# uart_rx_core

### Clock routing, uart_rx_core

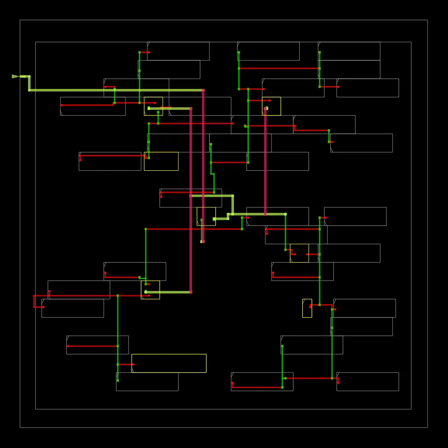
### Sequential cells grouped by signal name, uart_rx_core

Scale bar: 20 um. Other sequential cells in the stronger gray, the rest of the logic in the fainter gray.
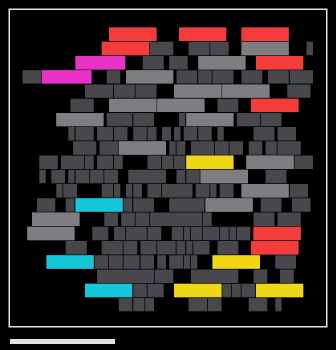
### I/O pins on the die edge, uart_rx_core

Scale bar: 20 um. Pins as bars across the die edge, other pins in gray.
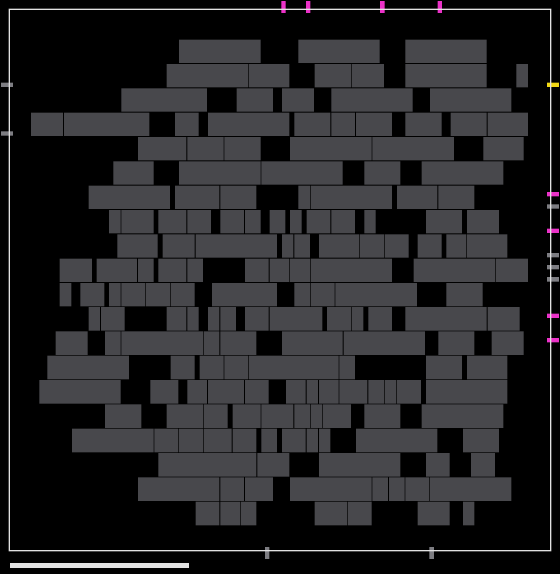
[src/rtl/uart_pkg.sv]
// Shared UART definitions: receiver state encoding and default framing constants.
package uart_pkg;

  localparam int DEF_OVERSAMPLE = 16;
  localparam int DEF_DATA_BITS  = 8;

  typedef enum logic [2:0] {
    IDLE   = 3'd0,
    START  = 3'd1,
    DATA   = 3'd2,
    PARITY = 3'd3,
    STOP   = 3'd4
  } rx_state_t;

endpackage

[src/rtl/uart_rx_sync.sv]
// Two-flop synchroniser for the asynchronous rx pad; resets to the idle-high level.
module uart_rx_sync (
  input  logic clk,
  input  logic reset,
  input  logic rx,
  output logic rx_s
);

  logic [1:0] sync_q;
  logic [1:0] sync_d;

  // Shift the raw line through two flops before the FSM looks at it
  always_comb begin
    sync_d = {sync_q[0], rx};
  end

  // Synchroniser flops; reset to 1 so a reset never looks like a start bit
  always_ff @(posedge clk or posedge reset) begin
    if (reset) begin
      sync_q <= 2'b11;
    end else begin
      sync_q <= sync_d;
    end
  end

  assign rx_s = sync_q[1];

endmodule

[src/rtl/uart_rx_core.sv]
// Parametrised oversampled UART receiver with false-start reject, framing/parity
// error flags and a valid/ack output handshake with overrun pulse.
// Optional feature: define UART_RX_PARITY_EN to expect one parity bit after data.
module uart_rx_core
  import uart_pkg::*;
#(
  parameter int OVERSAMPLE = DEF_OVERSAMPLE,
  parameter int DATA_BITS  = DEF_DATA_BITS,
  parameter int STOP_BITS  = 1,
  parameter int PARITY_ODD = 0
) (
  input  logic                 clk,
  input  logic                 reset,
  input  logic                 rx,
  input  logic                 ack,
  output logic [DATA_BITS-1:0] data,
  output logic                 valid,
  output logic                 frame_err,
  output logic                 parity_err,
  output logic                 overrun,
  output logic                 busy
);

  localparam int OS_W = $clog2(OVERSAMPLE);
  localparam int BC_W = $clog2(DATA_BITS + 1);

  localparam logic [OS_W-1:0] OS_MID    = OS_W'(OVERSAMPLE / 2 - 1);
  localparam logic [OS_W-1:0] OS_LAST   = OS_W'(OVERSAMPLE - 1);
  localparam logic [OS_W-1:0] OS_ONE    = OS_W'(1);
  localparam logic [BC_W-1:0] DATA_LAST = BC_W'(DATA_BITS - 1);
  localparam logic [BC_W-1:0] STOP_LAST = BC_W'(STOP_BITS - 1);
  localparam logic [BC_W-1:0] BC_ONE    = BC_W'(1);

  if ((OVERSAMPLE < 4) || ((OVERSAMPLE % 2) != 0)) begin : g_bad_os
    $error("uart_rx_core: OVERSAMPLE must be even and >= 4");
  end
  if ((DATA_BITS < 5) || (DATA_BITS > 9)) begin : g_bad_db
    $error("uart_rx_core: DATA_BITS must be 5..9");
  end
  if ((STOP_BITS != 1) && (STOP_BITS != 2)) begin : g_bad_sb
    $error("uart_rx_core: STOP_BITS must be 1 or 2");
  end
  if ((PARITY_ODD != 0) && (PARITY_ODD != 1)) begin : g_bad_po
    $error("uart_rx_core: PARITY_ODD must be 0 or 1");
  end

  logic rx_s;

  uart_rx_sync u_sync (
    .clk   (clk),
    .reset (reset),
    .rx    (rx),
    .rx_s  (rx_s)
  );

  rx_state_t            state_q,      state_d;
  logic [OS_W-1:0]      os_cnt_q,     os_cnt_d;
  logic [BC_W-1:0]      bit_cnt_q,    bit_cnt_d;
  logic [DATA_BITS-1:0] shreg_q,      shreg_d;
  logic                 ferr_acc_q,   ferr_acc_d;
  logic [DATA_BITS-1:0] data_q,       data_d;
  logic                 valid_q,      valid_d;
  logic                 frame_err_q,  frame_err_d;
  logic                 parity_err_q, parity_err_d;
  logic                 overrun_q,    overrun_d;
  logic                 frame_done;
  logic                 frame_ferr;
  logic                 frame_perr;

`ifdef UART_RX_PARITY_EN
  localparam logic PAR_ODD = (PARITY_ODD != 0);
  logic perr_acc_q, perr_acc_d;
`endif

  // Frame FSM: start qualification, bit sampling, stop checking and output handshake
  always_comb begin
    state_d      = state_q;
    os_cnt_d     = os_cnt_q;
    bit_cnt_d    = bit_cnt_q;
    shreg_d      = shreg_q;
    ferr_acc_d   = ferr_acc_q;
    data_d       = data_q;
    valid_d      = valid_q;
    frame_err_d  = frame_err_q;
    parity_err_d = parity_err_q;
    overrun_d    = 1'b0;
    frame_done   = 1'b0;
    frame_ferr   = 1'b0;
`ifdef UART_RX_PARITY_EN
    perr_acc_d   = perr_acc_q;
    frame_perr   = perr_acc_q;
`else
    frame_perr   = 1'b0;
`endif

    case (state_q)
      IDLE: begin
        os_cnt_d = '0;
        if (!rx_s) begin
          state_d = START;
        end
      end

      START: begin
        if (os_cnt_q == OS_MID) begin
          os_cnt_d = '0;
          // A line that is high again at mid start bit was only a glitch
          if (rx_s) begin
            state_d = IDLE;
          end else begin
            state_d   = DATA;
            bit_cnt_d = '0;
          end
        end else begin
          os_cnt_d = os_cnt_q + OS_ONE;
        end
      end

      DATA: begin
        if (os_cnt_q == OS_LAST) begin
          os_cnt_d = '0;
          shreg_d  = {rx_s, shreg_q[DATA_BITS-1:1]};
          if (bit_cnt_q == DATA_LAST) begin
            bit_cnt_d  = '0;
            ferr_acc_d = 1'b0;
`ifdef UART_RX_PARITY_EN
            state_d    = PARITY;
`else
            state_d    = STOP;
`endif
          end else begin
            bit_cnt_d = bit_cnt_q + BC_ONE;
          end
        end else begin
          os_cnt_d = os_cnt_q + OS_ONE;
        end
      end

`ifdef UART_RX_PARITY_EN
      PARITY: begin
        if (os_cnt_q == OS_LAST) begin
          os_cnt_d   = '0;
          perr_acc_d = rx_s ^ (^shreg_q) ^ PAR_ODD;
          state_d    = STOP;
        end else begin
          os_cnt_d = os_cnt_q + OS_ONE;
        end
      end
`endif

      STOP: begin
        if (os_cnt_q == OS_LAST) begin
          os_cnt_d = '0;
          if (bit_cnt_q == STOP_LAST) begin
            // Return to IDLE at once so a back-to-back start bit is not missed
            frame_done = 1'b1;
            frame_ferr = ferr_acc_q | ~rx_s;
            bit_cnt_d  = '0;
            state_d    = IDLE;
          end else begin
            ferr_acc_d = ferr_acc_q | ~rx_s;
            bit_cnt_d  = bit_cnt_q + BC_ONE;
          end
        end else begin
          os_cnt_d = os_cnt_q + OS_ONE;
        end
      end

      default: begin
        state_d = IDLE;
      end
    endcase

    if (valid_q && ack) begin
      valid_d = 1'b0;
    end

    // A completed frame loads only if the previous word is gone or being taken now
    if (frame_done) begin
      if (!valid_q || ack) begin
        data_d       = shreg_q;
        frame_err_d  = frame_ferr;
        parity_err_d = frame_perr;
        valid_d      = 1'b1;
      end else begin
        overrun_d = 1'b1;
      end
    end
  end

  // State, counters, shift register and output registers
  always_ff @(posedge clk or posedge reset) begin
    if (reset) begin
      state_q      <= IDLE;
      os_cnt_q     <= '0;
      bit_cnt_q    <= '0;
      shreg_q      <= '0;
      ferr_acc_q   <= 1'b0;
      data_q       <= '0;
      valid_q      <= 1'b0;
      frame_err_q  <= 1'b0;
      parity_err_q <= 1'b0;
      overrun_q    <= 1'b0;
`ifdef UART_RX_PARITY_EN
      perr_acc_q   <= 1'b0;
`endif
    end else begin
      state_q      <= state_d;
      os_cnt_q     <= os_cnt_d;
      bit_cnt_q    <= bit_cnt_d;
      shreg_q      <= shreg_d;
      ferr_acc_q   <= ferr_acc_d;
      data_q       <= data_d;
      valid_q      <= valid_d;
      frame_err_q  <= frame_err_d;
      parity_err_q <= parity_err_d;
      overrun_q    <= overrun_d;
`ifdef UART_RX_PARITY_EN
      perr_acc_q   <= perr_acc_d;
`endif
    end
  end

  assign data       = data_q;
  assign valid      = valid_q;
  assign frame_err  = frame_err_q;
  assign parity_err = parity_err_q;
  assign overrun    = overrun_q;
  assign busy       = (state_q != IDLE);

endmodule

[config.mk]
export PLATFORM = sky130hd
export DESIGN_NAME = uart_rx_core
export DESIGN_NICKNAME = d
export VERILOG_FILES = /design/src/rtl/uart_pkg.sv /design/src/rtl/uart_rx_sync.sv /design/src/rtl/uart_rx_core.sv
export SDC_FILE = /design/constraint.sdc
export NUM_CORES = 1
export LEC_CHECK = 0
export CAP_MARGIN = 10
export CORE_MARGIN = 2
export CORE_UTILIZATION = 49
export DETAILED_ROUTE_END_ITERATION = 7
export PLACE_DENSITY = 0.74
export SLEW_MARGIN = 20
export SYNTH_ARGS = -nofsm -noshare
export SYNTH_HDL_FRONTEND = slang
export SYNTH_SLANG_ARGS = --single-unit
[constraint.sdc]
create_clock -name clk -period 1.75 [get_ports clk]
set_input_delay 0.35 -clock clk [delete_from_list [all_inputs] [get_ports clk]]
set_output_delay 0.35 -clock clk [all_outputs]
set_load 0.03 [all_outputs]
==> job_summary.md <==
## Synthesis and layout report

| Metric | Value |
|---|---|
| Yosys stat cell total | around 130 |
| DR iter-0 viols | 23 |
| Run status | finished, violations left |
| Failing checks | setup timing |
| Sw Pwr | 907 uW |
| Pwr Total | between 2000 and 3000 uW |
| Cells after DPL | 205 |
| Post-synth regs | 33 |
| Cell taking the most area after synthesis | dfrtp_1 |
| Non-filler cells, final | between 200 and 250 |
| Clk Tree Root Cell | clkbuf_4 |
| Distinct lib cells | 43 |
| # DRC | 0 |
| Slowest-stage cell, CP | or4b_1 |
| WHS | 0.361 ns |
| Endpoint, Worst Hold | u_sync.sync_q[1]$_DFF_PP1_ |
| Unrepaired setup endpoints after global routing | yes |
| Crit Path Max Fanout | 6 |
| Top cells by area | dfrtp_1 50%, mux2_2 14%, dfstp_2 3.4%, ha_1 2.4%, inv_1 1.7% |
| Fin crit period | ~1.8 ns |
| Flop share of the area | 39.6% |
| Setup crit start kind | flip-flop |
| Final setup fails | 1 |
| Max Cap Viol | 0 |
| Dominant logic cell types in the final layout | 31 x dfrtp_1, 27 x buf_4, 19 x mux2_2 |
| Hold Crit Class | reg -> reg |
| Worst EP arrival | a little over 2 ns |
| Comb/total area | 34.6% |
| Ant diodes | 0 |
| CP required | 2.02 ns |
| Fin worst setup slack | -0.0151 ns |
| Clk buf depth | 2 |
| Remaining antenna violation count after routing | 0 |
About 'Clock routing' of uart_rx_core:
Clock Power: 603 uW
Final Skew: 0.00579 ns

About 'Sequential cells grouped by signal name' of uart_rx_core:
legend:
  yellow:
    netlist_name: `os_cnt_q`
    flops: 4
  cyan:
    netlist_name: `state_q`
    flops: 3
  magenta:
    netlist_name: `u_sync.sync_q`
    flops: 2
  red:
    netlist_name: `data`
    flops: 8
not colored: 16

About 'I/O pins on the die edge' of uart_rx_core:
legend:
  magenta:
    port: `data`
    pins: 8
    direction: output
    edge: 4 right, 4 top
  yellow:
    port: `parity_err`
    pins: 1
    direction: output
    edge: right
all pins by edge: 9 right, 4 top, 2 bottom, 2 left
Die Span Y: 60.4 um
port buffer count: 15
Die W: 60.4 um

## layer usage
layer	part of all wire [%]	global-route usage, %	vias up
met5	0	0	-
li1	-	-	552
met3	4.6	4.05	10
met2	50	29.0	22
met4	3.0	9.52	0
met1	43	22.8	544
## power by group through the flow
stage / logic [uW] / clock network [uW] / registers (uW)
2_1_floorplan: 648 / 0 / 914
3_3_place_gp: 1010 / 0 / 924
3_5_place_dp: 1040 / 0 / 928
4_1_cts: 1080 / 606 / 911
5_1_grt: 1310 / 641 / 932
6_report: 1180 / 603 / 921
## kinds of logic after synthesis
group | count (synthesis) | synth area share, %
xor gates and xnor gates | 2 | 1.12
AOI/OAI and AO/OA | 18 | 8.76
DFF | 33 | 53.2
muxes | 21 | 15.0
adders and majority gates | 5 | 3.70
and+or+nand+nor | 34 | 14.5
buffers and inverters | 11 | 3.45
other | 1 | 0.241
## synth_stat cells, types with 3 or more instances
library cell,count
nor2_1,6
nor3_1,3
inv_1,7
dfrtp_1,31
o21ai_0,5
nand2_1,4
mux2_2,19
buf_4,3
ha_1,3
nand3_1,4

# bus_enable_sequencer

## src/rtl/bus_enable_sequencer.sv

```systemverilog
// bus_enable_sequencer: drives the TB-side enable of a counting bus and plays
// back "ON cycles high, OFF cycles low, REPS times" commands.
// Optional returned-data checker compiled in with `define SEQ_DATA_CHECK_EN.
//
// state | meaning
// ------+---------------------------------------------------------
// IDLE  | waiting for a command, cmd_ready=1
// ON    | enable high, counting down the ON length
// OFF   | enable low, counting down the OFF length
module bus_enable_sequencer #(
    parameter int DATA_W = 8,
    parameter int CNT_W  = 16,
    parameter int REP_W  = 8,
    parameter int ERR_W  = 8
) (
    input  logic              clk,
    input  logic              rst,
    input  logic              cmd_valid,
    output logic              cmd_ready,
    input  logic [CNT_W-1:0]  cmd_on,
    input  logic [CNT_W-1:0]  cmd_off,
    input  logic [REP_W-1:0]  cmd_reps,
    output logic              enable,
    input  logic [DATA_W-1:0] data,
    output logic              busy,
    output logic              done,
    output logic              mismatch,
    output logic [ERR_W-1:0]  err_count
);

    typedef enum logic [1:0] {
        S_IDLE = 2'd0,
        S_ON   = 2'd1,
        S_OFF  = 2'd2
    } state_t;

    localparam logic [CNT_W-1:0] CNT_ONE = CNT_W'(1);
    localparam logic [REP_W-1:0] REP_ONE = REP_W'(1);

    state_t           state, state_nxt;
    logic [CNT_W-1:0] on_len, on_len_nxt;
    logic [CNT_W-1:0] off_len, off_len_nxt;
    logic [CNT_W-1:0] cnt, cnt_nxt;
    logic [REP_W-1:0] rep_cnt, rep_cnt_nxt;
    logic             done_nxt;
    logic             end_rep;

    assign cmd_ready = (state == S_IDLE);
    assign busy      = (state != S_IDLE);

    // Next-state and counter update; counters load N-1 and advance at zero.
    always_comb begin
        state_nxt   = state;
        on_len_nxt  = on_len;
        off_len_nxt = off_len;
        cnt_nxt     = cnt;
        rep_cnt_nxt = rep_cnt;
        done_nxt    = 1'b0;
        end_rep     = 1'b0;
        case (state)
            S_IDLE: begin
                if (cmd_valid) begin
                    on_len_nxt  = cmd_on;
                    off_len_nxt = cmd_off;
                    rep_cnt_nxt = (cmd_reps == '0) ? REP_ONE : cmd_reps;
                    if (cmd_on != '0) begin
                        state_nxt = S_ON;
                        cnt_nxt   = cmd_on - CNT_ONE;
                    end else if (cmd_off != '0) begin
                        state_nxt = S_OFF;
                        cnt_nxt   = cmd_off - CNT_ONE;
                    end else begin
                        // empty command: complete immediately, enable never rises
                        done_nxt = 1'b1;
                    end
                end
            end
            S_ON: begin
                if (cnt != '0) begin
                    cnt_nxt = cnt - CNT_ONE;
                end else if (off_len != '0) begin
                    state_nxt = S_OFF;
                    cnt_nxt   = off_len - CNT_ONE;
                end else begin
                    end_rep = 1'b1;
                end
            end
            S_OFF: begin
                if (cnt != '0) begin
                    cnt_nxt = cnt - CNT_ONE;
                end else begin
                    end_rep = 1'b1;
                end
            end
            default: state_nxt = S_IDLE;
        endcase

        if (end_rep) begin
            if (rep_cnt > REP_ONE) begin
                rep_cnt_nxt = rep_cnt - REP_ONE;
                if (on_len != '0) begin
                    state_nxt = S_ON;
                    cnt_nxt   = on_len - CNT_ONE;
                end else begin
                    state_nxt = S_OFF;
                    cnt_nxt   = off_len - CNT_ONE;
                end
            end else begin
                rep_cnt_nxt = '0;
                state_nxt   = S_IDLE;
                done_nxt    = 1'b1;
            end
        end
    end

    // State, counters and registered enable/done outputs.
    always_ff @(posedge clk) begin
        if (rst) begin
            state   <= S_IDLE;
            on_len  <= '0;
            off_len <= '0;
            cnt     <= '0;
            rep_cnt <= '0;
            enable  <= 1'b0;
            done    <= 1'b0;
        end else begin
            state   <= state_nxt;
            on_len  <= on_len_nxt;
            off_len <= off_len_nxt;
            cnt     <= cnt_nxt;
            rep_cnt <= rep_cnt_nxt;
            enable  <= (state_nxt == S_ON);
            done    <= done_nxt;
        end
    end

`ifdef SEQ_DATA_CHECK_EN
    localparam logic [DATA_W-1:0] DATA_ONE = DATA_W'(1);
    localparam logic [ERR_W-1:0]  ERR_ONE  = ERR_W'(1);

    logic              en_d;
    logic [DATA_W-1:0] data_d;
    logic [DATA_W-1:0] data_exp;
    logic              armed;
    logic              bad;
    logic              mismatch_q;
    logic [ERR_W-1:0]  err_q;

    // The far end counts while enabled and clears otherwise; wrap is legal.
    assign data_exp = en_d ? (data_d + DATA_ONE) : '0;
    assign bad      = armed && (data != data_exp);

    // Checker arms once a cleared cycle has been seen, since bus data is
    // undefined until the far end is forced to zero.
    always_ff @(posedge clk) begin
        if (rst) begin
            en_d       <= 1'b0;
            data_d     <= '0;
            armed      <= 1'b0;
            mismatch_q <= 1'b0;
            err_q      <= '0;
        end else begin
            en_d       <= enable;
            data_d     <= data;
            armed      <= armed | ~en_d;
            mismatch_q <= bad;
            if (bad && (err_q != '1)) begin
                err_q <= err_q + ERR_ONE;
            end
        end
    end

    assign mismatch  = mismatch_q;
    assign err_count = err_q;
`else
    logic unused_data;

    assign unused_data = ^data;
    assign mismatch    = 1'b0;
    assign err_count   = '0;
`endif

endmodule

```

## config.mk

```make
export PLATFORM = sky130hd
export DESIGN_NAME = bus_enable_sequencer
export DESIGN_NICKNAME = d
export VERILOG_FILES = /design/src/rtl/bus_enable_sequencer.sv
export SDC_FILE = /design/constraint.sdc
export NUM_CORES = 1
export LEC_CHECK = 0
export ABC_AREA = 1
export CORE_MARGIN = 2
export CORE_UTILIZATION = 50
export DETAILED_ROUTE_END_ITERATION = 7
export PLACE_DENSITY = 0.69
export SLEW_MARGIN = 40
export SYNTH_ARGS = -nofsm -noshare
export SYNTH_HDL_FRONTEND = slang
export SYNTH_SLANG_ARGS = --single-unit
```

## constraint.sdc

```tcl
create_clock -name clk -period 4.37 [get_ports clk]
set_input_delay 0.874 -clock clk [delete_from_list [all_inputs] [get_ports clk]]
set_output_delay 0.874 -clock clk [all_outputs]
set_load 0.005 [all_outputs]
```

### Clock routing, bus_enable_sequencer

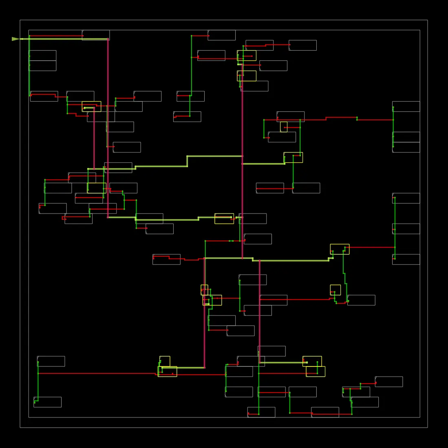
Insertion Delay late pin: 0.38 ns
TritonCTS Buffers: 9
seq_cells: 60
clock buffer count: 11

### The metal 1 layer, bus_enable_sequencer

Scale bar: 20 um.
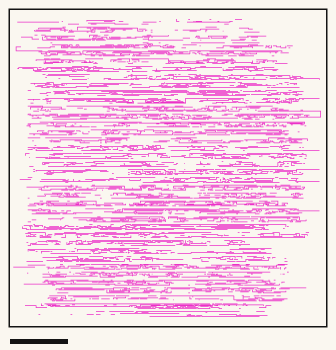
wire length on this layer: 8650 um
nets with wire on the layer: 940
main direction: horizontal
longest straight run: 56.8 um
share of all routed wire: 47%
Via Count: 6063
DRT Wirelength: 18.3 mm
met1 Use GR: 48.7%

==> job_summary.md <==
## Synthesis and layout report

| Metric | Value |
|---|---|
| Run status | complete, no violations |
| Reg2reg end | cnt[0]$_SDFF_PP0_ |
| # rows | 38 |
| Hpwl dp | 14.4 mm |
| Top non-seq family | simple AND/OR/NAND/NOR gates |
| Post-synth EDFFs | 0 |
| Initial antenna violation count | 0 |
| Adder Area Share | 3.42% |
| DR WL/cell | 16.5 um |
| Signal inverters | 118 |
| End of the critical path | cnt[2]$_SDFF_PP0_ |
| Fmax | 338 MHz |
| Setup slack on the worst flop-to-flop path | 1.73 ns |
| Design area | about 0.0062 mm2 |
| Initial core utilization | 50.8% |
| Met3 routed WL | about 1.6 mm |
| Sequential fraction of the synthesis area | between 20 and 25% |
| Sequential share of power | 27.3% |
| Post-synth ARST share | 0% |
| R2r startpoint | off_len[0]$_SDFFE_PP0P_ |
| WL met1 | 8.65 mm |
| Post-synth regs | ~60 |
| Cell depth of the worst hold path | 2 |
| Simple-Gate Fraction of Synth Area | roughly 38% |
| Total track usage | 32.7% |
| Slew HR | 47.7% |
| Unrepaired setup endpoints after global routing | no |
| Fin crit period | 2.96 ns |
| Reg area | approximately 0.0012 mm2 |
| FILL cells | 1117 |
| Postcts setup bufs | 0 |
| Mux share | 0% |
| Clk Tree Root Cell | clkbuf_8 |
| Hold Vio Cnt, Final | 0 |
| Tap Count | between 100 and 150 |
| Dominant cell area share | 21.9% |
| Crit. End Element | flip-flop |
| P_int | 1540 uW |
| Crit Path Max Fanout | 9 |
| Share of post-route cells with drive strength above 1 | between 5 and 6% |
| Vias in the first global route | roughly 5400 |
| DR iter-0 viols | 526 |
| Non-clock buffer share of cell area | 7.79% |
| Worst EP arrival | 3.19 ns |
| Largest net degree at the start of global routing | ~55 |
power by group through the flow:
stage          Clock [uW]  Combinational, uW  Sequential (uW)
2_1_floorplan           0               1320              812
3_3_place_gp            0               1760              864
5_1_grt               504               2030              877
4_1_cts               481               1770              854
6_report              481               1810              863
3_5_place_dp            0               1760              865
critical path, cell delays in order:
cell and delay (ns):
clkdlybuf4s50_1 0.47, inv_1 0.27, ha_1 0.24, nand2_1 0.08
nor2_1 0.24, nand3_2 0.25, nand2_2 0.23, o21ai_0 0.10
nand3_1 0.14, nand2_1 0.07, nand2_1 0.06, nand2_1 0.06
nand2_1 0.05, a21oi_1 0.07
metal layers:
layer / global-route usage (%) / vias up
met4: 14.7 / 0
li1: - / 3053
met5: 0 / -
met3: 6.75 / 47
met1: 48.7 / 2704
met2: 44.6 / 259
metrics by stage:
stage	util, %	hold WS [ns]	total power (uW)	worst slack [ns]	instances
after floorplan	-	0.448	2140	2.07	931
after global placement	55.8	0.465	2620	1.07	1091
after detailed placement	55.8	0.476	2620	1.07	1091
after CTS	57.4	0.487	3100	1.46	1106
after global routing	57.4	0.533	3410	1.19	1106
final	57.4	0.488	3160	1.41	1106

# hazard_scoreboard

### Zoomed window, hazard_scoreboard

Scale bar: 20 um. Region (28, 34) to (78, 84) um. Cells in gray, sequential cells in the stronger gray; small squares are vias.
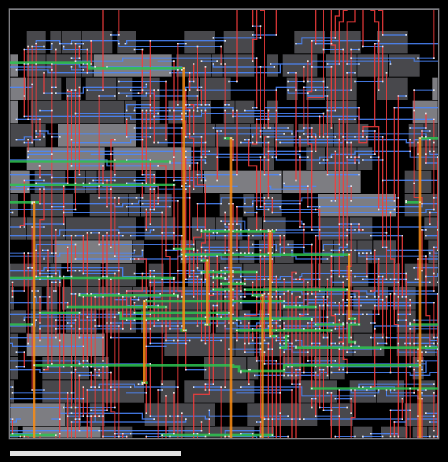
### I/O pins on the die edge, hazard_scoreboard

Scale bar: 20 um. Pins as bars across the die edge, other pins in gray.
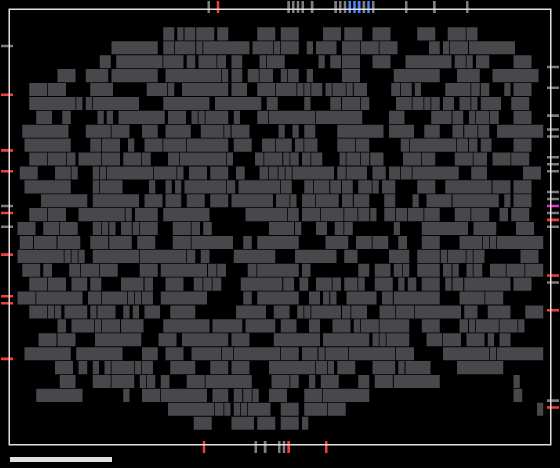
[src/rtl/hazard_scoreboard.sv]
// Decode-to-issue hazard scoreboard: per-register write countdown, RAW/WAW stall, stall-cycle counter.
// Optional macro HAZARD_FWD_EN: readers may consume once the producer's countdown reaches ALU_LAT (forwarding).
module hazard_scoreboard #(
  parameter int REG_ADDR_W   = 4,
  parameter int NUM_REGS     = 16,
  parameter int LAT_W        = 3,
  parameter int ALU_LAT      = 3,
  parameter int MEM_LAT      = 4,
  parameter int IMPLICIT_REG = 14,
  parameter int STALL_CNT_W  = 16
) (
  input  logic                   clk,
  input  logic                   rst_n,
  input  logic                   issue_valid,
  input  logic [REG_ADDR_W-1:0]  src1,
  input  logic                   src1_used,
  input  logic [REG_ADDR_W-1:0]  src2,
  input  logic                   src2_used,
  input  logic                   is_mem,
  input  logic [REG_ADDR_W-1:0]  dst,
  input  logic                   dst_used,
  input  logic                   lat_sel,
  input  logic                   flush,
  input  logic                   stall_clr,
  output logic                   stall,
  output logic                   issue_fire,
  output logic [NUM_REGS-1:0]    busy_mask,
  output logic [STALL_CNT_W-1:0] stall_count
);

  localparam logic [LAT_W-1:0]       ALU_L  = LAT_W'(ALU_LAT);
  localparam logic [LAT_W-1:0]       MEM_L  = LAT_W'(MEM_LAT);
  localparam logic [LAT_W-1:0]       ONE_L  = LAT_W'(1);
  localparam logic [LAT_W-1:0]       ZERO_L = {LAT_W{1'b0}};
  localparam logic [REG_ADDR_W-1:0]  IMP_R  = REG_ADDR_W'(IMPLICIT_REG);
  localparam logic [REG_ADDR_W-1:0]  ZERO_R = {REG_ADDR_W{1'b0}};
  localparam logic [STALL_CNT_W-1:0] CNT_MAX = {STALL_CNT_W{1'b1}};
  localparam logic [STALL_CNT_W-1:0] CNT_ONE = STALL_CNT_W'(1);
`ifdef HAZARD_FWD_EN
  localparam logic [LAT_W-1:0]       TH = ALU_L;
`else
  localparam logic [LAT_W-1:0]       TH = ZERO_L;
`endif

  logic [LAT_W-1:0]       pend_r [NUM_REGS];
  logic [STALL_CNT_W-1:0] cnt_r;
  logic [LAT_W-1:0]       lat_s;
  logic                   raw_s;
  logic                   waw_s;
  logic                   stall_s;
  logic                   fire_s;

  // r0 reads never hazard because r0 is never written
  function automatic logic read_hazard(input logic used, input logic [REG_ADDR_W-1:0] r,
                                       input logic [LAT_W-1:0] p);
    return used && (r != ZERO_R) && (p > TH);
  endfunction

  // Hazard detection and issue decision
  always_comb begin
    lat_s   = lat_sel ? MEM_L : ALU_L;
    raw_s   = read_hazard(src1_used, src1, pend_r[src1]) |
              read_hazard(src2_used, src2, pend_r[src2]) |
              read_hazard(is_mem, IMP_R, pend_r[IMP_R]);
    waw_s   = dst_used && (dst != ZERO_R) && (pend_r[dst] > lat_s);
    stall_s = issue_valid & (raw_s | waw_s);
    fire_s  = issue_valid & ~stall_s & ~flush;
  end

  // Busy view of the countdown array
  always_comb begin
    busy_mask = {NUM_REGS{1'b0}};
    for (int r = 0; r < NUM_REGS; r++) begin
      busy_mask[r] = (pend_r[r] != ZERO_L);
    end
  end

  // Countdown per register; a newly issued write reloads its entry instead of decrementing
  always_ff @(posedge clk or negedge rst_n) begin
    if (!rst_n) begin
      for (int r = 0; r < NUM_REGS; r++) pend_r[r] <= ZERO_L;
    end else begin
      for (int r = 0; r < NUM_REGS; r++) begin
        if (r == 0) begin
          pend_r[r] <= ZERO_L;
        end else if (fire_s && dst_used && (dst == REG_ADDR_W'(r))) begin
          pend_r[r] <= lat_s;
        end else if (pend_r[r] != ZERO_L) begin
          pend_r[r] <= pend_r[r] - ONE_L;
        end else begin
          pend_r[r] <= pend_r[r];
        end
      end
    end
  end

  // Saturating stall-cycle counter; clear wins over increment
  always_ff @(posedge clk or negedge rst_n) begin
    if (!rst_n) begin
      cnt_r <= {STALL_CNT_W{1'b0}};
    end else if (stall_clr) begin
      cnt_r <= {STALL_CNT_W{1'b0}};
    end else if (stall_s && (cnt_r != CNT_MAX)) begin
      cnt_r <= cnt_r + CNT_ONE;
    end else begin
      cnt_r <= cnt_r;
    end
  end

  assign stall       = stall_s;
  assign issue_fire  = fire_s;
  assign stall_count = cnt_r;

endmodule
[config.mk]
export PLATFORM = sky130hd
export DESIGN_NAME = hazard_scoreboard
export DESIGN_NICKNAME = d
export VERILOG_FILES = /design/src/rtl/hazard_scoreboard.sv
export SDC_FILE = /design/constraint.sdc
export NUM_CORES = 1
export LEC_CHECK = 0
export CORE_ASPECT_RATIO = 0.8
export CORE_UTILIZATION = 55
export DETAILED_ROUTE_END_ITERATION = 12
export MAX_ROUTING_LAYER = met4
export PLACE_DENSITY = 0.79
export RECOVER_POWER = 50
export SLEW_MARGIN = 10
export SYNTH_ARGS = -nofsm -noshare
export SYNTH_HDL_FRONTEND = slang
export SYNTH_SLANG_ARGS = --single-unit
[constraint.sdc]
create_clock -name clk -period 11.4 [get_ports clk]
set_input_delay 1.14 -clock clk [delete_from_list [all_inputs] [get_ports clk]]
set_output_delay 1.14 -clock clk [all_outputs]
set_load 0.02 [all_outputs]
==> job_summary.md <==
## Synthesis and layout report

| Metric | Value |
|---|---|
| DR WL/cell | 17.8 um |
| Failing checks | capacitance limit, slew limit |
| Post-synth top flop | dfrtp_1 |
| CP startpoint | dst[0] |
| TritonCTS clock tree | done |
| Slew Limit Fails | 62 |
| Sequential fraction of the synthesis area | ~32% |
| Setup crit start kind | input pin |
| Met2 Use GR | a little over two fifths |
| Postcts setup bufs | 0 |
| Most numerous logic cell after layout | mux2i_1 |
| Run status | finished, violations left |
| Chip area in the Yosys report | 0.00473 mm2 |
| Worst-path clk slew | 0.07 ns |
| Synth cell count leaders | 63 x mux2i_1, 61 x dfrtp_1, 40 x inv_1, 34 x ha_1, 33 x nand2_1 |
| Total track usage | approximately 28% |
| Syn avg cell area | 9.69 um2 |
| Hold Path Origin | stall_count[1]$_DFFE_PN0P_ |
| Placed Area | 0.00531 mm2 |
| Critical path depth | 12 |
| WL met1 | 5.35 mm |
| Max Cap Viol | 1 |
| Top cells by area | dfrtp_1 32%, mux2i_1 13%, ha_1 9.0%, mux4_2 6.2%, inv_1 3.2% |
| Final Wtd Congestion | 0.891 |
| CP Class | in -> out |
| Remaining antenna violation count after routing | 0 |
| Cell taking the most area after synthesis | dfrtp_1 |
| Top sig layer | met4 |
| Insertion Delay late pin | 0.36 ns |
| Unrepaired setup endpoints after global routing | no |
| H-tree Lvls | 3 |
| DRT Wirelength | 11.5 mm |
Notes on 'Zoomed window' of hazard_scoreboard above:
legend:
  orange:
    layer: met4
  red:
    layer: met2
  green:
    layer: met3
  blue:
    layer: met1
netlist names of flops here include: `pend_r` (6), `stall_count` (5)
cells with their middle in the window: 191
sequential cells in the window: 11
most frequent: nor3_1 (16), nor2_1 (16), mux2i_1 (12)

Notes on 'I/O pins on the die edge' of hazard_scoreboard above:
legend:
  red:
    port: `busy_mask`
    pins: 16
    direction: output
    edge: 8 left, 4 right, 3 bottom, 1 top
  magenta:
    port: `src1_used`
    pins: 1
    direction: input
    edge: right
  blue:
    port: `src2`
    pins: 4
    direction: input
    edge: top
all pins by edge: 19 right, 19 top, 11 left, 7 bottom
Die W: 106 um
Die Span Y: 84.9 um
port buffer count: 54

[area by class of cell]
type / instances / area [um2] / area share (%)
Clock inverter: 6 / 70.1 / 1.27
Timing Repair Buffer: 58 / 562 / 10.2
Sequential cell: 61 / 1530 / 27.7
Tap cell: 108 / 135 / 2.45
Multi-Input combinational cell: 362 / 2930 / 53.2
Inverter: 40 / 150 / 2.72
Clock buffer: 10 / 138 / 2.50
[worst paths after layout]
kind,end,slack (ns)
min in group asynchronous,pend_r[37]$_DFFE_PN0P_,2.00
worst min-delay path,stall_count[1]$_DFFE_PN0P_,0.59
worst min register to register,stall_count[1]$_DFFE_PN0P_,0.59
worst max register to register,pend_r[0]$_DFFE_PN0P_,7.47
max in group asynchronous,pend_r[16]$_DFFE_PN0P_,7.47
worst max-delay path,issue_fire,4.80
[stage by stage]
stage	power [uW]	hold slack, ns	worst slack [ns]
after global placement	993	0.567	4.91
after CTS	1240	0.601	4.77
final	1240	0.593	4.80
after floorplan	846	0.571	5.80
after detailed placement	1030	0.581	4.76
after global routing	1350	0.642	4.56
[registers in the layout, summed over array words and instances (netlist names)]
signal and cells:
pend_r 45, stall_count 16

# muller_c_pipeline

### The metal 1 layer, muller_c_pipeline

Scale bar: 20 um.
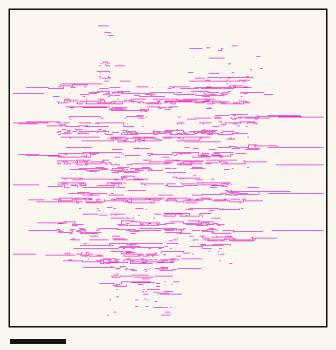
### Sequential cells grouped by signal name, muller_c_pipeline

Scale bar: 20 um. Other sequential cells in the stronger gray, the rest of the logic in the fainter gray.
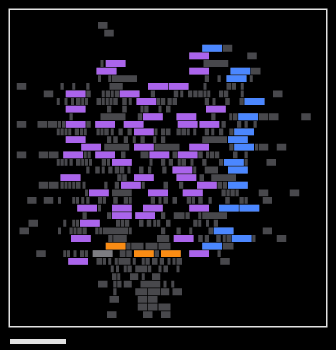
<file path="src/rtl/muller_pkg.sv">
// Shared definitions for the Muller C-element micropipeline: reset value of
// every C-element and the width helper for occupancy counters.
package muller_pkg;

    localparam logic C_RESET = 1'b0;

    // Bits needed to count 0..n inclusive.
    function automatic int clog2p1(input int n);
        return $clog2(n + 1);
    endfunction

endpackage

</file>
<file path="src/rtl/muller_c_n.sv">
// Generic N-input synchronous C-element: output follows the inputs when they
// all agree and holds otherwise.
module muller_c_n
    import muller_pkg::*;
#(
    parameter int N = 2
) (
    input  logic         wb_clk_i,
    input  logic         wb_rst_i,
    input  logic [N-1:0] in,
    output logic         c
);

    always_ff @(posedge wb_clk_i) begin
        if (wb_rst_i) begin
            c <= C_RESET;
        end else if (&in) begin
            c <= 1'b1;
        end else if (~|in) begin
            c <= 1'b0;
        end
    end

endmodule

</file>
<file path="src/rtl/muller_c_pipeline.sv">
// Clocked two-phase micropipeline: an N_IN-way join C-element followed by a
// chain of C-element/latch stages, with occupancy and empty/full status.
module muller_c_pipeline
    import muller_pkg::*;
#(
    parameter int STAGES = 4,
    parameter int WIDTH  = 8,
    parameter int N_IN   = 2
) (
    input  logic                           wb_clk_i,
    input  logic                           wb_rst_i,
    input  logic [N_IN-1:0]                in_req,
    input  logic [N_IN*WIDTH-1:0]          in_data,
    output logic                           in_ack,
    output logic                           out_req,
    output logic [N_IN*WIDTH-1:0]          out_data,
    input  logic                           out_ack,
    output logic [clog2p1(STAGES)-1:0]     occupancy,
    output logic                           empty,
    output logic                           full
);

    localparam int DW = N_IN * WIDTH;
    localparam int OW = clog2p1(STAGES);

    logic [STAGES-1:0]          c;
    logic [STAGES:0]            c_ext;
    logic [STAGES-1:0]          chg;
    logic [STAGES-1:0][DW-1:0]  d;
    logic [STAGES-1:0][DW-1:0]  d_src;

    // c_ext[STAGES] stands in for the consumer acknowledge
    assign c_ext = {out_ack, c};
    assign d_src = {d[STAGES-2:0], in_data};

    for (genvar i = 0; i < STAGES; i++) begin : g_stage
        if (i == 0) begin : g_head
            logic [N_IN:0] ins;
            assign ins = {in_req, ~c_ext[1]};

            muller_c_n #(.N(N_IN + 1)) u_c (
                .wb_clk_i (wb_clk_i),
                .wb_rst_i (wb_rst_i),
                .in       (ins),
                .c        (c[i])
            );

            assign chg[i] = (&ins & ~c[i]) | (~|ins & c[i]);
        end else begin : g_body
            logic [1:0] ins;
            assign ins = {c_ext[i-1], ~c_ext[i+1]};

            muller_c_n #(.N(2)) u_c (
                .wb_clk_i (wb_clk_i),
                .wb_rst_i (wb_rst_i),
                .in       (ins),
                .c        (c[i])
            );

            assign chg[i] = (&ins & ~c[i]) | (~|ins & c[i]);
        end
    end

    // Data latches capture their predecessor exactly when their C-element fires
    always_ff @(posedge wb_clk_i) begin
        if (wb_rst_i) begin
            d <= '0;
        end else begin
            for (int i = 0; i < STAGES; i++) begin
                if (chg[i]) begin
                    d[i] <= d_src[i];
                end
            end
        end
    end

    // A stage holds a token when its phase differs from its successor's
    always_comb begin
        occupancy = '0;
        for (int i = 0; i < STAGES; i++) begin
            occupancy = occupancy + OW'(c_ext[i] ^ c_ext[i+1]);
        end
    end

    assign in_ack   = c[0];
    assign out_req  = c[STAGES-1];
    assign out_data = d[STAGES-1];
    assign empty    = (occupancy == '0);
    assign full     = (occupancy == OW'(STAGES));

endmodule

</file>
<file path="config.mk">
export PLATFORM = sky130hd
export DESIGN_NAME = muller_c_pipeline
export DESIGN_NICKNAME = d
export VERILOG_FILES = /design/src/rtl/muller_pkg.sv /design/src/rtl/muller_c_n.sv /design/src/rtl/muller_c_pipeline.sv
export SDC_FILE = /design/constraint.sdc
export NUM_CORES = 1
export LEC_CHECK = 0
export ABC_AREA = 1
export CAP_MARGIN = 20
export CORE_MARGIN = 2
export CORE_UTILIZATION = 25
export DETAILED_ROUTE_END_ITERATION = 10
export RECOVER_POWER = 100
export SLEW_MARGIN = 0
export SYNTH_ARGS = -nofsm -noshare
export SYNTH_HDL_FRONTEND = slang
export SYNTH_SLANG_ARGS = --single-unit
</file>
<file path="constraint.sdc">
create_clock -name wb_clk_i -period 4.73 [get_ports wb_clk_i]
set_input_delay 0.473 -clock wb_clk_i [delete_from_list [all_inputs] [get_ports wb_clk_i]]
set_output_delay 0.473 -clock wb_clk_i [all_outputs]
set_load 0.1 [all_outputs]
</file>
==> job_summary.md <==
## Synthesis and layout report

| Metric | Value |
|---|---|
| Placed Area | 0.00332 mm2 |
| Endpoint, Worst Hold | out_data[0]$_SDFFE_PP0P_ |
| Run status | finished, violations left |
| GR peak layer | met2 |
| Fin crit share | 82.0% |
| # DRC | 4 |
| Initial core utilization | approximately a quarter |
| Worst Reg-to-Reg Cells | 6 |
| Yosys stat cell total | 381 |
| Non-filler cells, final | roughly 550 |
| Final Wtd Congestion | ~0.74 |
| Ant diodes | 0 |
| Pwr Total | roughly 2400 uW |
| Post-synth top flop | dfxtp_1 |
| Postcts setup bufs | 0 |
| Top cells by area | dfxtp_1 46%, nand3_1 11%, nand2_1 9.1%, a21oi_1 8.4%, buf_4 4.8% |
| 1st-pass router iterations | 7 |
| Cells after DPL | 529 |
| Failing checks | DRC, capacitance limit, slew limit |
| Setup crit start kind | flip-flop |
| Distinct lib cells | 24 |
| Post-synth EDFFs | 0 |
| Buffers & Inverters on Critical Path | 1 |
| Met3 routed WL | 243 um |
| Slew Limit Fails | 50 |
| Initial antenna violation count | 0 |
| Largest net degree at the start of global routing | approximately 50 |
| Top sig layer | met4 |
| GR Util met3 | roughly 2.5% |
| Max Cap Viol | 1 |
| Vias in the first global route | 2266 |
| Worst VDD drop | 0.000524 V |
| Port buffer count | 43 |
| Design area | 0.00360 mm2 |
| Routed wl met2 | 2.49 mm |
| Via Count | 2341 |
| Sequential fraction of the synthesis area | 45.9% |
| Post-CTS sizing | 0 |
| Crit Path Max Fanout | 9 |
| CORE AREA | 0.0115 mm2 |
| Unrepaired setup endpoints after global routing | no |
| Pre-CTS WS | between 1 and 1.5 ns |
| Worst EP arrival | approximately 3.4 ns |
## Picture notes: 'The metal 1 layer' of muller_c_pipeline
main direction: horizontal
nets with wire on the layer: 398
share of all routed wire: 52%

## Picture notes: 'Sequential cells grouped by signal name' of muller_c_pipeline
legend:
  purple:
    netlist_name: `d`
    flops: 48
  orange:
    netlist_name: `g_stage.g_body.u_c.c`
    flops: 3
  blue:
    netlist_name: `out_data`
    flops: 16
final core occ: 31.2%
Flop+latch power: 672 uW
flop share of the area: 37.8%
Reg area: 0.00136 mm2

state kept, by name, summed over array words and instances (netlist names):
name,count
d,48
g_stage.g_body.u_c.c,3
g_stage.g_head.u_c.c,1
out_data,16
layout make-up:
cell class / instances / area (um2)
timing repair buffer: 44 / 428
multi-input combinational: 249 / 1250
clock buffer: 15 / 278
clock inverter: 1 / 5.00
sequential: 68 / 1360
inverter: 25 / 93.8
fill: 1236 / 7920
tap: 143 / 179
worst min-delay path, delay by kind of cell, from the launching register on:
kind,cells,cell delay (ns)
AOI/OAI and AO/OA,1,0.05
DFF,1,0.30
and+or+nand+nor,1,0.06
report_power, final:
group / leakage (uW) / switching [uW] / internal [uW]
Sequential: 0.000551 / 45.2 / 627
Clock: 0.000140 / 222 / 397
Combinational: 0.000722 / 884 / 250
Total: 0.00141 / 1150 / 1270
cell families (layout without fill, tap and decap cells):
logic type | after synthesis | count (layout) | synth area share [%]
AND/OR/NAND/NOR | 182 | 182 | 27.4
buffers and inverters | 64 | 85 | 12.2
XOR/XNOR | 4 | 4 | 1.18
AND-OR/OR-AND | 54 | 54 | 9.23
adder cells (fa/ha/maj) | 9 | 9 | 4.05
flip-flops | 68 | 68 | 45.9

# mem_port_sequencer

### Sequential cells grouped by signal name, mem_port_sequencer

Scale bar: 50 um. Other sequential cells in the stronger gray, the rest of the logic in the fainter gray.
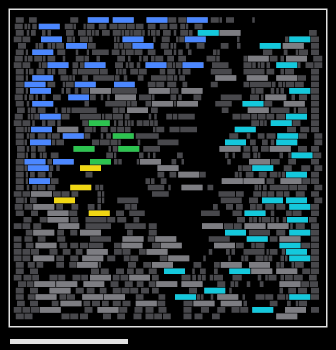
**config.mk**
```make
export PLATFORM = sky130hd
export DESIGN_NAME = mem_port_sequencer
export DESIGN_NICKNAME = d
export VERILOG_FILES = /design/src/rtl/mem_port_sequencer.sv
export SDC_FILE = /design/constraint.sdc
export NUM_CORES = 1
export LEC_CHECK = 0
export CAP_MARGIN = 10
export CORE_UTILIZATION = 38
export CTS_BUF_LIST = sky130_fd_sc_hd__clkbuf_16
export CTS_CLUSTER_SIZE = 40
export DETAILED_ROUTE_END_ITERATION = 10
export PLACE_DENSITY = 0.76
export SLEW_MARGIN = 40
export SYNTH_ARGS = -nofsm -noshare
export SYNTH_HDL_FRONTEND = slang
export SYNTH_SLANG_ARGS = --single-unit
```
**constraint.sdc**
```tcl
create_clock -name clk_i -period 2.2 [get_ports clk_i]
set_input_delay 0.44 -clock clk_i [delete_from_list [all_inputs] [get_ports clk_i]]
set_output_delay 0.44 -clock clk_i [all_outputs]
set_load 0.01 [all_outputs]
```
**src/rtl/mem_port_sequencer.sv**
```systemverilog
// Shares one memory port between instruction fetch and the data stage: arbitration,
// req/ack handshake with timeout, byte/word lane formatting and pipeline stall.
module mem_port_sequencer #(
    parameter int AW      = 32,
    parameter int TIMEOUT = 16
) (
    input  logic          clk_i,
    input  logic          reset_ni,
    input  logic          if_req_i,
    input  logic [AW-1:0] if_addr_i,
    output logic [31:0]   if_rdata_o,
    output logic          if_done_o,
    input  logic          d_req_i,
    input  logic          d_we_i,
    input  logic          d_byte_i,
    input  logic [AW-1:0] d_addr_i,
    input  logic [31:0]   d_wdata_i,
    output logic [31:0]   d_rdata_o,
    output logic          d_done_o,
    output logic          stall_o,
    output logic          mem_req_o,
    output logic          mem_we_o,
    output logic [3:0]    mem_be_o,
    output logic [AW-1:0] mem_addr_o,
    output logic [31:0]   mem_wdata_o,
    input  logic [31:0]   mem_rdata_i,
    input  logic          mem_ack_i,
    output logic          err_misalign_o,
    output logic          err_timeout_o
);

    localparam int TW = $clog2(TIMEOUT + 1);

    typedef enum logic [1:0] {
        S_IDLE   = 2'd0,
        S_ACCESS = 2'd1,
        S_DONE   = 2'd2
    } state_t;

    state_t          state_q;
    logic            last_grant_q;   // 0 = IF, 1 = D
    logic            gnt_d_q;
    logic            we_q;
    logic            byte_q;
    logic [1:0]      lane_q;
    logic [TW-1:0]   timer_q;
    logic            mem_req_q;
    logic            mem_we_q;
    logic [3:0]      mem_be_q;
    logic [AW-1:0]   mem_addr_q;
    logic [31:0]     mem_wdata_q;
    logic [31:0]     if_rdata_q;
    logic [31:0]     d_rdata_q;
    logic            if_done_q;
    logic            d_done_q;
    logic            err_mis_q;
    logic            err_to_q;

    logic            pick_d_s;
    logic            misalign_s;
    logic            store_s;
    logic [AW-1:0]   sel_addr_s;

    function automatic logic [31:0] lane_sext(input logic [31:0] w, input logic [1:0] l);
        logic [7:0] b;
        case (l)
            2'd0:    b = w[7:0];
            2'd1:    b = w[15:8];
            2'd2:    b = w[23:16];
            default: b = w[31:24];
        endcase
        return {{24{b[7]}}, b};
    endfunction

    // Arbitration: a lone request wins; with both pending, the side not granted last wins.
    always_comb begin
        pick_d_s = d_req_i & (~if_req_i | ~last_grant_q);
        store_s  = pick_d_s & d_we_i;
        if (pick_d_s) begin
            sel_addr_s = d_addr_i;
            misalign_s = ~d_byte_i & (d_addr_i[1:0] != 2'b00);
        end else begin
            sel_addr_s = if_addr_i;
            misalign_s = (if_addr_i[1:0] != 2'b00);
        end
    end

    assign stall_o = (if_req_i & ~if_done_q) | (d_req_i & ~d_done_q);

    // Sequencer FSM with all memory-side and completion outputs registered.
    always_ff @(posedge clk_i or negedge reset_ni) begin
        if (!reset_ni) begin
            state_q      <= S_IDLE;
            last_grant_q <= 1'b0;
            gnt_d_q      <= 1'b0;
            we_q         <= 1'b0;
            byte_q       <= 1'b0;
            lane_q       <= 2'b00;
            timer_q      <= '0;
            mem_req_q    <= 1'b0;
            mem_we_q     <= 1'b0;
            mem_be_q     <= 4'b0000;
            mem_addr_q   <= '0;
            mem_wdata_q  <= 32'h0;
            if_rdata_q   <= 32'h0;
            d_rdata_q    <= 32'h0;
            if_done_q    <= 1'b0;
            d_done_q     <= 1'b0;
            err_mis_q    <= 1'b0;
            err_to_q     <= 1'b0;
        end else begin
            if_done_q <= 1'b0;
            d_done_q  <= 1'b0;
            err_mis_q <= 1'b0;
            err_to_q  <= 1'b0;
            case (state_q)
                S_IDLE: begin
                    if (if_req_i | d_req_i) begin
                        last_grant_q <= pick_d_s;
                        gnt_d_q      <= pick_d_s;
                        we_q         <= store_s;
                        byte_q       <= pick_d_s & d_byte_i;
                        lane_q       <= sel_addr_s[1:0];
                        timer_q      <= '0;
                        if (misalign_s) begin
                            state_q   <= S_DONE;
                            if_done_q <= ~pick_d_s;
                            d_done_q  <= pick_d_s;
                            err_mis_q <= 1'b1;
                        end else begin
                            state_q    <= S_ACCESS;
                            mem_req_q  <= 1'b1;
                            mem_we_q   <= store_s;
                            mem_addr_q <= {sel_addr_s[AW-1:2], 2'b00};
                            mem_be_q   <= (store_s & d_byte_i) ? (4'b0001 << sel_addr_s[1:0]) : 4'b1111;
                            if (store_s) begin
                                mem_wdata_q <= d_byte_i ? {4{d_wdata_i[7:0]}} : d_wdata_i;
                            end else begin
                                mem_wdata_q <= 32'h0;
                            end
                        end
                    end else begin
                        state_q <= S_IDLE;
                    end
                end
                S_ACCESS: begin
                    if (mem_ack_i || (timer_q == TW'(TIMEOUT - 1))) begin
                        state_q     <= S_DONE;
                        mem_req_q   <= 1'b0;
                        mem_we_q    <= 1'b0;
                        mem_be_q    <= 4'b0000;
                        mem_wdata_q <= 32'h0;
                        if_done_q   <= ~gnt_d_q;
                        d_done_q    <= gnt_d_q;
                        err_to_q    <= ~mem_ack_i;
                        // Stores return nothing; a timeout leaves the held read data untouched.
                        if (mem_ack_i && gnt_d_q && !we_q) begin
                            d_rdata_q <= byte_q ? lane_sext(mem_rdata_i, lane_q) : mem_rdata_i;
                        end else if (mem_ack_i && !gnt_d_q) begin
                            if_rdata_q <= mem_rdata_i;
                        end else begin
                            d_rdata_q <= d_rdata_q;
                        end
                    end else begin
                        timer_q <= timer_q + TW'(1);
                    end
                end
                S_DONE: begin
                    state_q <= S_IDLE;
                end
                default: begin
                    state_q   <= S_IDLE;
                    mem_req_q <= 1'b0;
                end
            endcase
        end
    end

    assign if_rdata_o     = if_rdata_q;
    assign if_done_o      = if_done_q;
    assign d_rdata_o      = d_rdata_q;
    assign d_done_o       = d_done_q;
    assign mem_req_o      = mem_req_q;
    assign mem_we_o       = mem_we_q;
    assign mem_be_o       = mem_be_q;
    assign mem_addr_o     = mem_addr_q;
    assign mem_wdata_o    = mem_wdata_q;
    assign err_misalign_o = err_mis_q;
    assign err_timeout_o  = err_to_q;

endmodule

```
==> job_summary.md <==
## Synthesis and layout report

| Metric | Value |
|---|---|
| Endpoint, Worst Hold | mem_we_o$_DFFE_PN0P_ |
| Run status | complete, no violations |
| Aoi share | around a fifth |
| Adder Area Share | 0.381% |
| Initial antenna violation count | 0 |
| TritonCTS clock tree | done |
| FILL cells | 1415 |
| Sequential fraction of the synthesis area | 56.4% |
| Crit Path Max Fanout | 37 |
| Setup slack on the worst flop-to-flop path | 0.20 ns |
| Final setup fails | 0 |
| TritonCTS Buffers | 17 |
| Most numerous cell in the Yosys netlist | dfrtp_1 |
| Clk Tree Root Cell | clkbuf_16 |
| DRT Wirelength | 20.1 mm |
| Final Skew | 0.0134 ns |
| Hold Buf Count CTS | 1 |
| Ant diodes | 0 |
| Port buffer count | roughly 270 |
| Hpwl dp | 14.4 mm |
| Top cells by area | dfrtp_1 56%, a21oi_1 7.0%, mux2_2 6.3%, nand2_1 4.1%, mux2i_1 4.0% |
| Post-synth regs | 148 |
| Post-synth ARST share | 100% |
| Io pins | 274 |
| Hold Path Origin | mem_we_o$_DFFE_PN0P_ |
| Die Span Y | ~130 um |
| Crit path cell chain | ha_1, and3_1, ha_1, nor2_1, nor2_1, o32ai_4, buf_12, a22o_1 |
| End of the critical path | mem_wdata_o[4]$_DFFE_PN0P_ |
| H-tree Lvls | 4 |
| Postcts setup bufs | 0 |
| Via Count | about 5800 |
| R2r startpoint | timer_q[0]$_DFFE_PN0P_ |
| Area growth syn-to-layout | 57.3% |
| Share of post-route cells with drive strength above 1 | 13.3% |
| GR Overflow Total | 0 |
| CTS Sinks | 148 |
| Synth cell count leaders | 148 x dfrtp_1, 92 x a21oi_1, 72 x nand2_1, 43 x nor2_1, 37 x mux2_2 |
| Vias in the first global route | 5911 |
| Max Cap Viol | 0 |
| Setup TNS | 0 ns |
| Met3 routed WL | roughly 1.7 mm |
| Remaining antenna violation count after routing | 0 |
| Worst EP arrival | between 2 and 2.5 ns |
About 'Sequential cells grouped by signal name' of mem_port_sequencer:
legend:
  green:
    netlist_name: `timer_q`
    flops: 5
  blue:
    netlist_name: `mem_addr_o`
    flops: 30
  cyan:
    netlist_name: `if_rdata_o`
    flops: 32
  yellow:
    netlist_name: `mem_be_o`
    flops: 4
    where: left middle

-- sequential cells by signal, summed over array words and instances (netlist names) --
signal,count
state_q,2
err_misalign_o,1
gnt_d_q,1
err_timeout_o,1
d_done_o,1
byte_q,1
mem_addr_o,30
lane_q,2
mem_we_o,1
timer_q,5
mem_be_o,4
mem_req_o,1
if_rdata_o,32
we_q,1
mem_wdata_o,32
if_done_o,1
d_rdata_o,32
-- power breakdown --
part           switching (uW)  total, uW  internal, uW
clock                    1190       2990          1790
sequential                728       4670          3940
combinational            2810       6350          3540
total                    4730      14000          9270
-- per-stage QoR --
step                instance area [um2]  util, %  instances
floorplan                          6570        -        598
global placement                   9710     58.2       1076
detailed placement                 9710     58.2       1076
CTS                               10300     61.8       1109
global route                      10300     61.8       1109
finish                            10300     61.8       1109
-- cell type report --
type	instances	area, um2	area share, %
Multi-Input combinational cell	395	2610	25.3
Timing Repair Buffer	308	3110	30.1
Sequential cell	148	3700	35.9
Clock buffer	17	425	4.12
Tap cell	220	275	2.67
Clock inverter	15	180	1.74
Inverter	6	22.5	0.218
-- cell families after synthesis --
kind of cell	after synthesis
xor+xnor	2
buf+inv	55
fa+ha+maj	2
simple gates	131
flops	148
other cells	1
mux	67
compound gates	191

# dk_sound_mixer

### The metal 1 layer, dk_sound_mixer

Scale bar: 50 um.
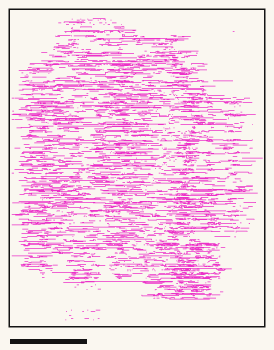
<file path="src/rtl/dk_mixer_pkg.sv">
// Shared constants and state encoding for the discrete-sound mixer datapath.
package dk_mixer_pkg;

  localparam int unsigned SAMPLE_W       = 16;
  localparam int unsigned GAIN_W         = 8;
  localparam int unsigned PROD_W         = 25;
  localparam int unsigned GAIN_FRAC_BITS = 6;
  localparam int unsigned ACC_WIDTH      = 32;

  localparam int SAMPLE_MAX = 32767;
  localparam int SAMPLE_MIN = -32768;

  typedef enum logic [1:0] {
    IDLE,
    MAC,
    SAT
  } mixer_state_t;

endpackage

</file>
<file path="src/rtl/sat_clip16.sv">
// Combinational saturation of a wide signed value to 16 bits, flagging any clip.
module sat_clip16
  import dk_mixer_pkg::*;
(
  input  logic signed [ACC_WIDTH-1:0] din,
  output logic signed [15:0]          dout_c,
  output logic                        clip_c
);

  always_comb begin
    dout_c = din[15:0];
    clip_c = 1'b0;
    if (din > $signed(ACC_WIDTH'(SAMPLE_MAX))) begin
      dout_c = 16'(SAMPLE_MAX);
      clip_c = 1'b1;
    end else if (din < $signed(ACC_WIDTH'(SAMPLE_MIN))) begin
      dout_c = 16'(SAMPLE_MIN);
      clip_c = 1'b1;
    end
  end

endmodule

</file>
<file path="src/rtl/dk_sound_mixer.sv">
// Time-multiplexed gain-and-sum of the discrete sound generators: snapshot on the
// sample tick, one shared multiply-accumulate per channel, then saturate to 16 bits.
module dk_sound_mixer
  import dk_mixer_pkg::*;
#(
  parameter int unsigned NUM_CHANNELS = 4,
  parameter int unsigned CLOCK_RATE   = 1000000,
  parameter int unsigned SAMPLE_RATE  = 48000
) (
  input  logic                       clk,
  input  logic                       I_RSTn,
  input  logic                       audio_clk_en,
  input  logic signed [SAMPLE_W-1:0] in_sample [NUM_CHANNELS],
  input  logic        [GAIN_W-1:0]   gain      [NUM_CHANNELS],
  input  logic                       clear_flags,
  output logic signed [SAMPLE_W-1:0] out,
  output logic                       out_valid,
  output logic                       clipped,
  output logic                       overrun
);

  localparam int unsigned IDX_W = (NUM_CHANNELS > 1) ? $clog2(NUM_CHANNELS) : 1;
  localparam logic [IDX_W-1:0] LAST_IDX = IDX_W'(NUM_CHANNELS - 1);

  // The whole sample must finish before the next tick can arrive.
  if ((NUM_CHANNELS < 1) || (NUM_CHANNELS > 8) ||
      ((CLOCK_RATE / SAMPLE_RATE) < (NUM_CHANNELS + 2))) begin : g_cfg_check
    $error("dk_sound_mixer: invalid NUM_CHANNELS / clock-to-sample ratio");
  end

  mixer_state_t                state_q, state_d;
  logic signed [ACC_WIDTH-1:0] acc_q, acc_d;
  logic        [IDX_W-1:0]     idx_q, idx_d;
  logic                        snap_en;
  logic signed [SAMPLE_W-1:0]  snap_sample [NUM_CHANNELS];
  logic        [GAIN_W-1:0]    snap_gain   [NUM_CHANNELS];

  logic signed [SAMPLE_W-1:0]  out_d;
  logic                        out_valid_d, clipped_d, overrun_d;

  logic signed [PROD_W-1:0]    sample_ext_c, gain_ext_c, prod_c;
  logic signed [ACC_WIDTH-1:0] shifted_c;
  logic signed [15:0]          sat_out_c;
  logic                        sat_clip_c;

  // Single shared multiplier; gain is unsigned so it is zero-extended before the signed multiply.
  assign sample_ext_c = PROD_W'(snap_sample[idx_q]);
  assign gain_ext_c   = $signed(PROD_W'({1'b0, snap_gain[idx_q]}));
  assign prod_c       = sample_ext_c * gain_ext_c;
  assign shifted_c    = acc_q >>> GAIN_FRAC_BITS;

  sat_clip16 u_sat (
    .din    (shifted_c),
    .dout_c (sat_out_c),
    .clip_c (sat_clip_c)
  );

  always_ff @(posedge clk or negedge I_RSTn) begin
    if (!I_RSTn) state_q <= IDLE;
    else         state_q <= state_d;
  end

  always_comb begin
    state_d     = state_q;
    acc_d       = acc_q;
    idx_d       = idx_q;
    snap_en     = 1'b0;
    out_d       = out;
    out_valid_d = 1'b0;
    clipped_d   = clear_flags ? 1'b0 : clipped;
    overrun_d   = clear_flags ? 1'b0 : overrun;

    case (state_q)
      IDLE: begin
        if (audio_clk_en) begin
          snap_en = 1'b1;
          acc_d   = '0;
          idx_d   = '0;
          state_d = MAC;
        end
      end
      MAC: begin
        acc_d = acc_q + ACC_WIDTH'(prod_c);
        if (idx_q == LAST_IDX) state_d = SAT;
        else                   idx_d   = IDX_W'(idx_q + 1'b1);
      end
      SAT: begin
        out_d       = sat_out_c;
        out_valid_d = 1'b1;
        if (sat_clip_c) clipped_d = 1'b1;
        state_d     = IDLE;
      end
      default: state_d = IDLE;
    endcase

    // Ticks during a computation are dropped, not queued.
    if (audio_clk_en && (state_q != IDLE)) overrun_d = 1'b1;
  end

  always_ff @(posedge clk or negedge I_RSTn) begin
    if (!I_RSTn) begin
      acc_q     <= '0;
      idx_q     <= '0;
      out       <= '0;
      out_valid <= 1'b0;
      clipped   <= 1'b0;
      overrun   <= 1'b0;
      for (int i = 0; i < int'(NUM_CHANNELS); i++) begin
        snap_sample[i] <= '0;
        snap_gain[i]   <= '0;
      end
    end else begin
      acc_q     <= acc_d;
      idx_q     <= idx_d;
      out       <= out_d;
      out_valid <= out_valid_d;
      clipped   <= clipped_d;
      overrun   <= overrun_d;
      if (snap_en) begin
        for (int i = 0; i < int'(NUM_CHANNELS); i++) begin
          snap_sample[i] <= in_sample[i];
          snap_gain[i]   <= gain[i];
        end
      end
    end
  end

endmodule

</file>
<file path="config.mk">
export PLATFORM = sky130hd
export DESIGN_NAME = dk_sound_mixer
export DESIGN_NICKNAME = d
export VERILOG_FILES = /design/src/rtl/dk_mixer_pkg.sv /design/src/rtl/sat_clip16.sv /design/src/rtl/dk_sound_mixer.sv
export SDC_FILE = /design/constraint.sdc
export NUM_CORES = 1
export LEC_CHECK = 0
export CORE_ASPECT_RATIO = 1.25
export CORE_MARGIN = 2
export CORE_UTILIZATION = 38
export DETAILED_ROUTE_END_ITERATION = 10
export SLEW_MARGIN = 30
export SYNTH_ARGS = -nofsm -noshare
export SYNTH_HDL_FRONTEND = slang
export SYNTH_SLANG_ARGS = --single-unit
</file>
<file path="constraint.sdc">
create_clock -name clk -period 9.4 [get_ports clk]
set_input_delay 1.88 -clock clk [delete_from_list [all_inputs] [get_ports clk]]
set_output_delay 1.88 -clock clk [all_outputs]
set_load 0.05 [all_outputs]
</file>
==> job_summary.md <==
## Synthesis and layout report

| Metric | Value |
|---|---|
| Vias in the first global route | between 9000 and 10000 |
| Post-synth regs | around 150 |
| Distinct lib cells | 54 |
| Ant diodes | 0 |
| Cell depth of the worst hold path | 2 |
| First-pass GRT wire length | 47.9 mm |
| Post-CTS sizing | 0 |
| Run status | complete, no violations |
| WHS | between 0.4 and 0.5 ns |
| DR iter-0 viols | 529 |
| TritonCTS clock tree | done |
| Sequential fraction of the synthesis area | 30.6% |
| Yosys stat cell total | ~1400 |
| XOR/XNOR Fraction of Synth Area | 1.56% |
| Cells after DPL | between 1500 and 2000 |
| Top sig layer | met4 |
| Total track usage | 18.0% |
| Crit Path Max Fanout | 26 |
| Max FFs per register | 64 |
| Synth Warn # | 0 |
| Crit path cell chain | mux4_2, and2_1, fa_1, inv_1, fa_1, inv_1, fa_1, fa_1, inv_1, fa_1, inv_1, ha_1, nand4_1, or3_1, o211ai_1, a21oi_1, or4b_2, nand3_1 |
| CORE AREA | 0.0320 mm2 |
| # DRC | 0 |
| Hold Buf Count CTS | 0 |
| Adder Area Share | 28.0% |
| Most numerous logic cell after layout | nand2_1 |
| TritonCTS Buffers | 17 |
| Insertion Delay late pin | 0.43 ns |
| Remaining antenna violation count after routing | 0 |
| Setup TNS | 0 ns |
| Aoi share | roughly 8.5% |
| Final core occ | roughly 45% |
| Setup slack on the worst flop-to-flop path | roughly 2.5 ns |
| Io pins | 119 |
| Fmax | roughly 140 MHz |
About 'The metal 1 layer' of dk_sound_mixer:
wire length on this layer: 13400 um
main direction: horizontal

[worst reg2reg max path: cells and delay by family, from the launching register on]
family                   cells  cell delay [ns]
buffers and inverters        4             0.31
multiplexers                 1             0.76
AND/OR/NAND/NOR              5             1.53
flip-flops                   1             0.77
AND-OR/OR-AND                2             0.49
adder cells (fa/ha/maj)      6             3.04
[cell type report]
class	count	area, um2	share of cell area (%)
sequential	151	3780	26.1
clock buffer	19	433	2.98
tap	412	515	3.55
timing repair buffer	126	1280	8.84
multi-input combinational	955	7670	52.8
clock inverter	13	114	0.784
inverter	191	717	4.94
[path summary, 6_finish.rpt]
path	startpoint	to
min in group asynchronous	I_RSTn	out[1]$_DFFE_PN0P_
max	idx_q[0]$_DFFE_PN0P_	acc_q[27]$_DFFE_PN0P_
max in group asynchronous	I_RSTn	snap_gain[13]$_DFFE_PN0P_
min reg2reg	snap_sample[5]$_DFFE_PN0P_	snap_sample[5]$_DFFE_PN0P_
min	snap_sample[5]$_DFFE_PN0P_	snap_sample[5]$_DFFE_PN0P_
max reg2reg	idx_q[0]$_DFFE_PN0P_	acc_q[27]$_DFFE_PN0P_

# lfsr_generator

### Clock routing, lfsr_generator

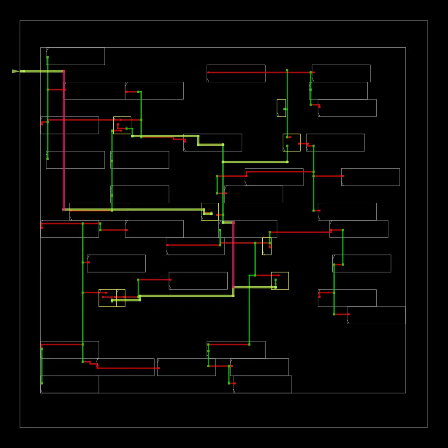
### config.mk
export PLATFORM = sky130hd
export DESIGN_NAME = lfsr_generator
export DESIGN_NICKNAME = d
export VERILOG_FILES = /design/src/rtl/lfsr_pkg.sv /design/src/rtl/lfsr_step.sv /design/src/rtl/lfsr_generator.sv
export SDC_FILE = /design/constraint.sdc
export NUM_CORES = 1
export LEC_CHECK = 0
export ABC_AREA = 1
export ABC_CLOCK_PERIOD_IN_PS = 4100
export CAP_MARGIN = 20
export CORE_MARGIN = 3
export CORE_UTILIZATION = 57
export CTS_CLUSTER_SIZE = 8
export DETAILED_ROUTE_END_ITERATION = 10
export GPL_ROUTABILITY_DRIVEN = 0
export HOLD_SLACK_MARGIN = 0.1
export PLACE_DENSITY = 0.84
export SLEW_MARGIN = 15
export SYNTH_ARGS = -nofsm -noshare
export SYNTH_HDL_FRONTEND = slang
export SYNTH_HIERARCHICAL = 1
export SYNTH_SLANG_ARGS = --single-unit
### constraint.sdc
create_clock -name clk -period 4.1 [get_ports clk]
set_clock_uncertainty 0.2 [all_clocks]
set_input_delay 0.615 -clock clk [delete_from_list [all_inputs] [get_ports clk]]
set_output_delay 0.615 -clock clk [all_outputs]
set_load 0.005 [all_outputs]
### src/rtl/lfsr_pkg.sv
// -----------------------------------------------------------------------------
// lfsr_pkg
// Shared definitions for the LFSR pattern generator and its checker:
//   - LFSR width, feedback tap mask and output corruption mask
//   - generator FSM state encoding
//   - lfsr_next(): 8-bit, 256-state next-state function (includes 8'h00)
// -----------------------------------------------------------------------------
package lfsr_pkg;

  localparam int                LFSR_W   = 8;
  localparam logic [LFSR_W-1:0] TAP_MASK = 8'h62;
  localparam logic [LFSR_W-1:0] ERR_MASK = 8'h80;

  typedef enum logic [1:0] {
    IDLE = 2'd0,
    RUN  = 2'd1,
    ERR  = 2'd2
  } fsm_state_e;

  // Shift left with feedback f into bit 0, then fold f into taps 1, 5 and 6.
  // f carries an extra term (low seven bits all zero) so that the all-zero
  // state is part of the cycle: 8'h80 -> 8'h00 -> 8'h63.
  function automatic logic [LFSR_W-1:0] lfsr_next(input logic [LFSR_W-1:0] s);
    logic f_s;
    f_s = s[7] ^ (s[6:0] == 7'd0);
    return {s[6:0], f_s} ^ (f_s ? TAP_MASK : {LFSR_W{1'b0}});
  endfunction

endpackage : lfsr_pkg

### src/rtl/lfsr_step.sv
// -----------------------------------------------------------------------------
// lfsr_step
// Combinational LFSR next-state block; the same block is used by the checker
// so generator and checker always agree on the polynomial.
// Ports:
//   state      in  LFSR_W  current LFSR state
//   next_state out LFSR_W  state after one step
// -----------------------------------------------------------------------------
module lfsr_step
  import lfsr_pkg::*;
(
  input  logic [LFSR_W-1:0] state,
  output logic [LFSR_W-1:0] next_state
);

  // Next-state evaluation.
  always_comb begin
    next_state = lfsr_next(state);
  end

endmodule : lfsr_step

### src/rtl/lfsr_generator.sv
// -----------------------------------------------------------------------------
// lfsr_generator
// Paced LFSR pattern source feeding the LFSR checker. Emits one word every
// i_rate+1 cycles while enabled, supports seed loading and flags every 256th
// word since start/seed load.
//
// Build option: define LFSR_ERR_INJ_EN to include the error-burst injector
// (ERR state, burst counter, bit-7 output corruption). Without it the inject
// inputs are ignored and o_err_active is constant 0.
//
// Ports:
//   clk           in   1       rising-edge clock
//   i_rst_n       in   1       asynchronous active-low reset
//   i_enable      in   1       level, runs the generator
//   i_seed_load   in   1       pulse, loads i_seed (highest priority)
//   i_seed        in   8       seed value (8'h00 legal)
//   i_rate        in   RATE_W  word spacing minus 1
//   i_err_inject  in   1       pulse, requests a corruption burst
//   i_err_len     in   2       burst length minus 1
//   o_valid       out  1       word strobe
//   o_LFSR        out  8       emitted word
//   o_wrap        out  1       256th word marker (only with o_valid)
//   o_err_active  out  1       burst pending or in progress
// -----------------------------------------------------------------------------
module lfsr_generator
  import lfsr_pkg::*;
#(
  parameter int                RATE_W       = 4,
  parameter logic [LFSR_W-1:0] SEED_DEFAULT = 8'h01
) (
  input  logic              clk,
  input  logic              i_rst_n,
  input  logic              i_enable,
  input  logic              i_seed_load,
  input  logic [LFSR_W-1:0] i_seed,
  input  logic [RATE_W-1:0] i_rate,
  input  logic              i_err_inject,
  input  logic [1:0]        i_err_len,
  output logic              o_valid,
  output logic [LFSR_W-1:0] o_LFSR,
  output logic              o_wrap,
  output logic              o_err_active
);

  localparam logic [RATE_W-1:0] RATE_ZERO = {RATE_W{1'b0}};
  localparam logic [RATE_W-1:0] RATE_ONE  = {{(RATE_W-1){1'b0}}, 1'b1};

  fsm_state_e        fsm_r;
  logic [LFSR_W-1:0] state_r;
  logic [LFSR_W-1:0] next_state_s;
  logic [RATE_W-1:0] rate_r;
  logic [RATE_W-1:0] rate_cnt_r;
  logic [7:0]        word_cnt_r;
  logic              valid_r;
  logic              wrap_r;
  logic [LFSR_W-1:0] lfsr_out_r;
  logic              emit_s;

`ifdef LFSR_ERR_INJ_EN
  logic [1:0]        burst_cnt_r;
  logic              err_active_r;
`else
  logic              unused_err_s;
`endif

  lfsr_step u_lfsr_step (
    .state      (state_r),
    .next_state (next_state_s)
  );

  // Rate counter expiry marks an emit cycle while in RUN/ERR.
  always_comb begin
    emit_s = (rate_cnt_r == RATE_ZERO);
  end

  // Sequencer: FSM, rate pacing, LFSR advance, word counter, burst and outputs.
  always_ff @(posedge clk or negedge i_rst_n) begin
    if (!i_rst_n) begin
      fsm_r        <= IDLE;
      state_r      <= SEED_DEFAULT;
      rate_r       <= RATE_ZERO;
      rate_cnt_r   <= RATE_ZERO;
      word_cnt_r   <= 8'd0;
      valid_r      <= 1'b0;
      wrap_r       <= 1'b0;
      lfsr_out_r   <= {LFSR_W{1'b0}};
`ifdef LFSR_ERR_INJ_EN
      burst_cnt_r  <= 2'd0;
      err_active_r <= 1'b0;
`endif
    end else if (i_seed_load) begin
      // Seed load overrides everything, cancels any burst, emits nothing.
      state_r      <= i_seed;
      word_cnt_r   <= 8'd0;
      rate_r       <= i_rate;
      rate_cnt_r   <= i_rate;
      valid_r      <= 1'b0;
      wrap_r       <= 1'b0;
      fsm_r        <= i_enable ? RUN : IDLE;
`ifdef LFSR_ERR_INJ_EN
      burst_cnt_r  <= 2'd0;
      err_active_r <= 1'b0;
`endif
    end else begin
      valid_r      <= 1'b0;
      wrap_r       <= 1'b0;
`ifdef LFSR_ERR_INJ_EN
      err_active_r <= 1'b0;
`endif
      case (fsm_r)
        IDLE: begin
          // LFSR state is held here so the sequence resumes seamlessly.
          if (i_enable) begin
            fsm_r      <= RUN;
            rate_r     <= i_rate;
            rate_cnt_r <= i_rate;
          end else begin
            fsm_r      <= IDLE;
          end
        end

        RUN: begin
          if (!i_enable) begin
            fsm_r <= IDLE;
          end else begin
            if (emit_s) begin
              valid_r    <= 1'b1;
              lfsr_out_r <= state_r;
              state_r    <= next_state_s;
              wrap_r     <= (word_cnt_r == 8'hFF);
              word_cnt_r <= word_cnt_r + 8'd1;
              rate_cnt_r <= rate_r;
            end else begin
              rate_cnt_r <= rate_cnt_r - RATE_ONE;
            end
`ifdef LFSR_ERR_INJ_EN
            // A request on an emit cycle leaves that word clean; corruption
            // starts with the following word.
            if (i_err_inject) begin
              fsm_r        <= ERR;
              burst_cnt_r  <= i_err_len;
              err_active_r <= 1'b1;
            end else begin
              fsm_r        <= RUN;
            end
`else
            fsm_r <= RUN;
`endif
          end
        end

`ifdef LFSR_ERR_INJ_EN
        ERR: begin
          if (!i_enable) begin
            fsm_r       <= IDLE;
            burst_cnt_r <= 2'd0;
          end else begin
            // Stays high through the cycle of the last corrupted o_valid.
            err_active_r <= 1'b1;
            if (emit_s) begin
              valid_r    <= 1'b1;
              lfsr_out_r <= state_r ^ ERR_MASK;
              state_r    <= next_state_s;
              wrap_r     <= (word_cnt_r == 8'hFF);
              word_cnt_r <= word_cnt_r + 8'd1;
              rate_cnt_r <= rate_r;
              if (burst_cnt_r == 2'd0) begin
                fsm_r       <= RUN;
              end else begin
                fsm_r       <= ERR;
                burst_cnt_r <= burst_cnt_r - 2'd1;
              end
            end else begin
              rate_cnt_r <= rate_cnt_r - RATE_ONE;
              fsm_r      <= ERR;
            end
          end
        end
`endif

        default: begin
          fsm_r <= IDLE;
        end
      endcase
    end
  end

  assign o_valid = valid_r;
  assign o_LFSR  = lfsr_out_r;
  assign o_wrap  = wrap_r;

`ifdef LFSR_ERR_INJ_EN
  assign o_err_active = err_active_r;
`else
  assign o_err_active = 1'b0;
  assign unused_err_s = ^{i_err_inject, i_err_len};
`endif

endmodule : lfsr_generator

==> job_summary.md <==
## Synthesis and layout report

| Metric | Value |
|---|---|
| CP required | 4.14 ns |
| Via Count | 1516 |
| End of the critical path | word_cnt_r[7]$_DFFE_PN0P_ |
| Final core occ | about 70% |
| Postcts setup bufs | 0 |
| CORE AREA | 0.00313 mm2 |
| Unrepaired setup endpoints after global routing | no |
| Run status | complete, no violations |
| Placed Area | between 0.002 and 0.0025 mm2 |
| Setup crit start kind | input pin |
| Die Span Y | 64.1 um |
| Largest class | sequential cells |
| Buffers outside the clock class | 26 |
| Routed wl met2 | 1.61 mm |
| Ant diodes | 0 |
| Cell depth of the worst hold path | 2 |
| Design area | 0.00220 mm2 |
| CP Class | in -> reg |
| Crit. End Element | flip-flop |
| Clk Tree Root Cell | clkbuf_4 |
| Dominant logic cell types in the final layout | 85 x nand2_1, 34 x dfrtp_1, 27 x inv_1 |
| Fin worst setup slack | 1.88 ns |
| Non-filler cells, final | just over 300 |
| Io pins | 30 |
| Port buffer count | 25 |
| First-pass GRT wire length | 6.19 mm |
| Clk buf depth | 2 |
| Critical Path Max Stage Delay | ~0.78 ns |
| Hold Crit Class | reg -> reg |
| H-tree Lvls | 2 |
| 1st-pass router iterations | 4 |
| Fin crit share | 54.1% |
| Comb group | ~220 uW |
Notes on 'Clock routing' of lfsr_generator above:
CTS Sinks: 35
TritonCTS Buffers: 5
clock buffer count: 8
Insertion Delay late pin: 0.34 ns

-- tightest hold or removal path, stage by stage, from the launching register on --
cell     delay, ns
dfrtp_1       0.35
nand2_1       0.06
o21ai_2       0.05
-- logic make-up after synthesis --
kind of cell    count (synthesis)
simple gates                  128
buf+inv                        43
flops                          35
compound gates                 31
fa+ha+maj                       2
other cells                     1
-- cells in the mapped netlist --
cell type | count | area, um2
nor3_4 | 1 | 16.3
o21ai_1 | 5 | 25.0
dfstp_2 | 1 | 26.3
nor2_4 | 2 | 22.5
nor2_1 | 7 | 26.3
nand2_1 | 85 | 319
a21oi_1 | 1 | 5.00
o21ai_0 | 13 | 65.1
nand4_1 | 6 | 37.5
buf_6 | 3 | 33.8
nand3_4 | 1 | 17.5
nand2_2 | 6 | 37.5
inv_1 | 27 | 101
nor2_2 | 6 | 37.5
dfrtp_1 | 34 | 851
conb_1 | 1 | 3.75
a21oi_4 | 1 | 16.3
buf_4 | 7 | 52.6
inv_2 | 6 | 22.5
o211ai_1 | 2 | 15.0
o21ai_4 | 1 | 16.3
ha_1 | 2 | 25.0
nand2_4 | 2 | 22.5
o21ai_2 | 8 | 70.1
nand3_1 | 12 | 60.1

# dfe_sample_serializer

<file path="src/rtl/dfe_ser_pkg.sv">
// Shared types and helpers for the DFE sample serializer.
// SER_PARITY_EN adds one even-parity bit to the end of each frame.
package dfe_ser_pkg;

   typedef enum logic {
      StIdle  = 1'b0,
      StShift = 1'b1
   } ser_state_e;

   localparam int unsigned W_DEFAULT = 21;

   function automatic int unsigned frame_len(input int unsigned w);
`ifdef SER_PARITY_EN
      return w + 1;
`else
      return w;
`endif
   endfunction

endpackage

</file>
<file path="src/rtl/dfe_ser_fifo.sv">
// Synchronous DEPTH-word FIFO with a combinational head word and an occupancy count.
// A push into a full FIFO is accepted only when a pop happens in the same cycle.
module dfe_ser_fifo #(
   parameter int unsigned W     = 21,
   parameter int unsigned DEPTH = 4,
   parameter int unsigned AW    = 2
) (
   input  logic          i_clk,
   input  logic          i_rst,
   input  logic          i_push,
   input  logic          i_pop,
   input  logic [W-1:0]  i_wdata,
   output logic [W-1:0]  o_rdata,
   output logic          o_full,
   output logic          o_empty,
   output logic [AW:0]   o_level
);

   logic [W-1:0]  r_mem [DEPTH];
   logic [AW-1:0] r_wr_ptr;
   logic [AW-1:0] r_rd_ptr;
   logic [AW:0]   r_level;
   logic          w_do_push;
   logic          w_do_pop;

   assign o_full    = (r_level == (AW+1)'(DEPTH));
   assign o_empty   = (r_level == '0);
   assign o_level   = r_level;
   assign o_rdata   = r_mem[r_rd_ptr];
   assign w_do_pop  = i_pop & ~o_empty;
   assign w_do_push = i_push & (~o_full | w_do_pop);

   always_ff @(posedge i_clk) begin
      if (w_do_push) begin
         r_mem[r_wr_ptr] <= i_wdata;
      end
   end

   always_ff @(posedge i_clk) begin
      if (i_rst) begin
         r_wr_ptr <= '0;
         r_rd_ptr <= '0;
         r_level  <= '0;
      end else begin
         if (w_do_push) begin
            r_wr_ptr <= r_wr_ptr + AW'(1);
         end
         if (w_do_pop) begin
            r_rd_ptr <= r_rd_ptr + AW'(1);
         end
         case ({w_do_push, w_do_pop})
            2'b10:   r_level <= r_level + (AW+1)'(1);
            2'b01:   r_level <= r_level - (AW+1)'(1);
            default: r_level <= r_level;
         endcase
      end
   end

endmodule

</file>
<file path="src/rtl/dfe_sample_serializer.sv">
// Buffers DFE samples and shifts each one out MSB-first with a frame-sync pulse.
// Define SER_PARITY_EN to append an even-parity bit after the LSB of each frame.
module dfe_sample_serializer
   import dfe_ser_pkg::*;
#(
   parameter int unsigned W     = W_DEFAULT,
   parameter int unsigned DEPTH = 4,
   parameter int unsigned AW    = 2
) (
   input  logic          i_clk,
   input  logic          i_rst,
   input  logic          i_enable,
   input  logic [W-1:0]  i_din,
   input  logic          i_din_valid,
   input  logic          i_ovf_clr,
   output logic          o_sdout,
   output logic          o_fsync,
   output logic          o_busy,
   output logic          o_ovf,
   output logic [AW:0]   o_level
);

   localparam int unsigned FL = frame_len(W);
   localparam int unsigned CW = $clog2(FL);

   ser_state_e    r_state;
   logic [FL-1:0] r_shreg;
   logic [CW-1:0] r_cnt;
   logic          r_first;
   logic          r_sdout;
   logic          r_fsync;
   logic          r_busy;
   logic          r_ovf;

   logic          w_full;
   logic          w_empty;
   logic [W-1:0]  w_head;
   logic          w_push;
   logic          w_pop;
   logic          w_drop;
   logic [FL-1:0] w_load;

   assign w_push = i_din_valid & i_enable;
   // Pop only at a frame boundary: from idle, or on the last bit of the current frame.
   assign w_pop  = i_enable & ~w_empty & ((r_state == StIdle) | (r_cnt == '0));
   assign w_drop = w_push & w_full & ~w_pop;

`ifdef SER_PARITY_EN
   assign w_load = {w_head, ^w_head};
`else
   assign w_load = w_head;
`endif

   dfe_ser_fifo #(
      .W     (W),
      .DEPTH (DEPTH),
      .AW    (AW)
   ) u_fifo (
      .i_clk   (i_clk),
      .i_rst   (i_rst),
      .i_push  (w_push),
      .i_pop   (w_pop),
      .i_wdata (i_din),
      .o_rdata (w_head),
      .o_full  (w_full),
      .o_empty (w_empty),
      .o_level (o_level)
   );

   always_ff @(posedge i_clk) begin
      if (i_rst) begin
         r_state <= StIdle;
         r_shreg <= '0;
         r_cnt   <= '0;
         r_first <= 1'b0;
         r_sdout <= 1'b0;
         r_fsync <= 1'b0;
         r_busy  <= 1'b0;
         r_ovf   <= 1'b0;
      end else begin
         if (w_drop) begin
            r_ovf <= 1'b1;
         end else if (i_ovf_clr) begin
            r_ovf <= 1'b0;
         end
         case (r_state)
            StIdle: begin
               r_sdout <= 1'b0;
               r_fsync <= 1'b0;
               r_busy  <= 1'b0;
               if (w_pop) begin
                  r_shreg <= w_load;
                  r_cnt   <= CW'(FL - 1);
                  r_first <= 1'b1;
                  r_state <= StShift;
               end
            end
            StShift: begin
               r_sdout <= r_shreg[FL-1];
               r_fsync <= r_first;
               r_busy  <= 1'b1;
               r_first <= 1'b0;
               if (r_cnt == '0) begin
                  if (w_pop) begin
                     r_shreg <= w_load;
                     r_cnt   <= CW'(FL - 1);
                     r_first <= 1'b1;
                  end else begin
                     r_state <= StIdle;
                  end
               end else begin
                  r_shreg <= {r_shreg[FL-2:0], 1'b0};
                  r_cnt   <= r_cnt - CW'(1);
               end
            end
            default: r_state <= StIdle;
         endcase
      end
   end

   assign o_sdout = r_sdout;
   assign o_fsync = r_fsync;
   assign o_busy  = r_busy;
   assign o_ovf   = r_ovf;

endmodule

</file>
<file path="config.mk">
export PLATFORM = sky130hd
export DESIGN_NAME = dfe_sample_serializer
export DESIGN_NICKNAME = d
export VERILOG_FILES = /design/src/rtl/dfe_ser_pkg.sv /design/src/rtl/dfe_ser_fifo.sv /design/src/rtl/dfe_sample_serializer.sv
export SDC_FILE = /design/constraint.sdc
export NUM_CORES = 1
export LEC_CHECK = 0
export CELL_PAD_IN_SITES_DETAIL_PLACEMENT = 1
export CELL_PAD_IN_SITES_GLOBAL_PLACEMENT = 1
export CORE_ASPECT_RATIO = 1.5
export CORE_UTILIZATION = 49
export DETAILED_ROUTE_END_ITERATION = 8
export PLACE_DENSITY = 0.82
export SLEW_MARGIN = 20
export SYNTH_ARGS = -nofsm -noshare
export SYNTH_HDL_FRONTEND = slang
export SYNTH_SLANG_ARGS = --single-unit
export TNS_END_PERCENT = 5
</file>
<file path="constraint.sdc">
create_clock -name i_clk -period 3.1 [get_ports i_clk]
set_clock_uncertainty 0.05 [all_clocks]
set_input_delay 0.93 -clock i_clk [delete_from_list [all_inputs] [get_ports i_clk]]
set_output_delay 0.93 -clock i_clk [all_outputs]
set_load 0.02 [all_outputs]
</file>
==> job_summary.md <==
## Synthesis and layout report

| Metric | Value |
|---|---|
| Pre-CTS WS | -0.0344 ns |
| Slew Limit Fails | 0 |
| Failing checks | DRC |
| Run status | finished, violations left |
| Comb group | around 1200 uW |
| Post-CTS sizing | 0 |
| Static Leakage | 0.00206 uW |
| Final core occ | 62.2% |
| Pwr Total | 5310 uW |
| # DRC | 4 |
| Worst VDD drop | roughly 0.00052 V |
| Dominant cell area share | 50.5% |
| Post-synth top flop | edfxtp_1 |
| TritonCTS clock tree | done |
| CTS Sinks | 125 |
| OpenROAD warning count | 30 |
| DR iter-0 viols | around 120 |
| Clock Power Share | 36.8% |
==> path summary, 6_finish.rpt <==
path                        start                        endpoint  depth (start not counted)
min reg2reg  r_first$_SDFFE_PP0P_              o_fsync$_SDFF_PP0_                          1
max reg2reg   r_cnt[0]$_SDFF_PP0_  u_fifo.o_level[2]$_SDFFE_PP0P_                         12
min          r_first$_SDFFE_PP0P_              o_fsync$_SDFF_PP0_                          1
max                      i_enable  u_fifo.o_level[2]$_SDFFE_PP0P_                         10
==> per-layer routing <==
layer	wire (um)	GRT usage, %
met3	302	5.50
met5	0	0
met4	204	9.57
met1	4150	25.0
met2	6020	40.4
==> Yosys cell counts, drive strengths merged (2+ instances only) <==
master,n
mux4,21
a31oi,3
xnor2,2
xor2,3
mux2i,2
o21ai,2
nor3,3
clkbuf,9
inv,10
a311oi,21
edfxtp,84
nand2,47
ha,7
nor2,35
buf,9
and2,6
or3,3
dfxtp,41
a21oi,6
==> kinds of logic after synthesis <==
group,count (synthesis),share of synthesized area (%)
fa+ha+maj,8,2.15
flops,125,66.9
xor+xnor,5,0.876
mux,23,9.86
simple gates,101,8.81
buf+inv,28,2.70
compound gates,38,8.71
### Sequential cells grouped by signal name, dfe_sample_serializer

Scale bar: 20 um. Other sequential cells in the stronger gray, the rest of the logic in the fainter gray.
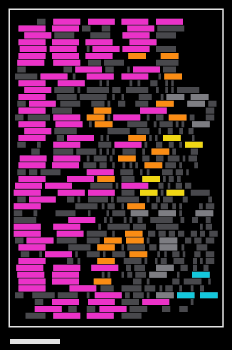
legend:
  cyan:
    netlist_name: `u_fifo.o_level`
    flops: 3
  yellow:
    netlist_name: `r_cnt`
    flops: 5
    where: right middle
  orange:
    netlist_name: `r_shreg`
    flops: 21
  magenta:
    netlist_name: `u_fifo.r_mem`
    flops: 84

### The metal 1 layer, dfe_sample_serializer

Scale bar: 20 um.
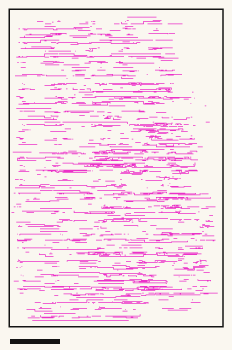
nets with wire on the layer: 373
longest straight run: 38.2 um
main direction: horizontal
met1 Use GR: 25.0%
DRT Wirelength: 10.7 mm
Via Count: 2855


# ext_mem_access_ctrl

### The metal 1 layer, ext_mem_access_ctrl

Scale bar: 50 um.
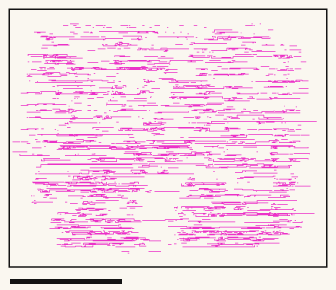
### Zoomed window, ext_mem_access_ctrl

Scale bar: 20 um. Region (46, 55) to (96, 105) um. Cells in gray, sequential cells in the stronger gray; small squares are vias.
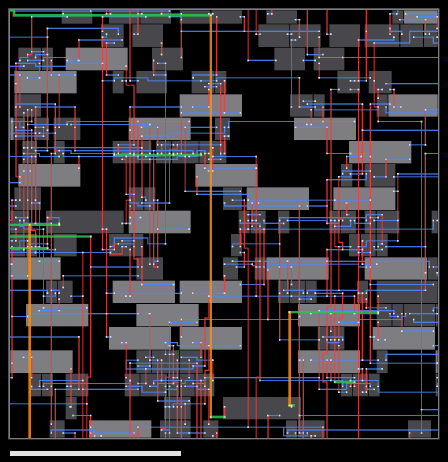
## config.mk

```make
export PLATFORM = sky130hd
export DESIGN_NAME = ext_mem_access_ctrl
export DESIGN_NICKNAME = d
export VERILOG_FILES = /design/src/rtl/ext_mem_pkg.sv /design/src/rtl/spi_frame_engine.sv /design/src/rtl/ext_mem_access_ctrl.sv
export SDC_FILE = /design/constraint.sdc
export NUM_CORES = 1
export LEC_CHECK = 0
export CAP_MARGIN = 20
export CELL_PAD_IN_SITES_DETAIL_PLACEMENT = 0
export CELL_PAD_IN_SITES_GLOBAL_PLACEMENT = 2
export CORE_ASPECT_RATIO = 0.8
export CORE_MARGIN = 4
export CORE_UTILIZATION = 36
export CTS_CLUSTER_SIZE = 40
export DETAILED_ROUTE_END_ITERATION = 6
export HOLD_SLACK_MARGIN = 0.06
export PLACE_DENSITY_LB_ADDON = 0.1
export SLEW_MARGIN = 20
export SYNTH_ARGS = -nofsm -noshare
export SYNTH_HDL_FRONTEND = slang
export SYNTH_SLANG_ARGS = --single-unit
```

## constraint.sdc

```tcl
create_clock -name clk -period 3.8 [get_ports clk]
set_input_delay 0.76 -clock clk [delete_from_list [all_inputs] [get_ports clk]]
set_output_delay 0.76 -clock clk [all_outputs]
set_load 0.01 [all_outputs]
```

## src/rtl/ext_mem_pkg.sv

```systemverilog
// Shared definitions for the external SPI memory access controller: FSM encoding,
// frame geometry and the dummy byte sent in read fetch frames.
package ext_mem_pkg;

    typedef enum logic [2:0] {
        StIdle,
        StGrant,
        StXfer,
        StGap,
        StDone
    } ctrl_state_e;

    localparam int unsigned FrameLen = 16;
    localparam int unsigned ByteW = FrameLen / 2;
    localparam logic [ByteW-1:0] DummyByte = 8'h00;

endpackage

```

## src/rtl/spi_frame_engine.sv

```systemverilog
// Shifts one 16-bit SPI mode-0 frame (MSB first) per start pulse and returns the
// second received byte; done pulses in the cycle before CS returns high.
module spi_frame_engine
    import ext_mem_pkg::*;
#(
    parameter int unsigned CLK_DIV = 2
) (
    input  logic                clk,
    input  logic                reset,
    input  logic                start,
    input  logic [FrameLen-1:0] tx_word,
    output logic [ByteW-1:0]    rx_byte,
    output logic                done,
    output logic                cs,
    output logic                sclk,
    output logic                mosi,
    input  logic                miso
);

    logic                active_q, active_d;
    logic                cs_q, cs_d;
    logic                sclk_q, sclk_d;
    logic [FrameLen-1:0] shreg_q, shreg_d;
    logic [ByteW-1:0]    rx_q, rx_d;
    logic [15:0]         div_cnt_q, div_cnt_d;
    logic [4:0]          rise_cnt_q, rise_cnt_d;
    logic                tick;

    always_comb begin
        active_d   = active_q;
        cs_d       = cs_q;
        sclk_d     = sclk_q;
        shreg_d    = shreg_q;
        rx_d       = rx_q;
        div_cnt_d  = div_cnt_q;
        rise_cnt_d = rise_cnt_q;
        tick       = active_q && (div_cnt_q == 16'(CLK_DIV - 1));
        done       = tick && sclk_q && (rise_cnt_q == 5'(FrameLen));

        if (!active_q) begin
            if (start) begin
                active_d   = 1'b1;
                cs_d       = 1'b0;
                shreg_d    = tx_word;
                div_cnt_d  = '0;
                rise_cnt_d = '0;
            end
        end else if (tick) begin
            div_cnt_d = '0;
            if (!sclk_q) begin
                sclk_d     = 1'b1;
                rx_d       = {rx_q[ByteW-2:0], miso};
                rise_cnt_d = rise_cnt_q + 5'd1;
            end else begin
                sclk_d = 1'b0;
                // MOSI only moves on the falling edge; cleared when CS rises.
                if (done) begin
                    active_d = 1'b0;
                    cs_d     = 1'b1;
                    shreg_d  = '0;
                end else begin
                    shreg_d = {shreg_q[FrameLen-2:0], 1'b0};
                end
            end
        end else begin
            div_cnt_d = div_cnt_q + 16'd1;
        end
    end

    always_ff @(posedge clk) begin
        if (reset) begin
            active_q   <= 1'b0;
            cs_q       <= 1'b1;
            sclk_q     <= 1'b0;
            shreg_q    <= '0;
            rx_q       <= '0;
            div_cnt_q  <= '0;
            rise_cnt_q <= '0;
        end else begin
            active_q   <= active_d;
            cs_q       <= cs_d;
            sclk_q     <= sclk_d;
            shreg_q    <= shreg_d;
            rx_q       <= rx_d;
            div_cnt_q  <= div_cnt_d;
            rise_cnt_q <= rise_cnt_d;
        end
    end

    assign cs      = cs_q;
    assign sclk    = sclk_q;
    assign mosi    = shreg_q[FrameLen-1];
    assign rx_byte = rx_q;

endmodule

```

## src/rtl/ext_mem_access_ctrl.sv

```systemverilog
// Two-port arbiter in front of an SPI byte memory. Define EXT_MEM_READ_RESTORE_EN to
// write read data back after each fetch frame; otherwise reads are destructive.
module ext_mem_access_ctrl
    import ext_mem_pkg::*;
#(
    parameter int unsigned ADDR_WIDTH = 8,
    parameter int unsigned DATA_WIDTH = 8,
    parameter int unsigned CLK_DIV    = 2,
    parameter int unsigned CS_GAP     = 2
) (
    input  logic                  clk,
    input  logic                  reset,
    input  logic                  req0_valid,
    output logic                  req0_ready,
    input  logic                  req0_we,
    input  logic [ADDR_WIDTH-1:0] req0_addr,
    input  logic [DATA_WIDTH-1:0] req0_wdata,
    output logic                  resp0_valid,
    output logic [DATA_WIDTH-1:0] resp0_rdata,
    input  logic                  req1_valid,
    output logic                  req1_ready,
    input  logic                  req1_we,
    input  logic [ADDR_WIDTH-1:0] req1_addr,
    input  logic [DATA_WIDTH-1:0] req1_wdata,
    output logic                  resp1_valid,
    output logic [DATA_WIDTH-1:0] resp1_rdata,
    output logic                  CS,
    output logic                  SCLK,
    output logic                  MOSI,
    input  logic                  MISO,
    output logic                  busy
);

    ctrl_state_e           state_q, state_d;
    logic                  last_q, last_d;
    logic                  sel_q, sel_d;
    logic                  we_q, we_d;
    logic [ADDR_WIDTH-1:0] addr_q, addr_d;
    logic [DATA_WIDTH-1:0] wdata_q, wdata_d;
    logic [DATA_WIDTH-1:0] rdata_cap_q, rdata_cap_d;
    logic [DATA_WIDTH-1:0] rdata0_q, rdata0_d, rdata1_q, rdata1_d;
    logic                  restore_q, restore_d;
    logic [15:0]           gap_cnt_q, gap_cnt_d;
    logic                  winner, start, frame_done, restore_pending;
    logic [ByteW-1:0]      tx_data, rx_byte;
    logic [FrameLen-1:0]   tx_word;

`ifdef EXT_MEM_READ_RESTORE_EN
    assign restore_pending = !we_q && !restore_q;
`else
    assign restore_pending = 1'b0;
`endif

    always_comb begin
        if (restore_q) begin
            tx_data = ByteW'(rdata_cap_q);
        end else if (we_q) begin
            tx_data = ByteW'(wdata_q);
        end else begin
            tx_data = DummyByte;
        end
        tx_word = {ByteW'(addr_q), tx_data};
    end

    always_comb begin
        state_d     = state_q;
        last_d      = last_q;
        sel_d       = sel_q;
        we_d        = we_q;
        addr_d      = addr_q;
        wdata_d     = wdata_q;
        rdata_cap_d = rdata_cap_q;
        rdata0_d    = rdata0_q;
        rdata1_d    = rdata1_q;
        restore_d   = restore_q;
        gap_cnt_d   = gap_cnt_q;
        start       = 1'b0;
        // On contention the requester that was not granted last wins.
        winner      = (req0_valid && req1_valid) ? !last_q : req1_valid;

        unique case (state_q)
            StIdle: begin
                if (req0_valid || req1_valid) begin
                    state_d = StGrant;
                    sel_d   = winner;
                    last_d  = winner;
                    we_d    = winner ? req1_we : req0_we;
                    addr_d  = winner ? req1_addr : req0_addr;
                    wdata_d = winner ? req1_wdata : req0_wdata;
                end
            end
            StGrant: begin
                start     = 1'b1;
                restore_d = 1'b0;
                state_d   = StXfer;
            end
            StXfer: begin
                if (frame_done) begin
                    state_d   = StGap;
                    gap_cnt_d = '0;
                    if (!we_q && !restore_q) begin
                        rdata_cap_d = DATA_WIDTH'(rx_byte);
                    end
                end
            end
            StGap: begin
                if (gap_cnt_q == 16'(CS_GAP - 1)) begin
                    if (restore_pending) begin
                        start     = 1'b1;
                        restore_d = 1'b1;
                        state_d   = StXfer;
                    end else begin
                        state_d = StDone;
                        if (sel_q) begin
                            rdata1_d = we_q ? '0 : rdata_cap_q;
                        end else begin
                            rdata0_d = we_q ? '0 : rdata_cap_q;
                        end
                    end
                end else begin
                    gap_cnt_d = gap_cnt_q + 16'd1;
                end
            end
            StDone: begin
                state_d = StIdle;
            end
            default: begin
                state_d = StIdle;
            end
        endcase
    end

    always_ff @(posedge clk) begin
        if (reset) begin
            state_q     <= StIdle;
            last_q      <= 1'b1;
            sel_q       <= 1'b0;
            we_q        <= 1'b0;
            addr_q      <= '0;
            wdata_q     <= '0;
            rdata_cap_q <= '0;
            rdata0_q    <= '0;
            rdata1_q    <= '0;
            restore_q   <= 1'b0;
            gap_cnt_q   <= '0;
        end else begin
            state_q     <= state_d;
            last_q      <= last_d;
            sel_q       <= sel_d;
            we_q        <= we_d;
            addr_q      <= addr_d;
            wdata_q     <= wdata_d;
            rdata_cap_q <= rdata_cap_d;
            rdata0_q    <= rdata0_d;
            rdata1_q    <= rdata1_d;
            restore_q   <= restore_d;
            gap_cnt_q   <= gap_cnt_d;
        end
    end

    spi_frame_engine #(
        .CLK_DIV (CLK_DIV)
    ) u_engine (
        .clk     (clk),
        .reset   (reset),
        .start   (start),
        .tx_word (tx_word),
        .rx_byte (rx_byte),
        .done    (frame_done),
        .cs      (CS),
        .sclk    (SCLK),
        .mosi    (MOSI),
        .miso    (MISO)
    );

    assign req0_ready  = (state_q == StGrant) && !sel_q;
    assign req1_ready  = (state_q == StGrant) && sel_q;
    assign resp0_valid = (state_q == StDone) && !sel_q;
    assign resp1_valid = (state_q == StDone) && sel_q;
    assign resp0_rdata = rdata0_q;
    assign resp1_rdata = rdata1_q;
    assign busy        = (state_q != StIdle);

endmodule

```

==> job_summary.md <==
## Synthesis and layout report

| Metric | Value |
|---|---|
| Run status | complete, no violations |
| Slew Limit Fails | 0 |
| Final setup fails | 0 |
| Sequential share of power | approximately half |
| Fin worst setup slack | approximately 1.0 ns |
| Fin crit period | 2.76 ns |
| Initial antenna violation count | 0 |
| Syn avg cell area | around 8.6 um2 |
| Sw Ratio | 27.6% |
| DR iter-0 viols | 270 |
| Critical path depth | 3 |
| Reg2reg end | gap_cnt_q[5]$_SDFFE_PP0P_ |
| Fmax | 363 MHz |
| Buffers & Inverters on Critical Path | 1 |
| CP required | a little over 3 ns |
| Worst EP arrival | 2.00 ns |
| Fin crit share | 72.6% |
| Worst Reg-to-Reg Cells | 6 |
| Seq_cells | 110 |
| Share of post-route cells with drive strength above 1 | 6.89% |
| Largest class | multi-input combinational cells |
| Ant diodes | 0 |
| Dominant cell area share | 43.2% |
| Syn Std Cell Area | 0.00510 mm2 |
| Multi-input gates | 431 |
| Final Wtd Congestion | 0.793 |
| End of the critical path | req1_ready |
| Sequential fraction of the synthesis area | 43.2% |
| Die Span Y | around 110 um |
| DRT Wirelength | about 12 mm |
| GR Overflow Total | 0 |
| Pre-CTS WS | 1.14 ns |
| Initial core utilization | 37.1% |
| Yosys stat cell total | 591 |
| CP Class | reg -> out |
| Slew HR | 47.6% |
| Distinct lib cells | around 54 |
## Picture notes: 'The metal 1 layer' of ext_mem_access_ctrl
longest straight run: 46.9 um
wire length on this layer: 6190 um

## Picture notes: 'Zoomed window' of ext_mem_access_ctrl
legend:
  green:
    layer: met3
  blue:
    layer: met1
  orange:
    layer: met4
  red:
    layer: met2
most frequent: dfxtp_1 (27), nand2_1 (18), nor2_1 (16)
cells with their middle in the window: 132
netlist names of flops here include: `u_engine.rx_byte` (8), `u_engine.shreg_q` (6), `wdata_q` (5)
sequential cells in the window: 27

## through the flow
stage               utilization [%]  cell area [um2]  std cells  power, uW
global route                   44.7             6150        819       2640
detailed placement             42.6             5850        802       1620
finish                         44.7             6150        819       2520
global placement               42.6             5850        802       1620
CTS                            44.7             6140        818       2560
floorplan                         -             5100        591       1490
## worst reg2reg max path: cells and delay by family, from the launching register on
| kind | cells | cell delay [ns] |
|---|---|---|
| AND-OR/OR-AND | 1 | 0.42 |
| adder cells (fa/ha/maj) | 1 | 0.18 |
| flip-flops | 1 | 0.42 |
| multiplexers | 1 | 0.21 |
| AND/OR/NAND/NOR | 3 | 1.39 |
## kinds of logic after synthesis
group / synth area share, %
compound gates: 17.3
flops: 43.2
buf+inv: 3.97
mux: 6.87
simple gates: 26.0
xor+xnor: 1.20
fa+ha+maj: 1.47
## routing by layer
metal	share of wire, %	vias up	track usage [%]
met2	44	87	24.0
met1	51	2002	21.7
met4	0.98	0	4.13
met5	0	-	0
met3	4.1	9	3.01
li1	-	2245	-

# imem_arbiter

**src/rtl/imem_pkg.sv**
```systemverilog
`default_nettype none
// ============================================================================
// Module      : imem_pkg
// Description : Shared types and constants for the instruction-memory
//               arbiter (response-owner encoding, address-range check).
// Revision    : 1.0 - initial release
// ============================================================================
package imem_pkg;

   // Default word-address width of the shared instruction memory (1024 words)
   localparam int IMEM_ADDR_W = 10;

   // Byte-offset bits that must be zero for a legal word access
   localparam logic [31:0] IMEM_ALIGN_MASK = 32'h0000_0003;

   // Who owns the read data returned by the memory in the current cycle
   typedef enum logic [1:0] {
      RSP_NONE  = 2'd0,
      RSP_IF    = 2'd1,
      RSP_LD_RD = 2'd2,
      RSP_ERR   = 2'd3
   } rsp_owner_e;

   // A loader address is legal when word-aligned and inside the memory
   function automatic logic ld_addr_ok(input logic [31:0] addr, input int addr_w);
      logic [31:0] upper;
      upper = addr >> (addr_w + 2);
      return ((addr & IMEM_ALIGN_MASK) == 32'd0) && (upper == 32'd0);
   endfunction

endpackage
`default_nettype wire

```
**src/rtl/imem_starve_cnt.sv**
```systemverilog
`default_nettype none
// ============================================================================
// Module      : imem_starve_cnt
// Description : Counts consecutive loader grants taken while a fetch waits;
//               limit_hit forces the next slot to the fetch port.
// Revision    : 1.0 - initial release
// ============================================================================
module imem_starve_cnt #(
   parameter int MAX_LD_BURST = 4
) (
   input  logic clk,
   input  logic rst,
   input  logic inc,
   input  logic clr,
   output logic limit_hit
);

   localparam int C_CNT_W = (MAX_LD_BURST < 1) ? 1 : $clog2(MAX_LD_BURST + 1);
   localparam logic [C_CNT_W-1:0] C_MAX = C_CNT_W'(MAX_LD_BURST);
   localparam logic [C_CNT_W-1:0] C_ONE = C_CNT_W'(1);

   logic [C_CNT_W-1:0] r_cnt;

   // Saturating count; a fetch grant or an idle fetch port restarts it
   always_ff @(posedge clk) begin
      if (rst || clr) begin
         r_cnt <= '0;
      end else if (inc && (r_cnt != C_MAX)) begin
         r_cnt <= r_cnt + C_ONE;
      end
   end

   assign limit_hit = (r_cnt == C_MAX);

endmodule
`default_nettype wire

```
**src/rtl/imem_arbiter.sv**
```systemverilog
`default_nettype none
// ============================================================================
// Module      : imem_arbiter
// Description : Single-port instruction memory arbiter between the IF stage
//               and a loader/debug port. Loader has priority, bounded by a
//               starvation counter. Loader port exists only when the macro
//               IMEM_ARB_LOADER_EN is defined; otherwise fetch owns memory.
// Revision    : 1.0 - initial release
// ============================================================================
module imem_arbiter
   import imem_pkg::*;
#(
   parameter int ADDR_W       = IMEM_ADDR_W,
   parameter int MAX_LD_BURST = 4
) (
   input  logic              clk_i,
   input  logic              rst_i,
   input  logic              if_req_i,
   input  logic [31:0]       if_pc_i,
   output logic              if_gnt_o,
   output logic              if_stall_o,
   output logic              if_rvalid_o,
   output logic [31:0]       if_rdata_o,
   input  logic              ld_req_i,
   input  logic              ld_we_i,
   input  logic [31:0]       ld_addr_i,
   input  logic [31:0]       ld_wdata_i,
   output logic              ld_gnt_o,
   output logic              ld_rvalid_o,
   output logic              ld_err_o,
   output logic [31:0]       ld_rdata_o,
   output logic              mem_en_o,
   output logic              mem_we_o,
   output logic [ADDR_W-1:0] mem_addr_o,
   output logic [31:0]       mem_wdata_o,
   input  logic [31:0]       mem_rdata_i
);

   rsp_owner_e        r_rsp;
   rsp_owner_e        w_rsp_nxt;
   logic              w_if_gnt;
   logic              w_ld_gnt;
   logic              w_ld_acc;   // loader granted with a legal address
   logic              w_ld_bad;   // loader granted with an illegal address
   logic [ADDR_W-1:0] w_if_word;
   logic [ADDR_W-1:0] w_ld_word;

   // Byte-offset and out-of-range fetch bits are dropped (wrap-around)
   assign w_if_word = if_pc_i[ADDR_W+1:2];
   assign w_ld_word = ld_addr_i[ADDR_W+1:2];

`ifdef IMEM_ARB_LOADER_EN
   logic w_limit_hit;
   logic w_addr_ok;
   logic w_cnt_inc;
   logic w_cnt_clr;
   logic w_unused_bits;

   assign w_unused_bits = ^{if_pc_i[31:ADDR_W+2], if_pc_i[1:0]};

   // Loader wins unless the fetch has waited MAX_LD_BURST loader slots
   always_comb begin
      w_addr_ok = ld_addr_ok(ld_addr_i, ADDR_W);
      w_ld_gnt  = ~rst_i & ld_req_i & ~(if_req_i & w_limit_hit);
      w_if_gnt  = ~rst_i & if_req_i & ~w_ld_gnt;
      w_ld_acc  = w_ld_gnt & w_addr_ok;
      w_ld_bad  = w_ld_gnt & ~w_addr_ok;
      w_cnt_inc = w_ld_gnt & if_req_i;
      w_cnt_clr = w_if_gnt | ~if_req_i;
   end

   imem_starve_cnt #(
      .MAX_LD_BURST (MAX_LD_BURST)
   ) u_starve_cnt (
      .clk       (clk_i),
      .rst       (rst_i),
      .inc       (w_cnt_inc),
      .clr       (w_cnt_clr),
      .limit_hit (w_limit_hit)
   );
`else
   logic w_unused_bits;

   assign w_unused_bits = ^{if_pc_i[31:ADDR_W+2], if_pc_i[1:0],
                            ld_req_i, ld_addr_i[31:ADDR_W+2], ld_addr_i[1:0]};

   // Without a loader port every fetch request owns the memory
   always_comb begin
      w_if_gnt = ~rst_i & if_req_i;
      w_ld_gnt = 1'b0;
      w_ld_acc = 1'b0;
      w_ld_bad = 1'b0;
   end
`endif

   // Drive the single memory port from whichever requester was granted
   always_comb begin
      mem_en_o    = w_if_gnt | w_ld_acc;
      mem_we_o    = w_ld_acc & ld_we_i;
      mem_addr_o  = '0;
      mem_wdata_o = '0;
      if (w_ld_acc) begin
         mem_addr_o = w_ld_word;
      end else if (w_if_gnt) begin
         mem_addr_o = w_if_word;
      end
      if (w_ld_acc && ld_we_i) begin
         mem_wdata_o = ld_wdata_i;
      end
      if_gnt_o   = w_if_gnt;
      ld_gnt_o   = w_ld_gnt;
      if_stall_o = if_req_i & ~w_if_gnt;
   end

   // Response-owner state register; reset drops any in-flight response
   always_ff @(posedge clk_i) begin
      if (rst_i) begin
         r_rsp <= RSP_NONE;
      end else begin
         r_rsp <= w_rsp_nxt;
      end
   end

   // Next owner follows this cycle's grant; writes and idle give no response
   always_comb begin
      w_rsp_nxt = RSP_NONE;
      if (w_if_gnt) begin
         w_rsp_nxt = RSP_IF;
      end else if (w_ld_bad) begin
         w_rsp_nxt = RSP_ERR;
      end else if (w_ld_acc && !ld_we_i) begin
         w_rsp_nxt = RSP_LD_RD;
      end
   end

   // Route the memory read data to its owner; everything quiet during reset
   always_comb begin
      if_rvalid_o = 1'b0;
      if_rdata_o  = '0;
      ld_rvalid_o = 1'b0;
      ld_rdata_o  = '0;
      ld_err_o    = 1'b0;
      if (!rst_i) begin
         case (r_rsp)
            RSP_IF: begin
               if_rvalid_o = 1'b1;
               if_rdata_o  = mem_rdata_i;
            end
`ifdef IMEM_ARB_LOADER_EN
            RSP_LD_RD: begin
               ld_rvalid_o = 1'b1;
               ld_rdata_o  = mem_rdata_i;
            end
            RSP_ERR: begin
               ld_err_o = 1'b1;
            end
`endif
            default: ;
         endcase
      end
   end

endmodule
`default_nettype wire

```
**config.mk**
```make
export PLATFORM = sky130hd
export DESIGN_NAME = imem_arbiter
export DESIGN_NICKNAME = d
export VERILOG_FILES = /design/src/rtl/imem_pkg.sv /design/src/rtl/imem_starve_cnt.sv /design/src/rtl/imem_arbiter.sv
export SDC_FILE = /design/constraint.sdc
export NUM_CORES = 1
export LEC_CHECK = 0
export ABC_CLOCK_PERIOD_IN_PS = 2200
export CORE_AREA = 2 2 95 97
export CTS_CLUSTER_DIAMETER = 50
export DETAILED_ROUTE_END_ITERATION = 16
export DIE_AREA = 0 0 97 99
export SYNTH_ARGS = -nofsm -noshare
export SYNTH_HDL_FRONTEND = slang
export SYNTH_SLANG_ARGS = --single-unit
```
**constraint.sdc**
```tcl
create_clock -name clk_i -period 2.2 [get_ports clk_i]
set_clock_uncertainty 0.1 [all_clocks]
set_input_delay 0.55 -clock clk_i [delete_from_list [all_inputs] [get_ports clk_i]]
set_output_delay 0.55 -clock clk_i [all_outputs]
set_load 0.01 [all_outputs]
```
### I/O pins on the die edge, imem_arbiter

Scale bar: 20 um. Pins as bars across the die edge, other pins in gray.
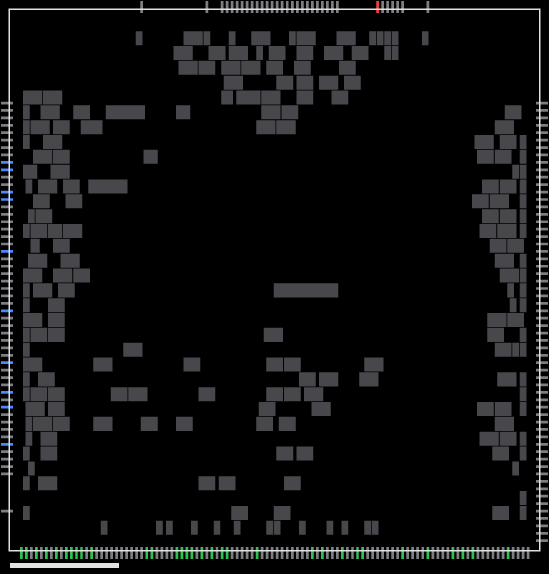
legend:
  green:
    port: `ld_addr_i`
    pins: 32
    direction: input
    edge: bottom
  blue:
    port: `mem_addr_o`
    pins: 10
    direction: output
    edge: left
  red:
    port: `mem_we_o`
    pins: 1
    direction: output
    edge: top

==> job_summary.md <==
## Synthesis and layout report

| Metric | Value |
|---|---|
| Combinational share of power | between 90 and 100% |
| Sequential share of power | between 7 and 8% |
| Yosys stat cell total | 125 |
| GR Overflow Total | 0 |
| Post-synth ARST share | 0% |
| Vias in the first global route | 886 |
| Non-filler cells, final | 318 |
| Postcts setup bufs | 0 |
| P_int | 147 uW |
| Run status | complete, no violations |
| Initial core utilization | between 10% and 20% |
| Post-synth top flop | dfxtp_1 |
| Setup TNS | 0 ns |
| Final setup fails | 0 |
| Chip area | 0.00960 mm2 |
-- final timing paths --
check	to	slack, ns
worst max-delay path	if_stall_o	0.07
worst min-delay path	r_rsp[0]$_SDFF_PP0_	0.82
-- layout make-up --
class,instances,area share [%]
well taps,108,7.75
flip-flops and latches,1,1.15
repair buffers,95,52.7
multi-input cells,114,38.4
-- metal layers --
metal / vias to the layer above / routed length [um] / global-route usage, % / part of all wire (%)
li1: 445 / - / - / -
met1: 435 / 1280 / 7.69 / 40
met2: 103 / 1510 / 10.8 / 47
met3: 0 / 389 / 1.28 / 12
met4: 0 / 0 / 0 / 0
met5: - / 0 / 0 / 0
-- logic make-up (layout without fill, tap and decap cells) --
family                 after synthesis  count (layout)  share of synthesized area [%]
flip-flops                           1               1                           2.02
other                                1              68                          0.378
AND/OR/NAND/NOR                     46              46                           41.8
buffers and inverters               77              95                           55.8
-- worst max-delay path, delay by kind of cell --
| kind | cells | cell delay [ns] |
|---|---|---|
| buffers and inverters | 3 | 0.80 |
| and+or+nand+nor | 1 | 0.13 |
-- timing repair --
item / 4_1_cts / 5_1_grt
resized: 54 / 3
cloned: 1 / 0
setup endpoints to repair: 46 / 2

# ac_eco_sequencer

### Sequential cells grouped by signal name, ac_eco_sequencer

Scale bar: 20 um. Other sequential cells in the stronger gray, the rest of the logic in the fainter gray.
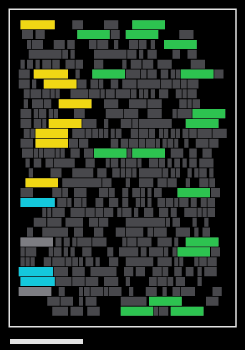
==> src/rtl/ac_eco_sequencer.sv <==
// ac_eco_sequencer: air-conditioner enable sequencer for the smart-home controller.
// Merges the user AC request, the eco-mode flag and the window/door contacts. It allows
// a grace period for a brief opening before cutting the AC, and it enforces a minimum
// compressor off-time before any restart.
//
// Ports:
//   clk_i               system clock
//   rst_n_i             asynchronous active-low reset
//   ac_request_i        user requests AC on (level)
//   eco_mode_valid_i    eco mode active
//   WINDOW_STATUS_i     per-window contact, 1 = open
//   DOOR_STATUS_i       per-door contact, 1 = open
//   ac_enable_o         relay drive (registered)
//   close_ac_o          1 while the AC is held off by eco mode (registered)
//   state_o             current FSM state encoding
//   eco_shutdown_cnt_o  saturating count of eco-forced shutdowns

`ifndef HOME_WINDOW_COUNT
`define HOME_WINDOW_COUNT 4
`endif
`ifndef HOME_DOOR_COUNT
`define HOME_DOOR_COUNT 2
`endif

module ac_eco_sequencer #(
  parameter int unsigned WIN_N          = `HOME_WINDOW_COUNT,
  parameter int unsigned DOOR_N         = `HOME_DOOR_COUNT,
  parameter int unsigned CNT_W          = 16,
  parameter int unsigned GRACE_CYCLES   = 1000,
  parameter int unsigned MIN_OFF_CYCLES = 5000
) (
  input  logic              clk_i,
  input  logic              rst_n_i,
  input  logic              ac_request_i,
  input  logic              eco_mode_valid_i,
  input  logic [WIN_N-1:0]  WINDOW_STATUS_i,
  input  logic [DOOR_N-1:0] DOOR_STATUS_i,
  output logic              ac_enable_o,
  output logic              close_ac_o,
  output logic [2:0]        state_o,
  output logic [7:0]        eco_shutdown_cnt_o
);

  localparam int unsigned ST_W    = 3;
  localparam int unsigned SHUT_W  = 8;

  localparam logic [ST_W-1:0] ST_IDLE     = 3'd0;
  localparam logic [ST_W-1:0] ST_RUN      = 3'd1;
  localparam logic [ST_W-1:0] ST_GRACE    = 3'd2;
  localparam logic [ST_W-1:0] ST_ECO_OFF  = 3'd3;
  localparam logic [ST_W-1:0] ST_HOLD_OFF = 3'd4;

  localparam logic [CNT_W-1:0]  GRACE_LOAD   = CNT_W'(GRACE_CYCLES);
  localparam logic [CNT_W-1:0]  MIN_OFF_LOAD = CNT_W'(MIN_OFF_CYCLES);
  localparam logic [SHUT_W-1:0] SHUT_MAX     = {SHUT_W{1'b1}};

  logic [ST_W-1:0]   state_q, state_d;
  logic [CNT_W-1:0]  timer_q, timer_d;
  logic [SHUT_W-1:0] shut_cnt_q, shut_cnt_d;
  logic              ac_enable_q, ac_enable_d;
  logic              close_ac_q, close_ac_d;

  logic opening;
  logic timer_zero;

  // An opening only matters while eco mode is active.
  assign opening    = eco_mode_valid_i & ((|WINDOW_STATUS_i) | (|DOOR_STATUS_i));
  assign timer_zero = (timer_q == '0);

  // State, timer, counter and output registers.
  always_ff @(posedge clk_i or negedge rst_n_i) begin
    if (!rst_n_i) begin
      state_q     <= ST_IDLE;
      timer_q     <= '0;
      shut_cnt_q  <= '0;
      ac_enable_q <= 1'b0;
      close_ac_q  <= 1'b0;
    end else begin
      state_q     <= state_d;
      timer_q     <= timer_d;
      shut_cnt_q  <= shut_cnt_d;
      ac_enable_q <= ac_enable_d;
      close_ac_q  <= close_ac_d;
    end
  end

  // Next-state logic; the single timer serves both grace and off-time counting.
  always_comb begin
    state_d    = state_q;
    timer_d    = timer_q;
    shut_cnt_d = shut_cnt_q;
    case (state_q)
      ST_IDLE: begin
        if (ac_request_i) begin
          if (opening) begin
            state_d = ST_ECO_OFF;
            timer_d = MIN_OFF_LOAD;
          end else begin
            state_d = ST_RUN;
          end
        end
      end
      ST_RUN: begin
        if (!ac_request_i) begin
          state_d = ST_HOLD_OFF;
          timer_d = MIN_OFF_LOAD;
        end else if (opening) begin
          state_d = ST_GRACE;
          timer_d = GRACE_LOAD;
        end
      end
      ST_GRACE: begin
        if (!ac_request_i) begin
          state_d = ST_HOLD_OFF;
          timer_d = MIN_OFF_LOAD;
        end else if (!opening) begin
          state_d = ST_RUN;
        end else if (timer_zero) begin
          state_d = ST_ECO_OFF;
          timer_d = MIN_OFF_LOAD;
          if (shut_cnt_q != SHUT_MAX) begin
            shut_cnt_d = shut_cnt_q + SHUT_W'(1);
          end
        end else begin
          timer_d = timer_q - CNT_W'(1);
        end
      end
      ST_ECO_OFF: begin
        // Off-time keeps running into HOLD_OFF so the compressor rest is not restarted.
        if (!timer_zero) begin
          timer_d = timer_q - CNT_W'(1);
        end
        if (!ac_request_i) begin
          state_d = ST_HOLD_OFF;
        end else if (!opening && timer_zero) begin
          state_d = ST_RUN;
        end
      end
      ST_HOLD_OFF: begin
        if (timer_zero) begin
          state_d = ST_IDLE;
        end else begin
          timer_d = timer_q - CNT_W'(1);
        end
      end
      default: begin
        state_d = ST_IDLE;
      end
    endcase
  end

  // Output decode from the next state so the registered outputs track state_q.
  always_comb begin
    ac_enable_d = 1'b0;
    close_ac_d  = 1'b0;
    case (state_d)
      ST_RUN,
      ST_GRACE:   ac_enable_d = 1'b1;
      ST_ECO_OFF: close_ac_d  = 1'b1;
      default: begin
        ac_enable_d = 1'b0;
        close_ac_d  = 1'b0;
      end
    endcase
  end

  assign ac_enable_o        = ac_enable_q;
  assign close_ac_o         = close_ac_q;
  assign state_o            = state_q;
  assign eco_shutdown_cnt_o = shut_cnt_q;

endmodule

==> config.mk <==
export PLATFORM = sky130hd
export DESIGN_NAME = ac_eco_sequencer
export DESIGN_NICKNAME = d
export VERILOG_FILES = /design/src/rtl/ac_eco_sequencer.sv
export SDC_FILE = /design/constraint.sdc
export NUM_CORES = 1
export LEC_CHECK = 0
export ABC_AREA = 1
export CAP_MARGIN = 10
export CORE_AREA = 2 2 60 85
export CTS_CLUSTER_DIAMETER = 150
export DETAILED_ROUTE_END_ITERATION = 8
export DIE_AREA = 0 0 62 87
export PLACE_DENSITY_LB_ADDON = 0.05
export SLEW_MARGIN = 40
export SYNTH_ARGS = -nofsm -noshare
export SYNTH_HDL_FRONTEND = slang
export SYNTH_SLANG_ARGS = --single-unit
==> constraint.sdc <==
create_clock -name clk_i -period 1.5 [get_ports clk_i]
set_input_delay 0.15 -clock clk_i [delete_from_list [all_inputs] [get_ports clk_i]]
set_output_delay 0.15 -clock clk_i [all_outputs]
set_load 0.02 [all_outputs]
==> job_summary.md <==
## Synthesis and layout report

| Metric | Value |
|---|---|
| Clk Tree Root Cell | clkbuf_8 |
| Final setup fails | 24 |
| Failing checks | setup timing |
| Critical Path Max Stage Delay | 0.41 ns |
| Area growth syn-to-layout | 61.9% |
| Sw Pwr | 2400 uW |
| Run status | finished, violations left |
| Setup crit start kind | flip-flop |
| CORE AREA | 0.00469 mm2 |
| Chip area | 0.00539 mm2 |
| Flop+latch power | 1090 uW |
| Slew HR | 74.0% |
| Dominant logic cell types in the final layout | 64 x nand2_1, 55 x buf_4, 26 x nand2_2 |
| Pwr Total | between 5000 and 6000 uW |
| Post-synth ARST share | 100% |
| Static Leakage | around 0.0017 uW |
| Fin worst setup slack | -0.0866 ns |
Notes on 'Sequential cells grouped by signal name' of ac_eco_sequencer above:
legend:
  green:
    netlist_name: `timer_q`
    flops: 16
  cyan:
    netlist_name: `state_o`
    flops: 3
  yellow:
    netlist_name: `eco_shutdown_cnt_o`
    flops: 8

## through the flow
stage / hold slack [ns] / area, um2 / instances
2_1_floorplan: -0.146 / 2090 / 288
3_3_place_gp: 0.506 / 2780 / 426
3_5_place_dp: 0.510 / 2780 / 426
4_1_cts: 0.273 / 3080 / 438
5_1_grt: 0.316 / 3300 / 440
6_report: 0.251 / 3300 / 440
## timing repair
item,CTS,global route
hold buffers,0,0
pin swaps,4,15
gates cloned,1,1
setup buffers,3,1
resized,48,55
endpoints found under the setup margin,33,28
## cells by family after synthesis
family                     Yosys count  share of synthesized area [%]
buffers and inverters               39                           8.24
xor gates and xnor gates            12                           5.16
AOI/OAI and AO/OA                   21                           6.15
DFF                                 29                           35.6
adders and majority gates            2                           1.23
and+or+nand+nor                    185                           43.6
## area by class of cell
type,instances,share of cell area (%)
Clock buffer,5,2.09
Tap cell,64,2.43
Inverter,35,4.37
Timing Repair Buffer,83,21.7
Sequential cell,29,22.2
Multi-Input combinational cell,221,45.3
Clock inverter,3,1.97
## critical path: cells and delay by family (launching register included)
kind | cells | cell delay [ns]
simple gates | 5 | 0.67
compound gates | 1 | 0.10
flops | 1 | 0.41
buf+inv | 3 | 0.34


==> layout pictures side by side <==
Sequential cells grouped by signal name.
picture 1
Scale bar: 20 um. Other sequential cells in the stronger gray, the rest of the logic in the fainter gray.
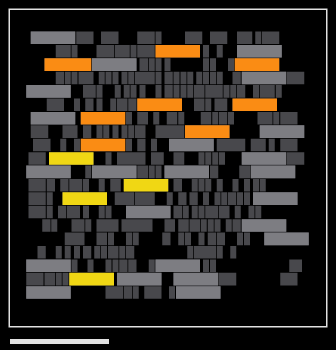
picture 2
Scale bar: 20 um. Other cells in gray.
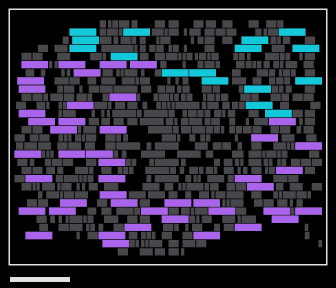
picture 3
Scale bar: 50 um. Other sequential cells in the stronger gray, the rest of the logic in the fainter gray.
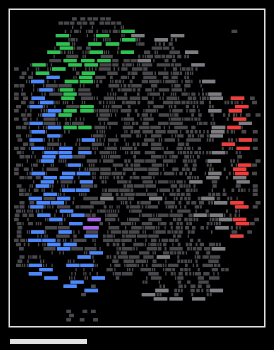
picture 4
Scale bar: 20 um. Other sequential cells in the stronger gray, the rest of the logic in the fainter gray.
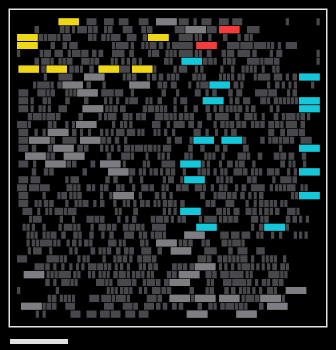
picture 5
Scale bar: 50 um. Other sequential cells in the stronger gray, the rest of the logic in the fainter gray.
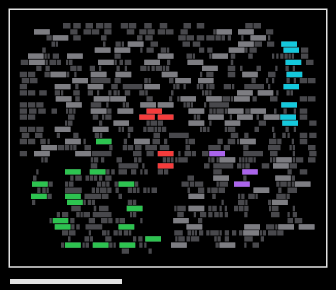
| from | picture |
|---|---|
| bus_enable_sequencer | picture 4 |
| hazard_scoreboard | picture 2 |
| ext_mem_access_ctrl | picture 5 |
| dk_sound_mixer | picture 3 |
| lfsr_generator | picture 1 |

Key to picture 5:
legend:
  cyan:
    netlist_name: `resp0_rdata`
    flops: 8
  green:
    netlist_name: `u_engine.div_cnt_q`
    flops: 16
    where: bottom left
  red:
    netlist_name: `u_engine.rise_cnt_q`
    flops: 5
    where: middle
  purple:
    netlist_name: `state_q`
    flops: 3
not colored: 78


==> screenshots <==
I/O pins on the die edge.
image #1
Scale bar: 20 um. Pins as bars across the die edge, other pins in gray.
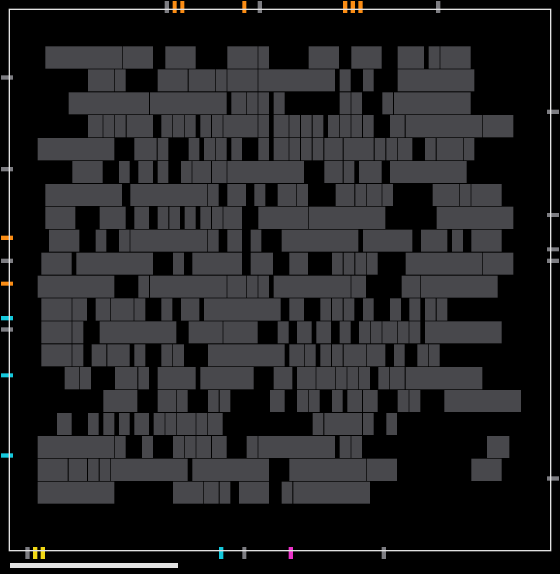
image #2
Scale bar: 20 um. Pins as bars across the die edge, other pins in gray.
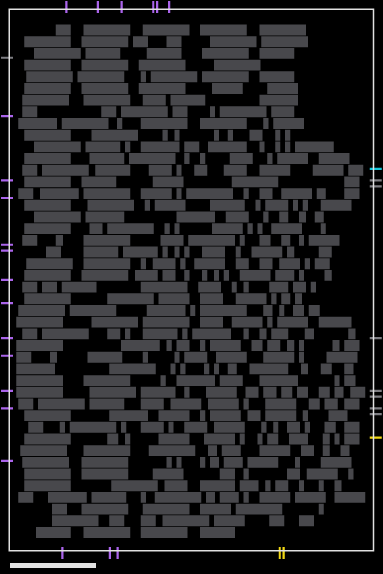
image #3
Scale bar: 20 um. Pins as bars across the die edge, other pins in gray.
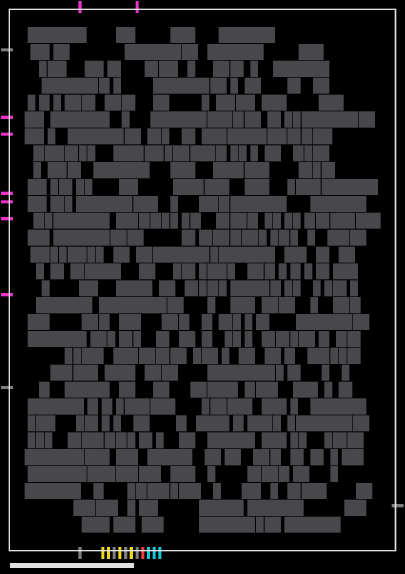
image #4
Scale bar: 20 um. Pins as bars across the die edge, other pins in gray.
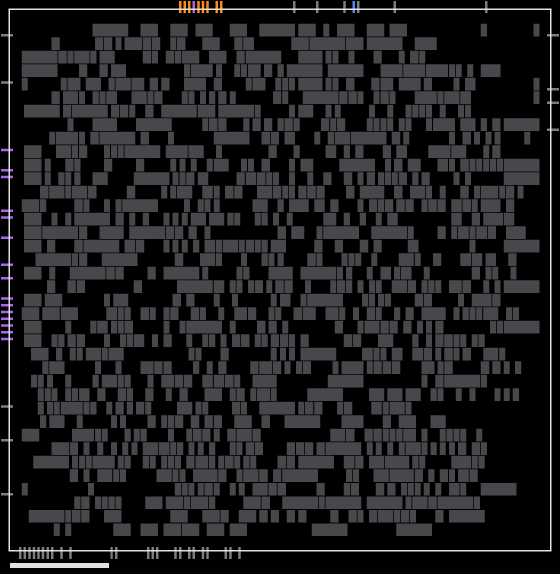
image #5
Scale bar: 50 um. Pins as bars across the die edge, other pins in gray.
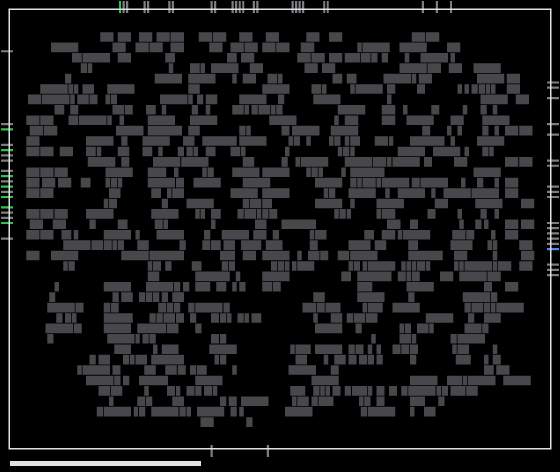
image #6
Scale bar: 50 um. Pins as bars across the die edge, other pins in gray.
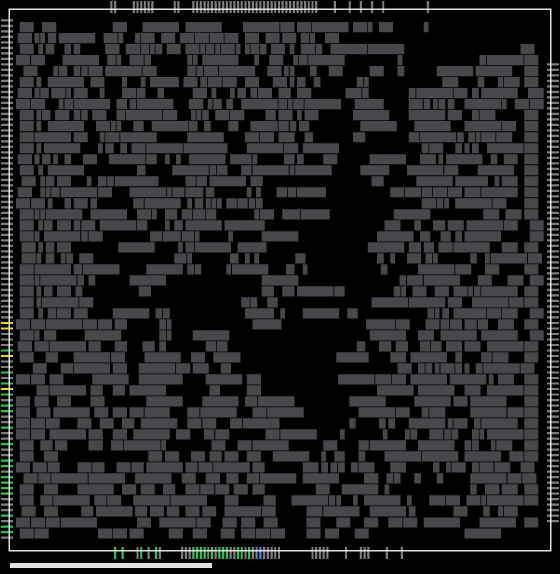
For lfsr_generator, see image #1.
For mem_port_sequencer, see image #6.
For ext_mem_access_ctrl, see image #5.
For bus_enable_sequencer, see image #4.
For dfe_sample_serializer, see image #2.
For ac_eco_sequencer, see image #3.
The one with the smallest die is image #1.
The one with the fewest pins is image #3.

Key to image #2:
legend:
  cyan:
    port: `o_sdout`
    pins: 1
    direction: output
    edge: right
  yellow:
    port: `o_level`
    pins: 3
    direction: output
    edge: 2 bottom, 1 right
  purple:
    port: `i_din`
    pins: 21
    direction: input
    edge: 12 left, 6 top, 3 bottom

No activity file was given, so power comes from the tool's default toggle rates.
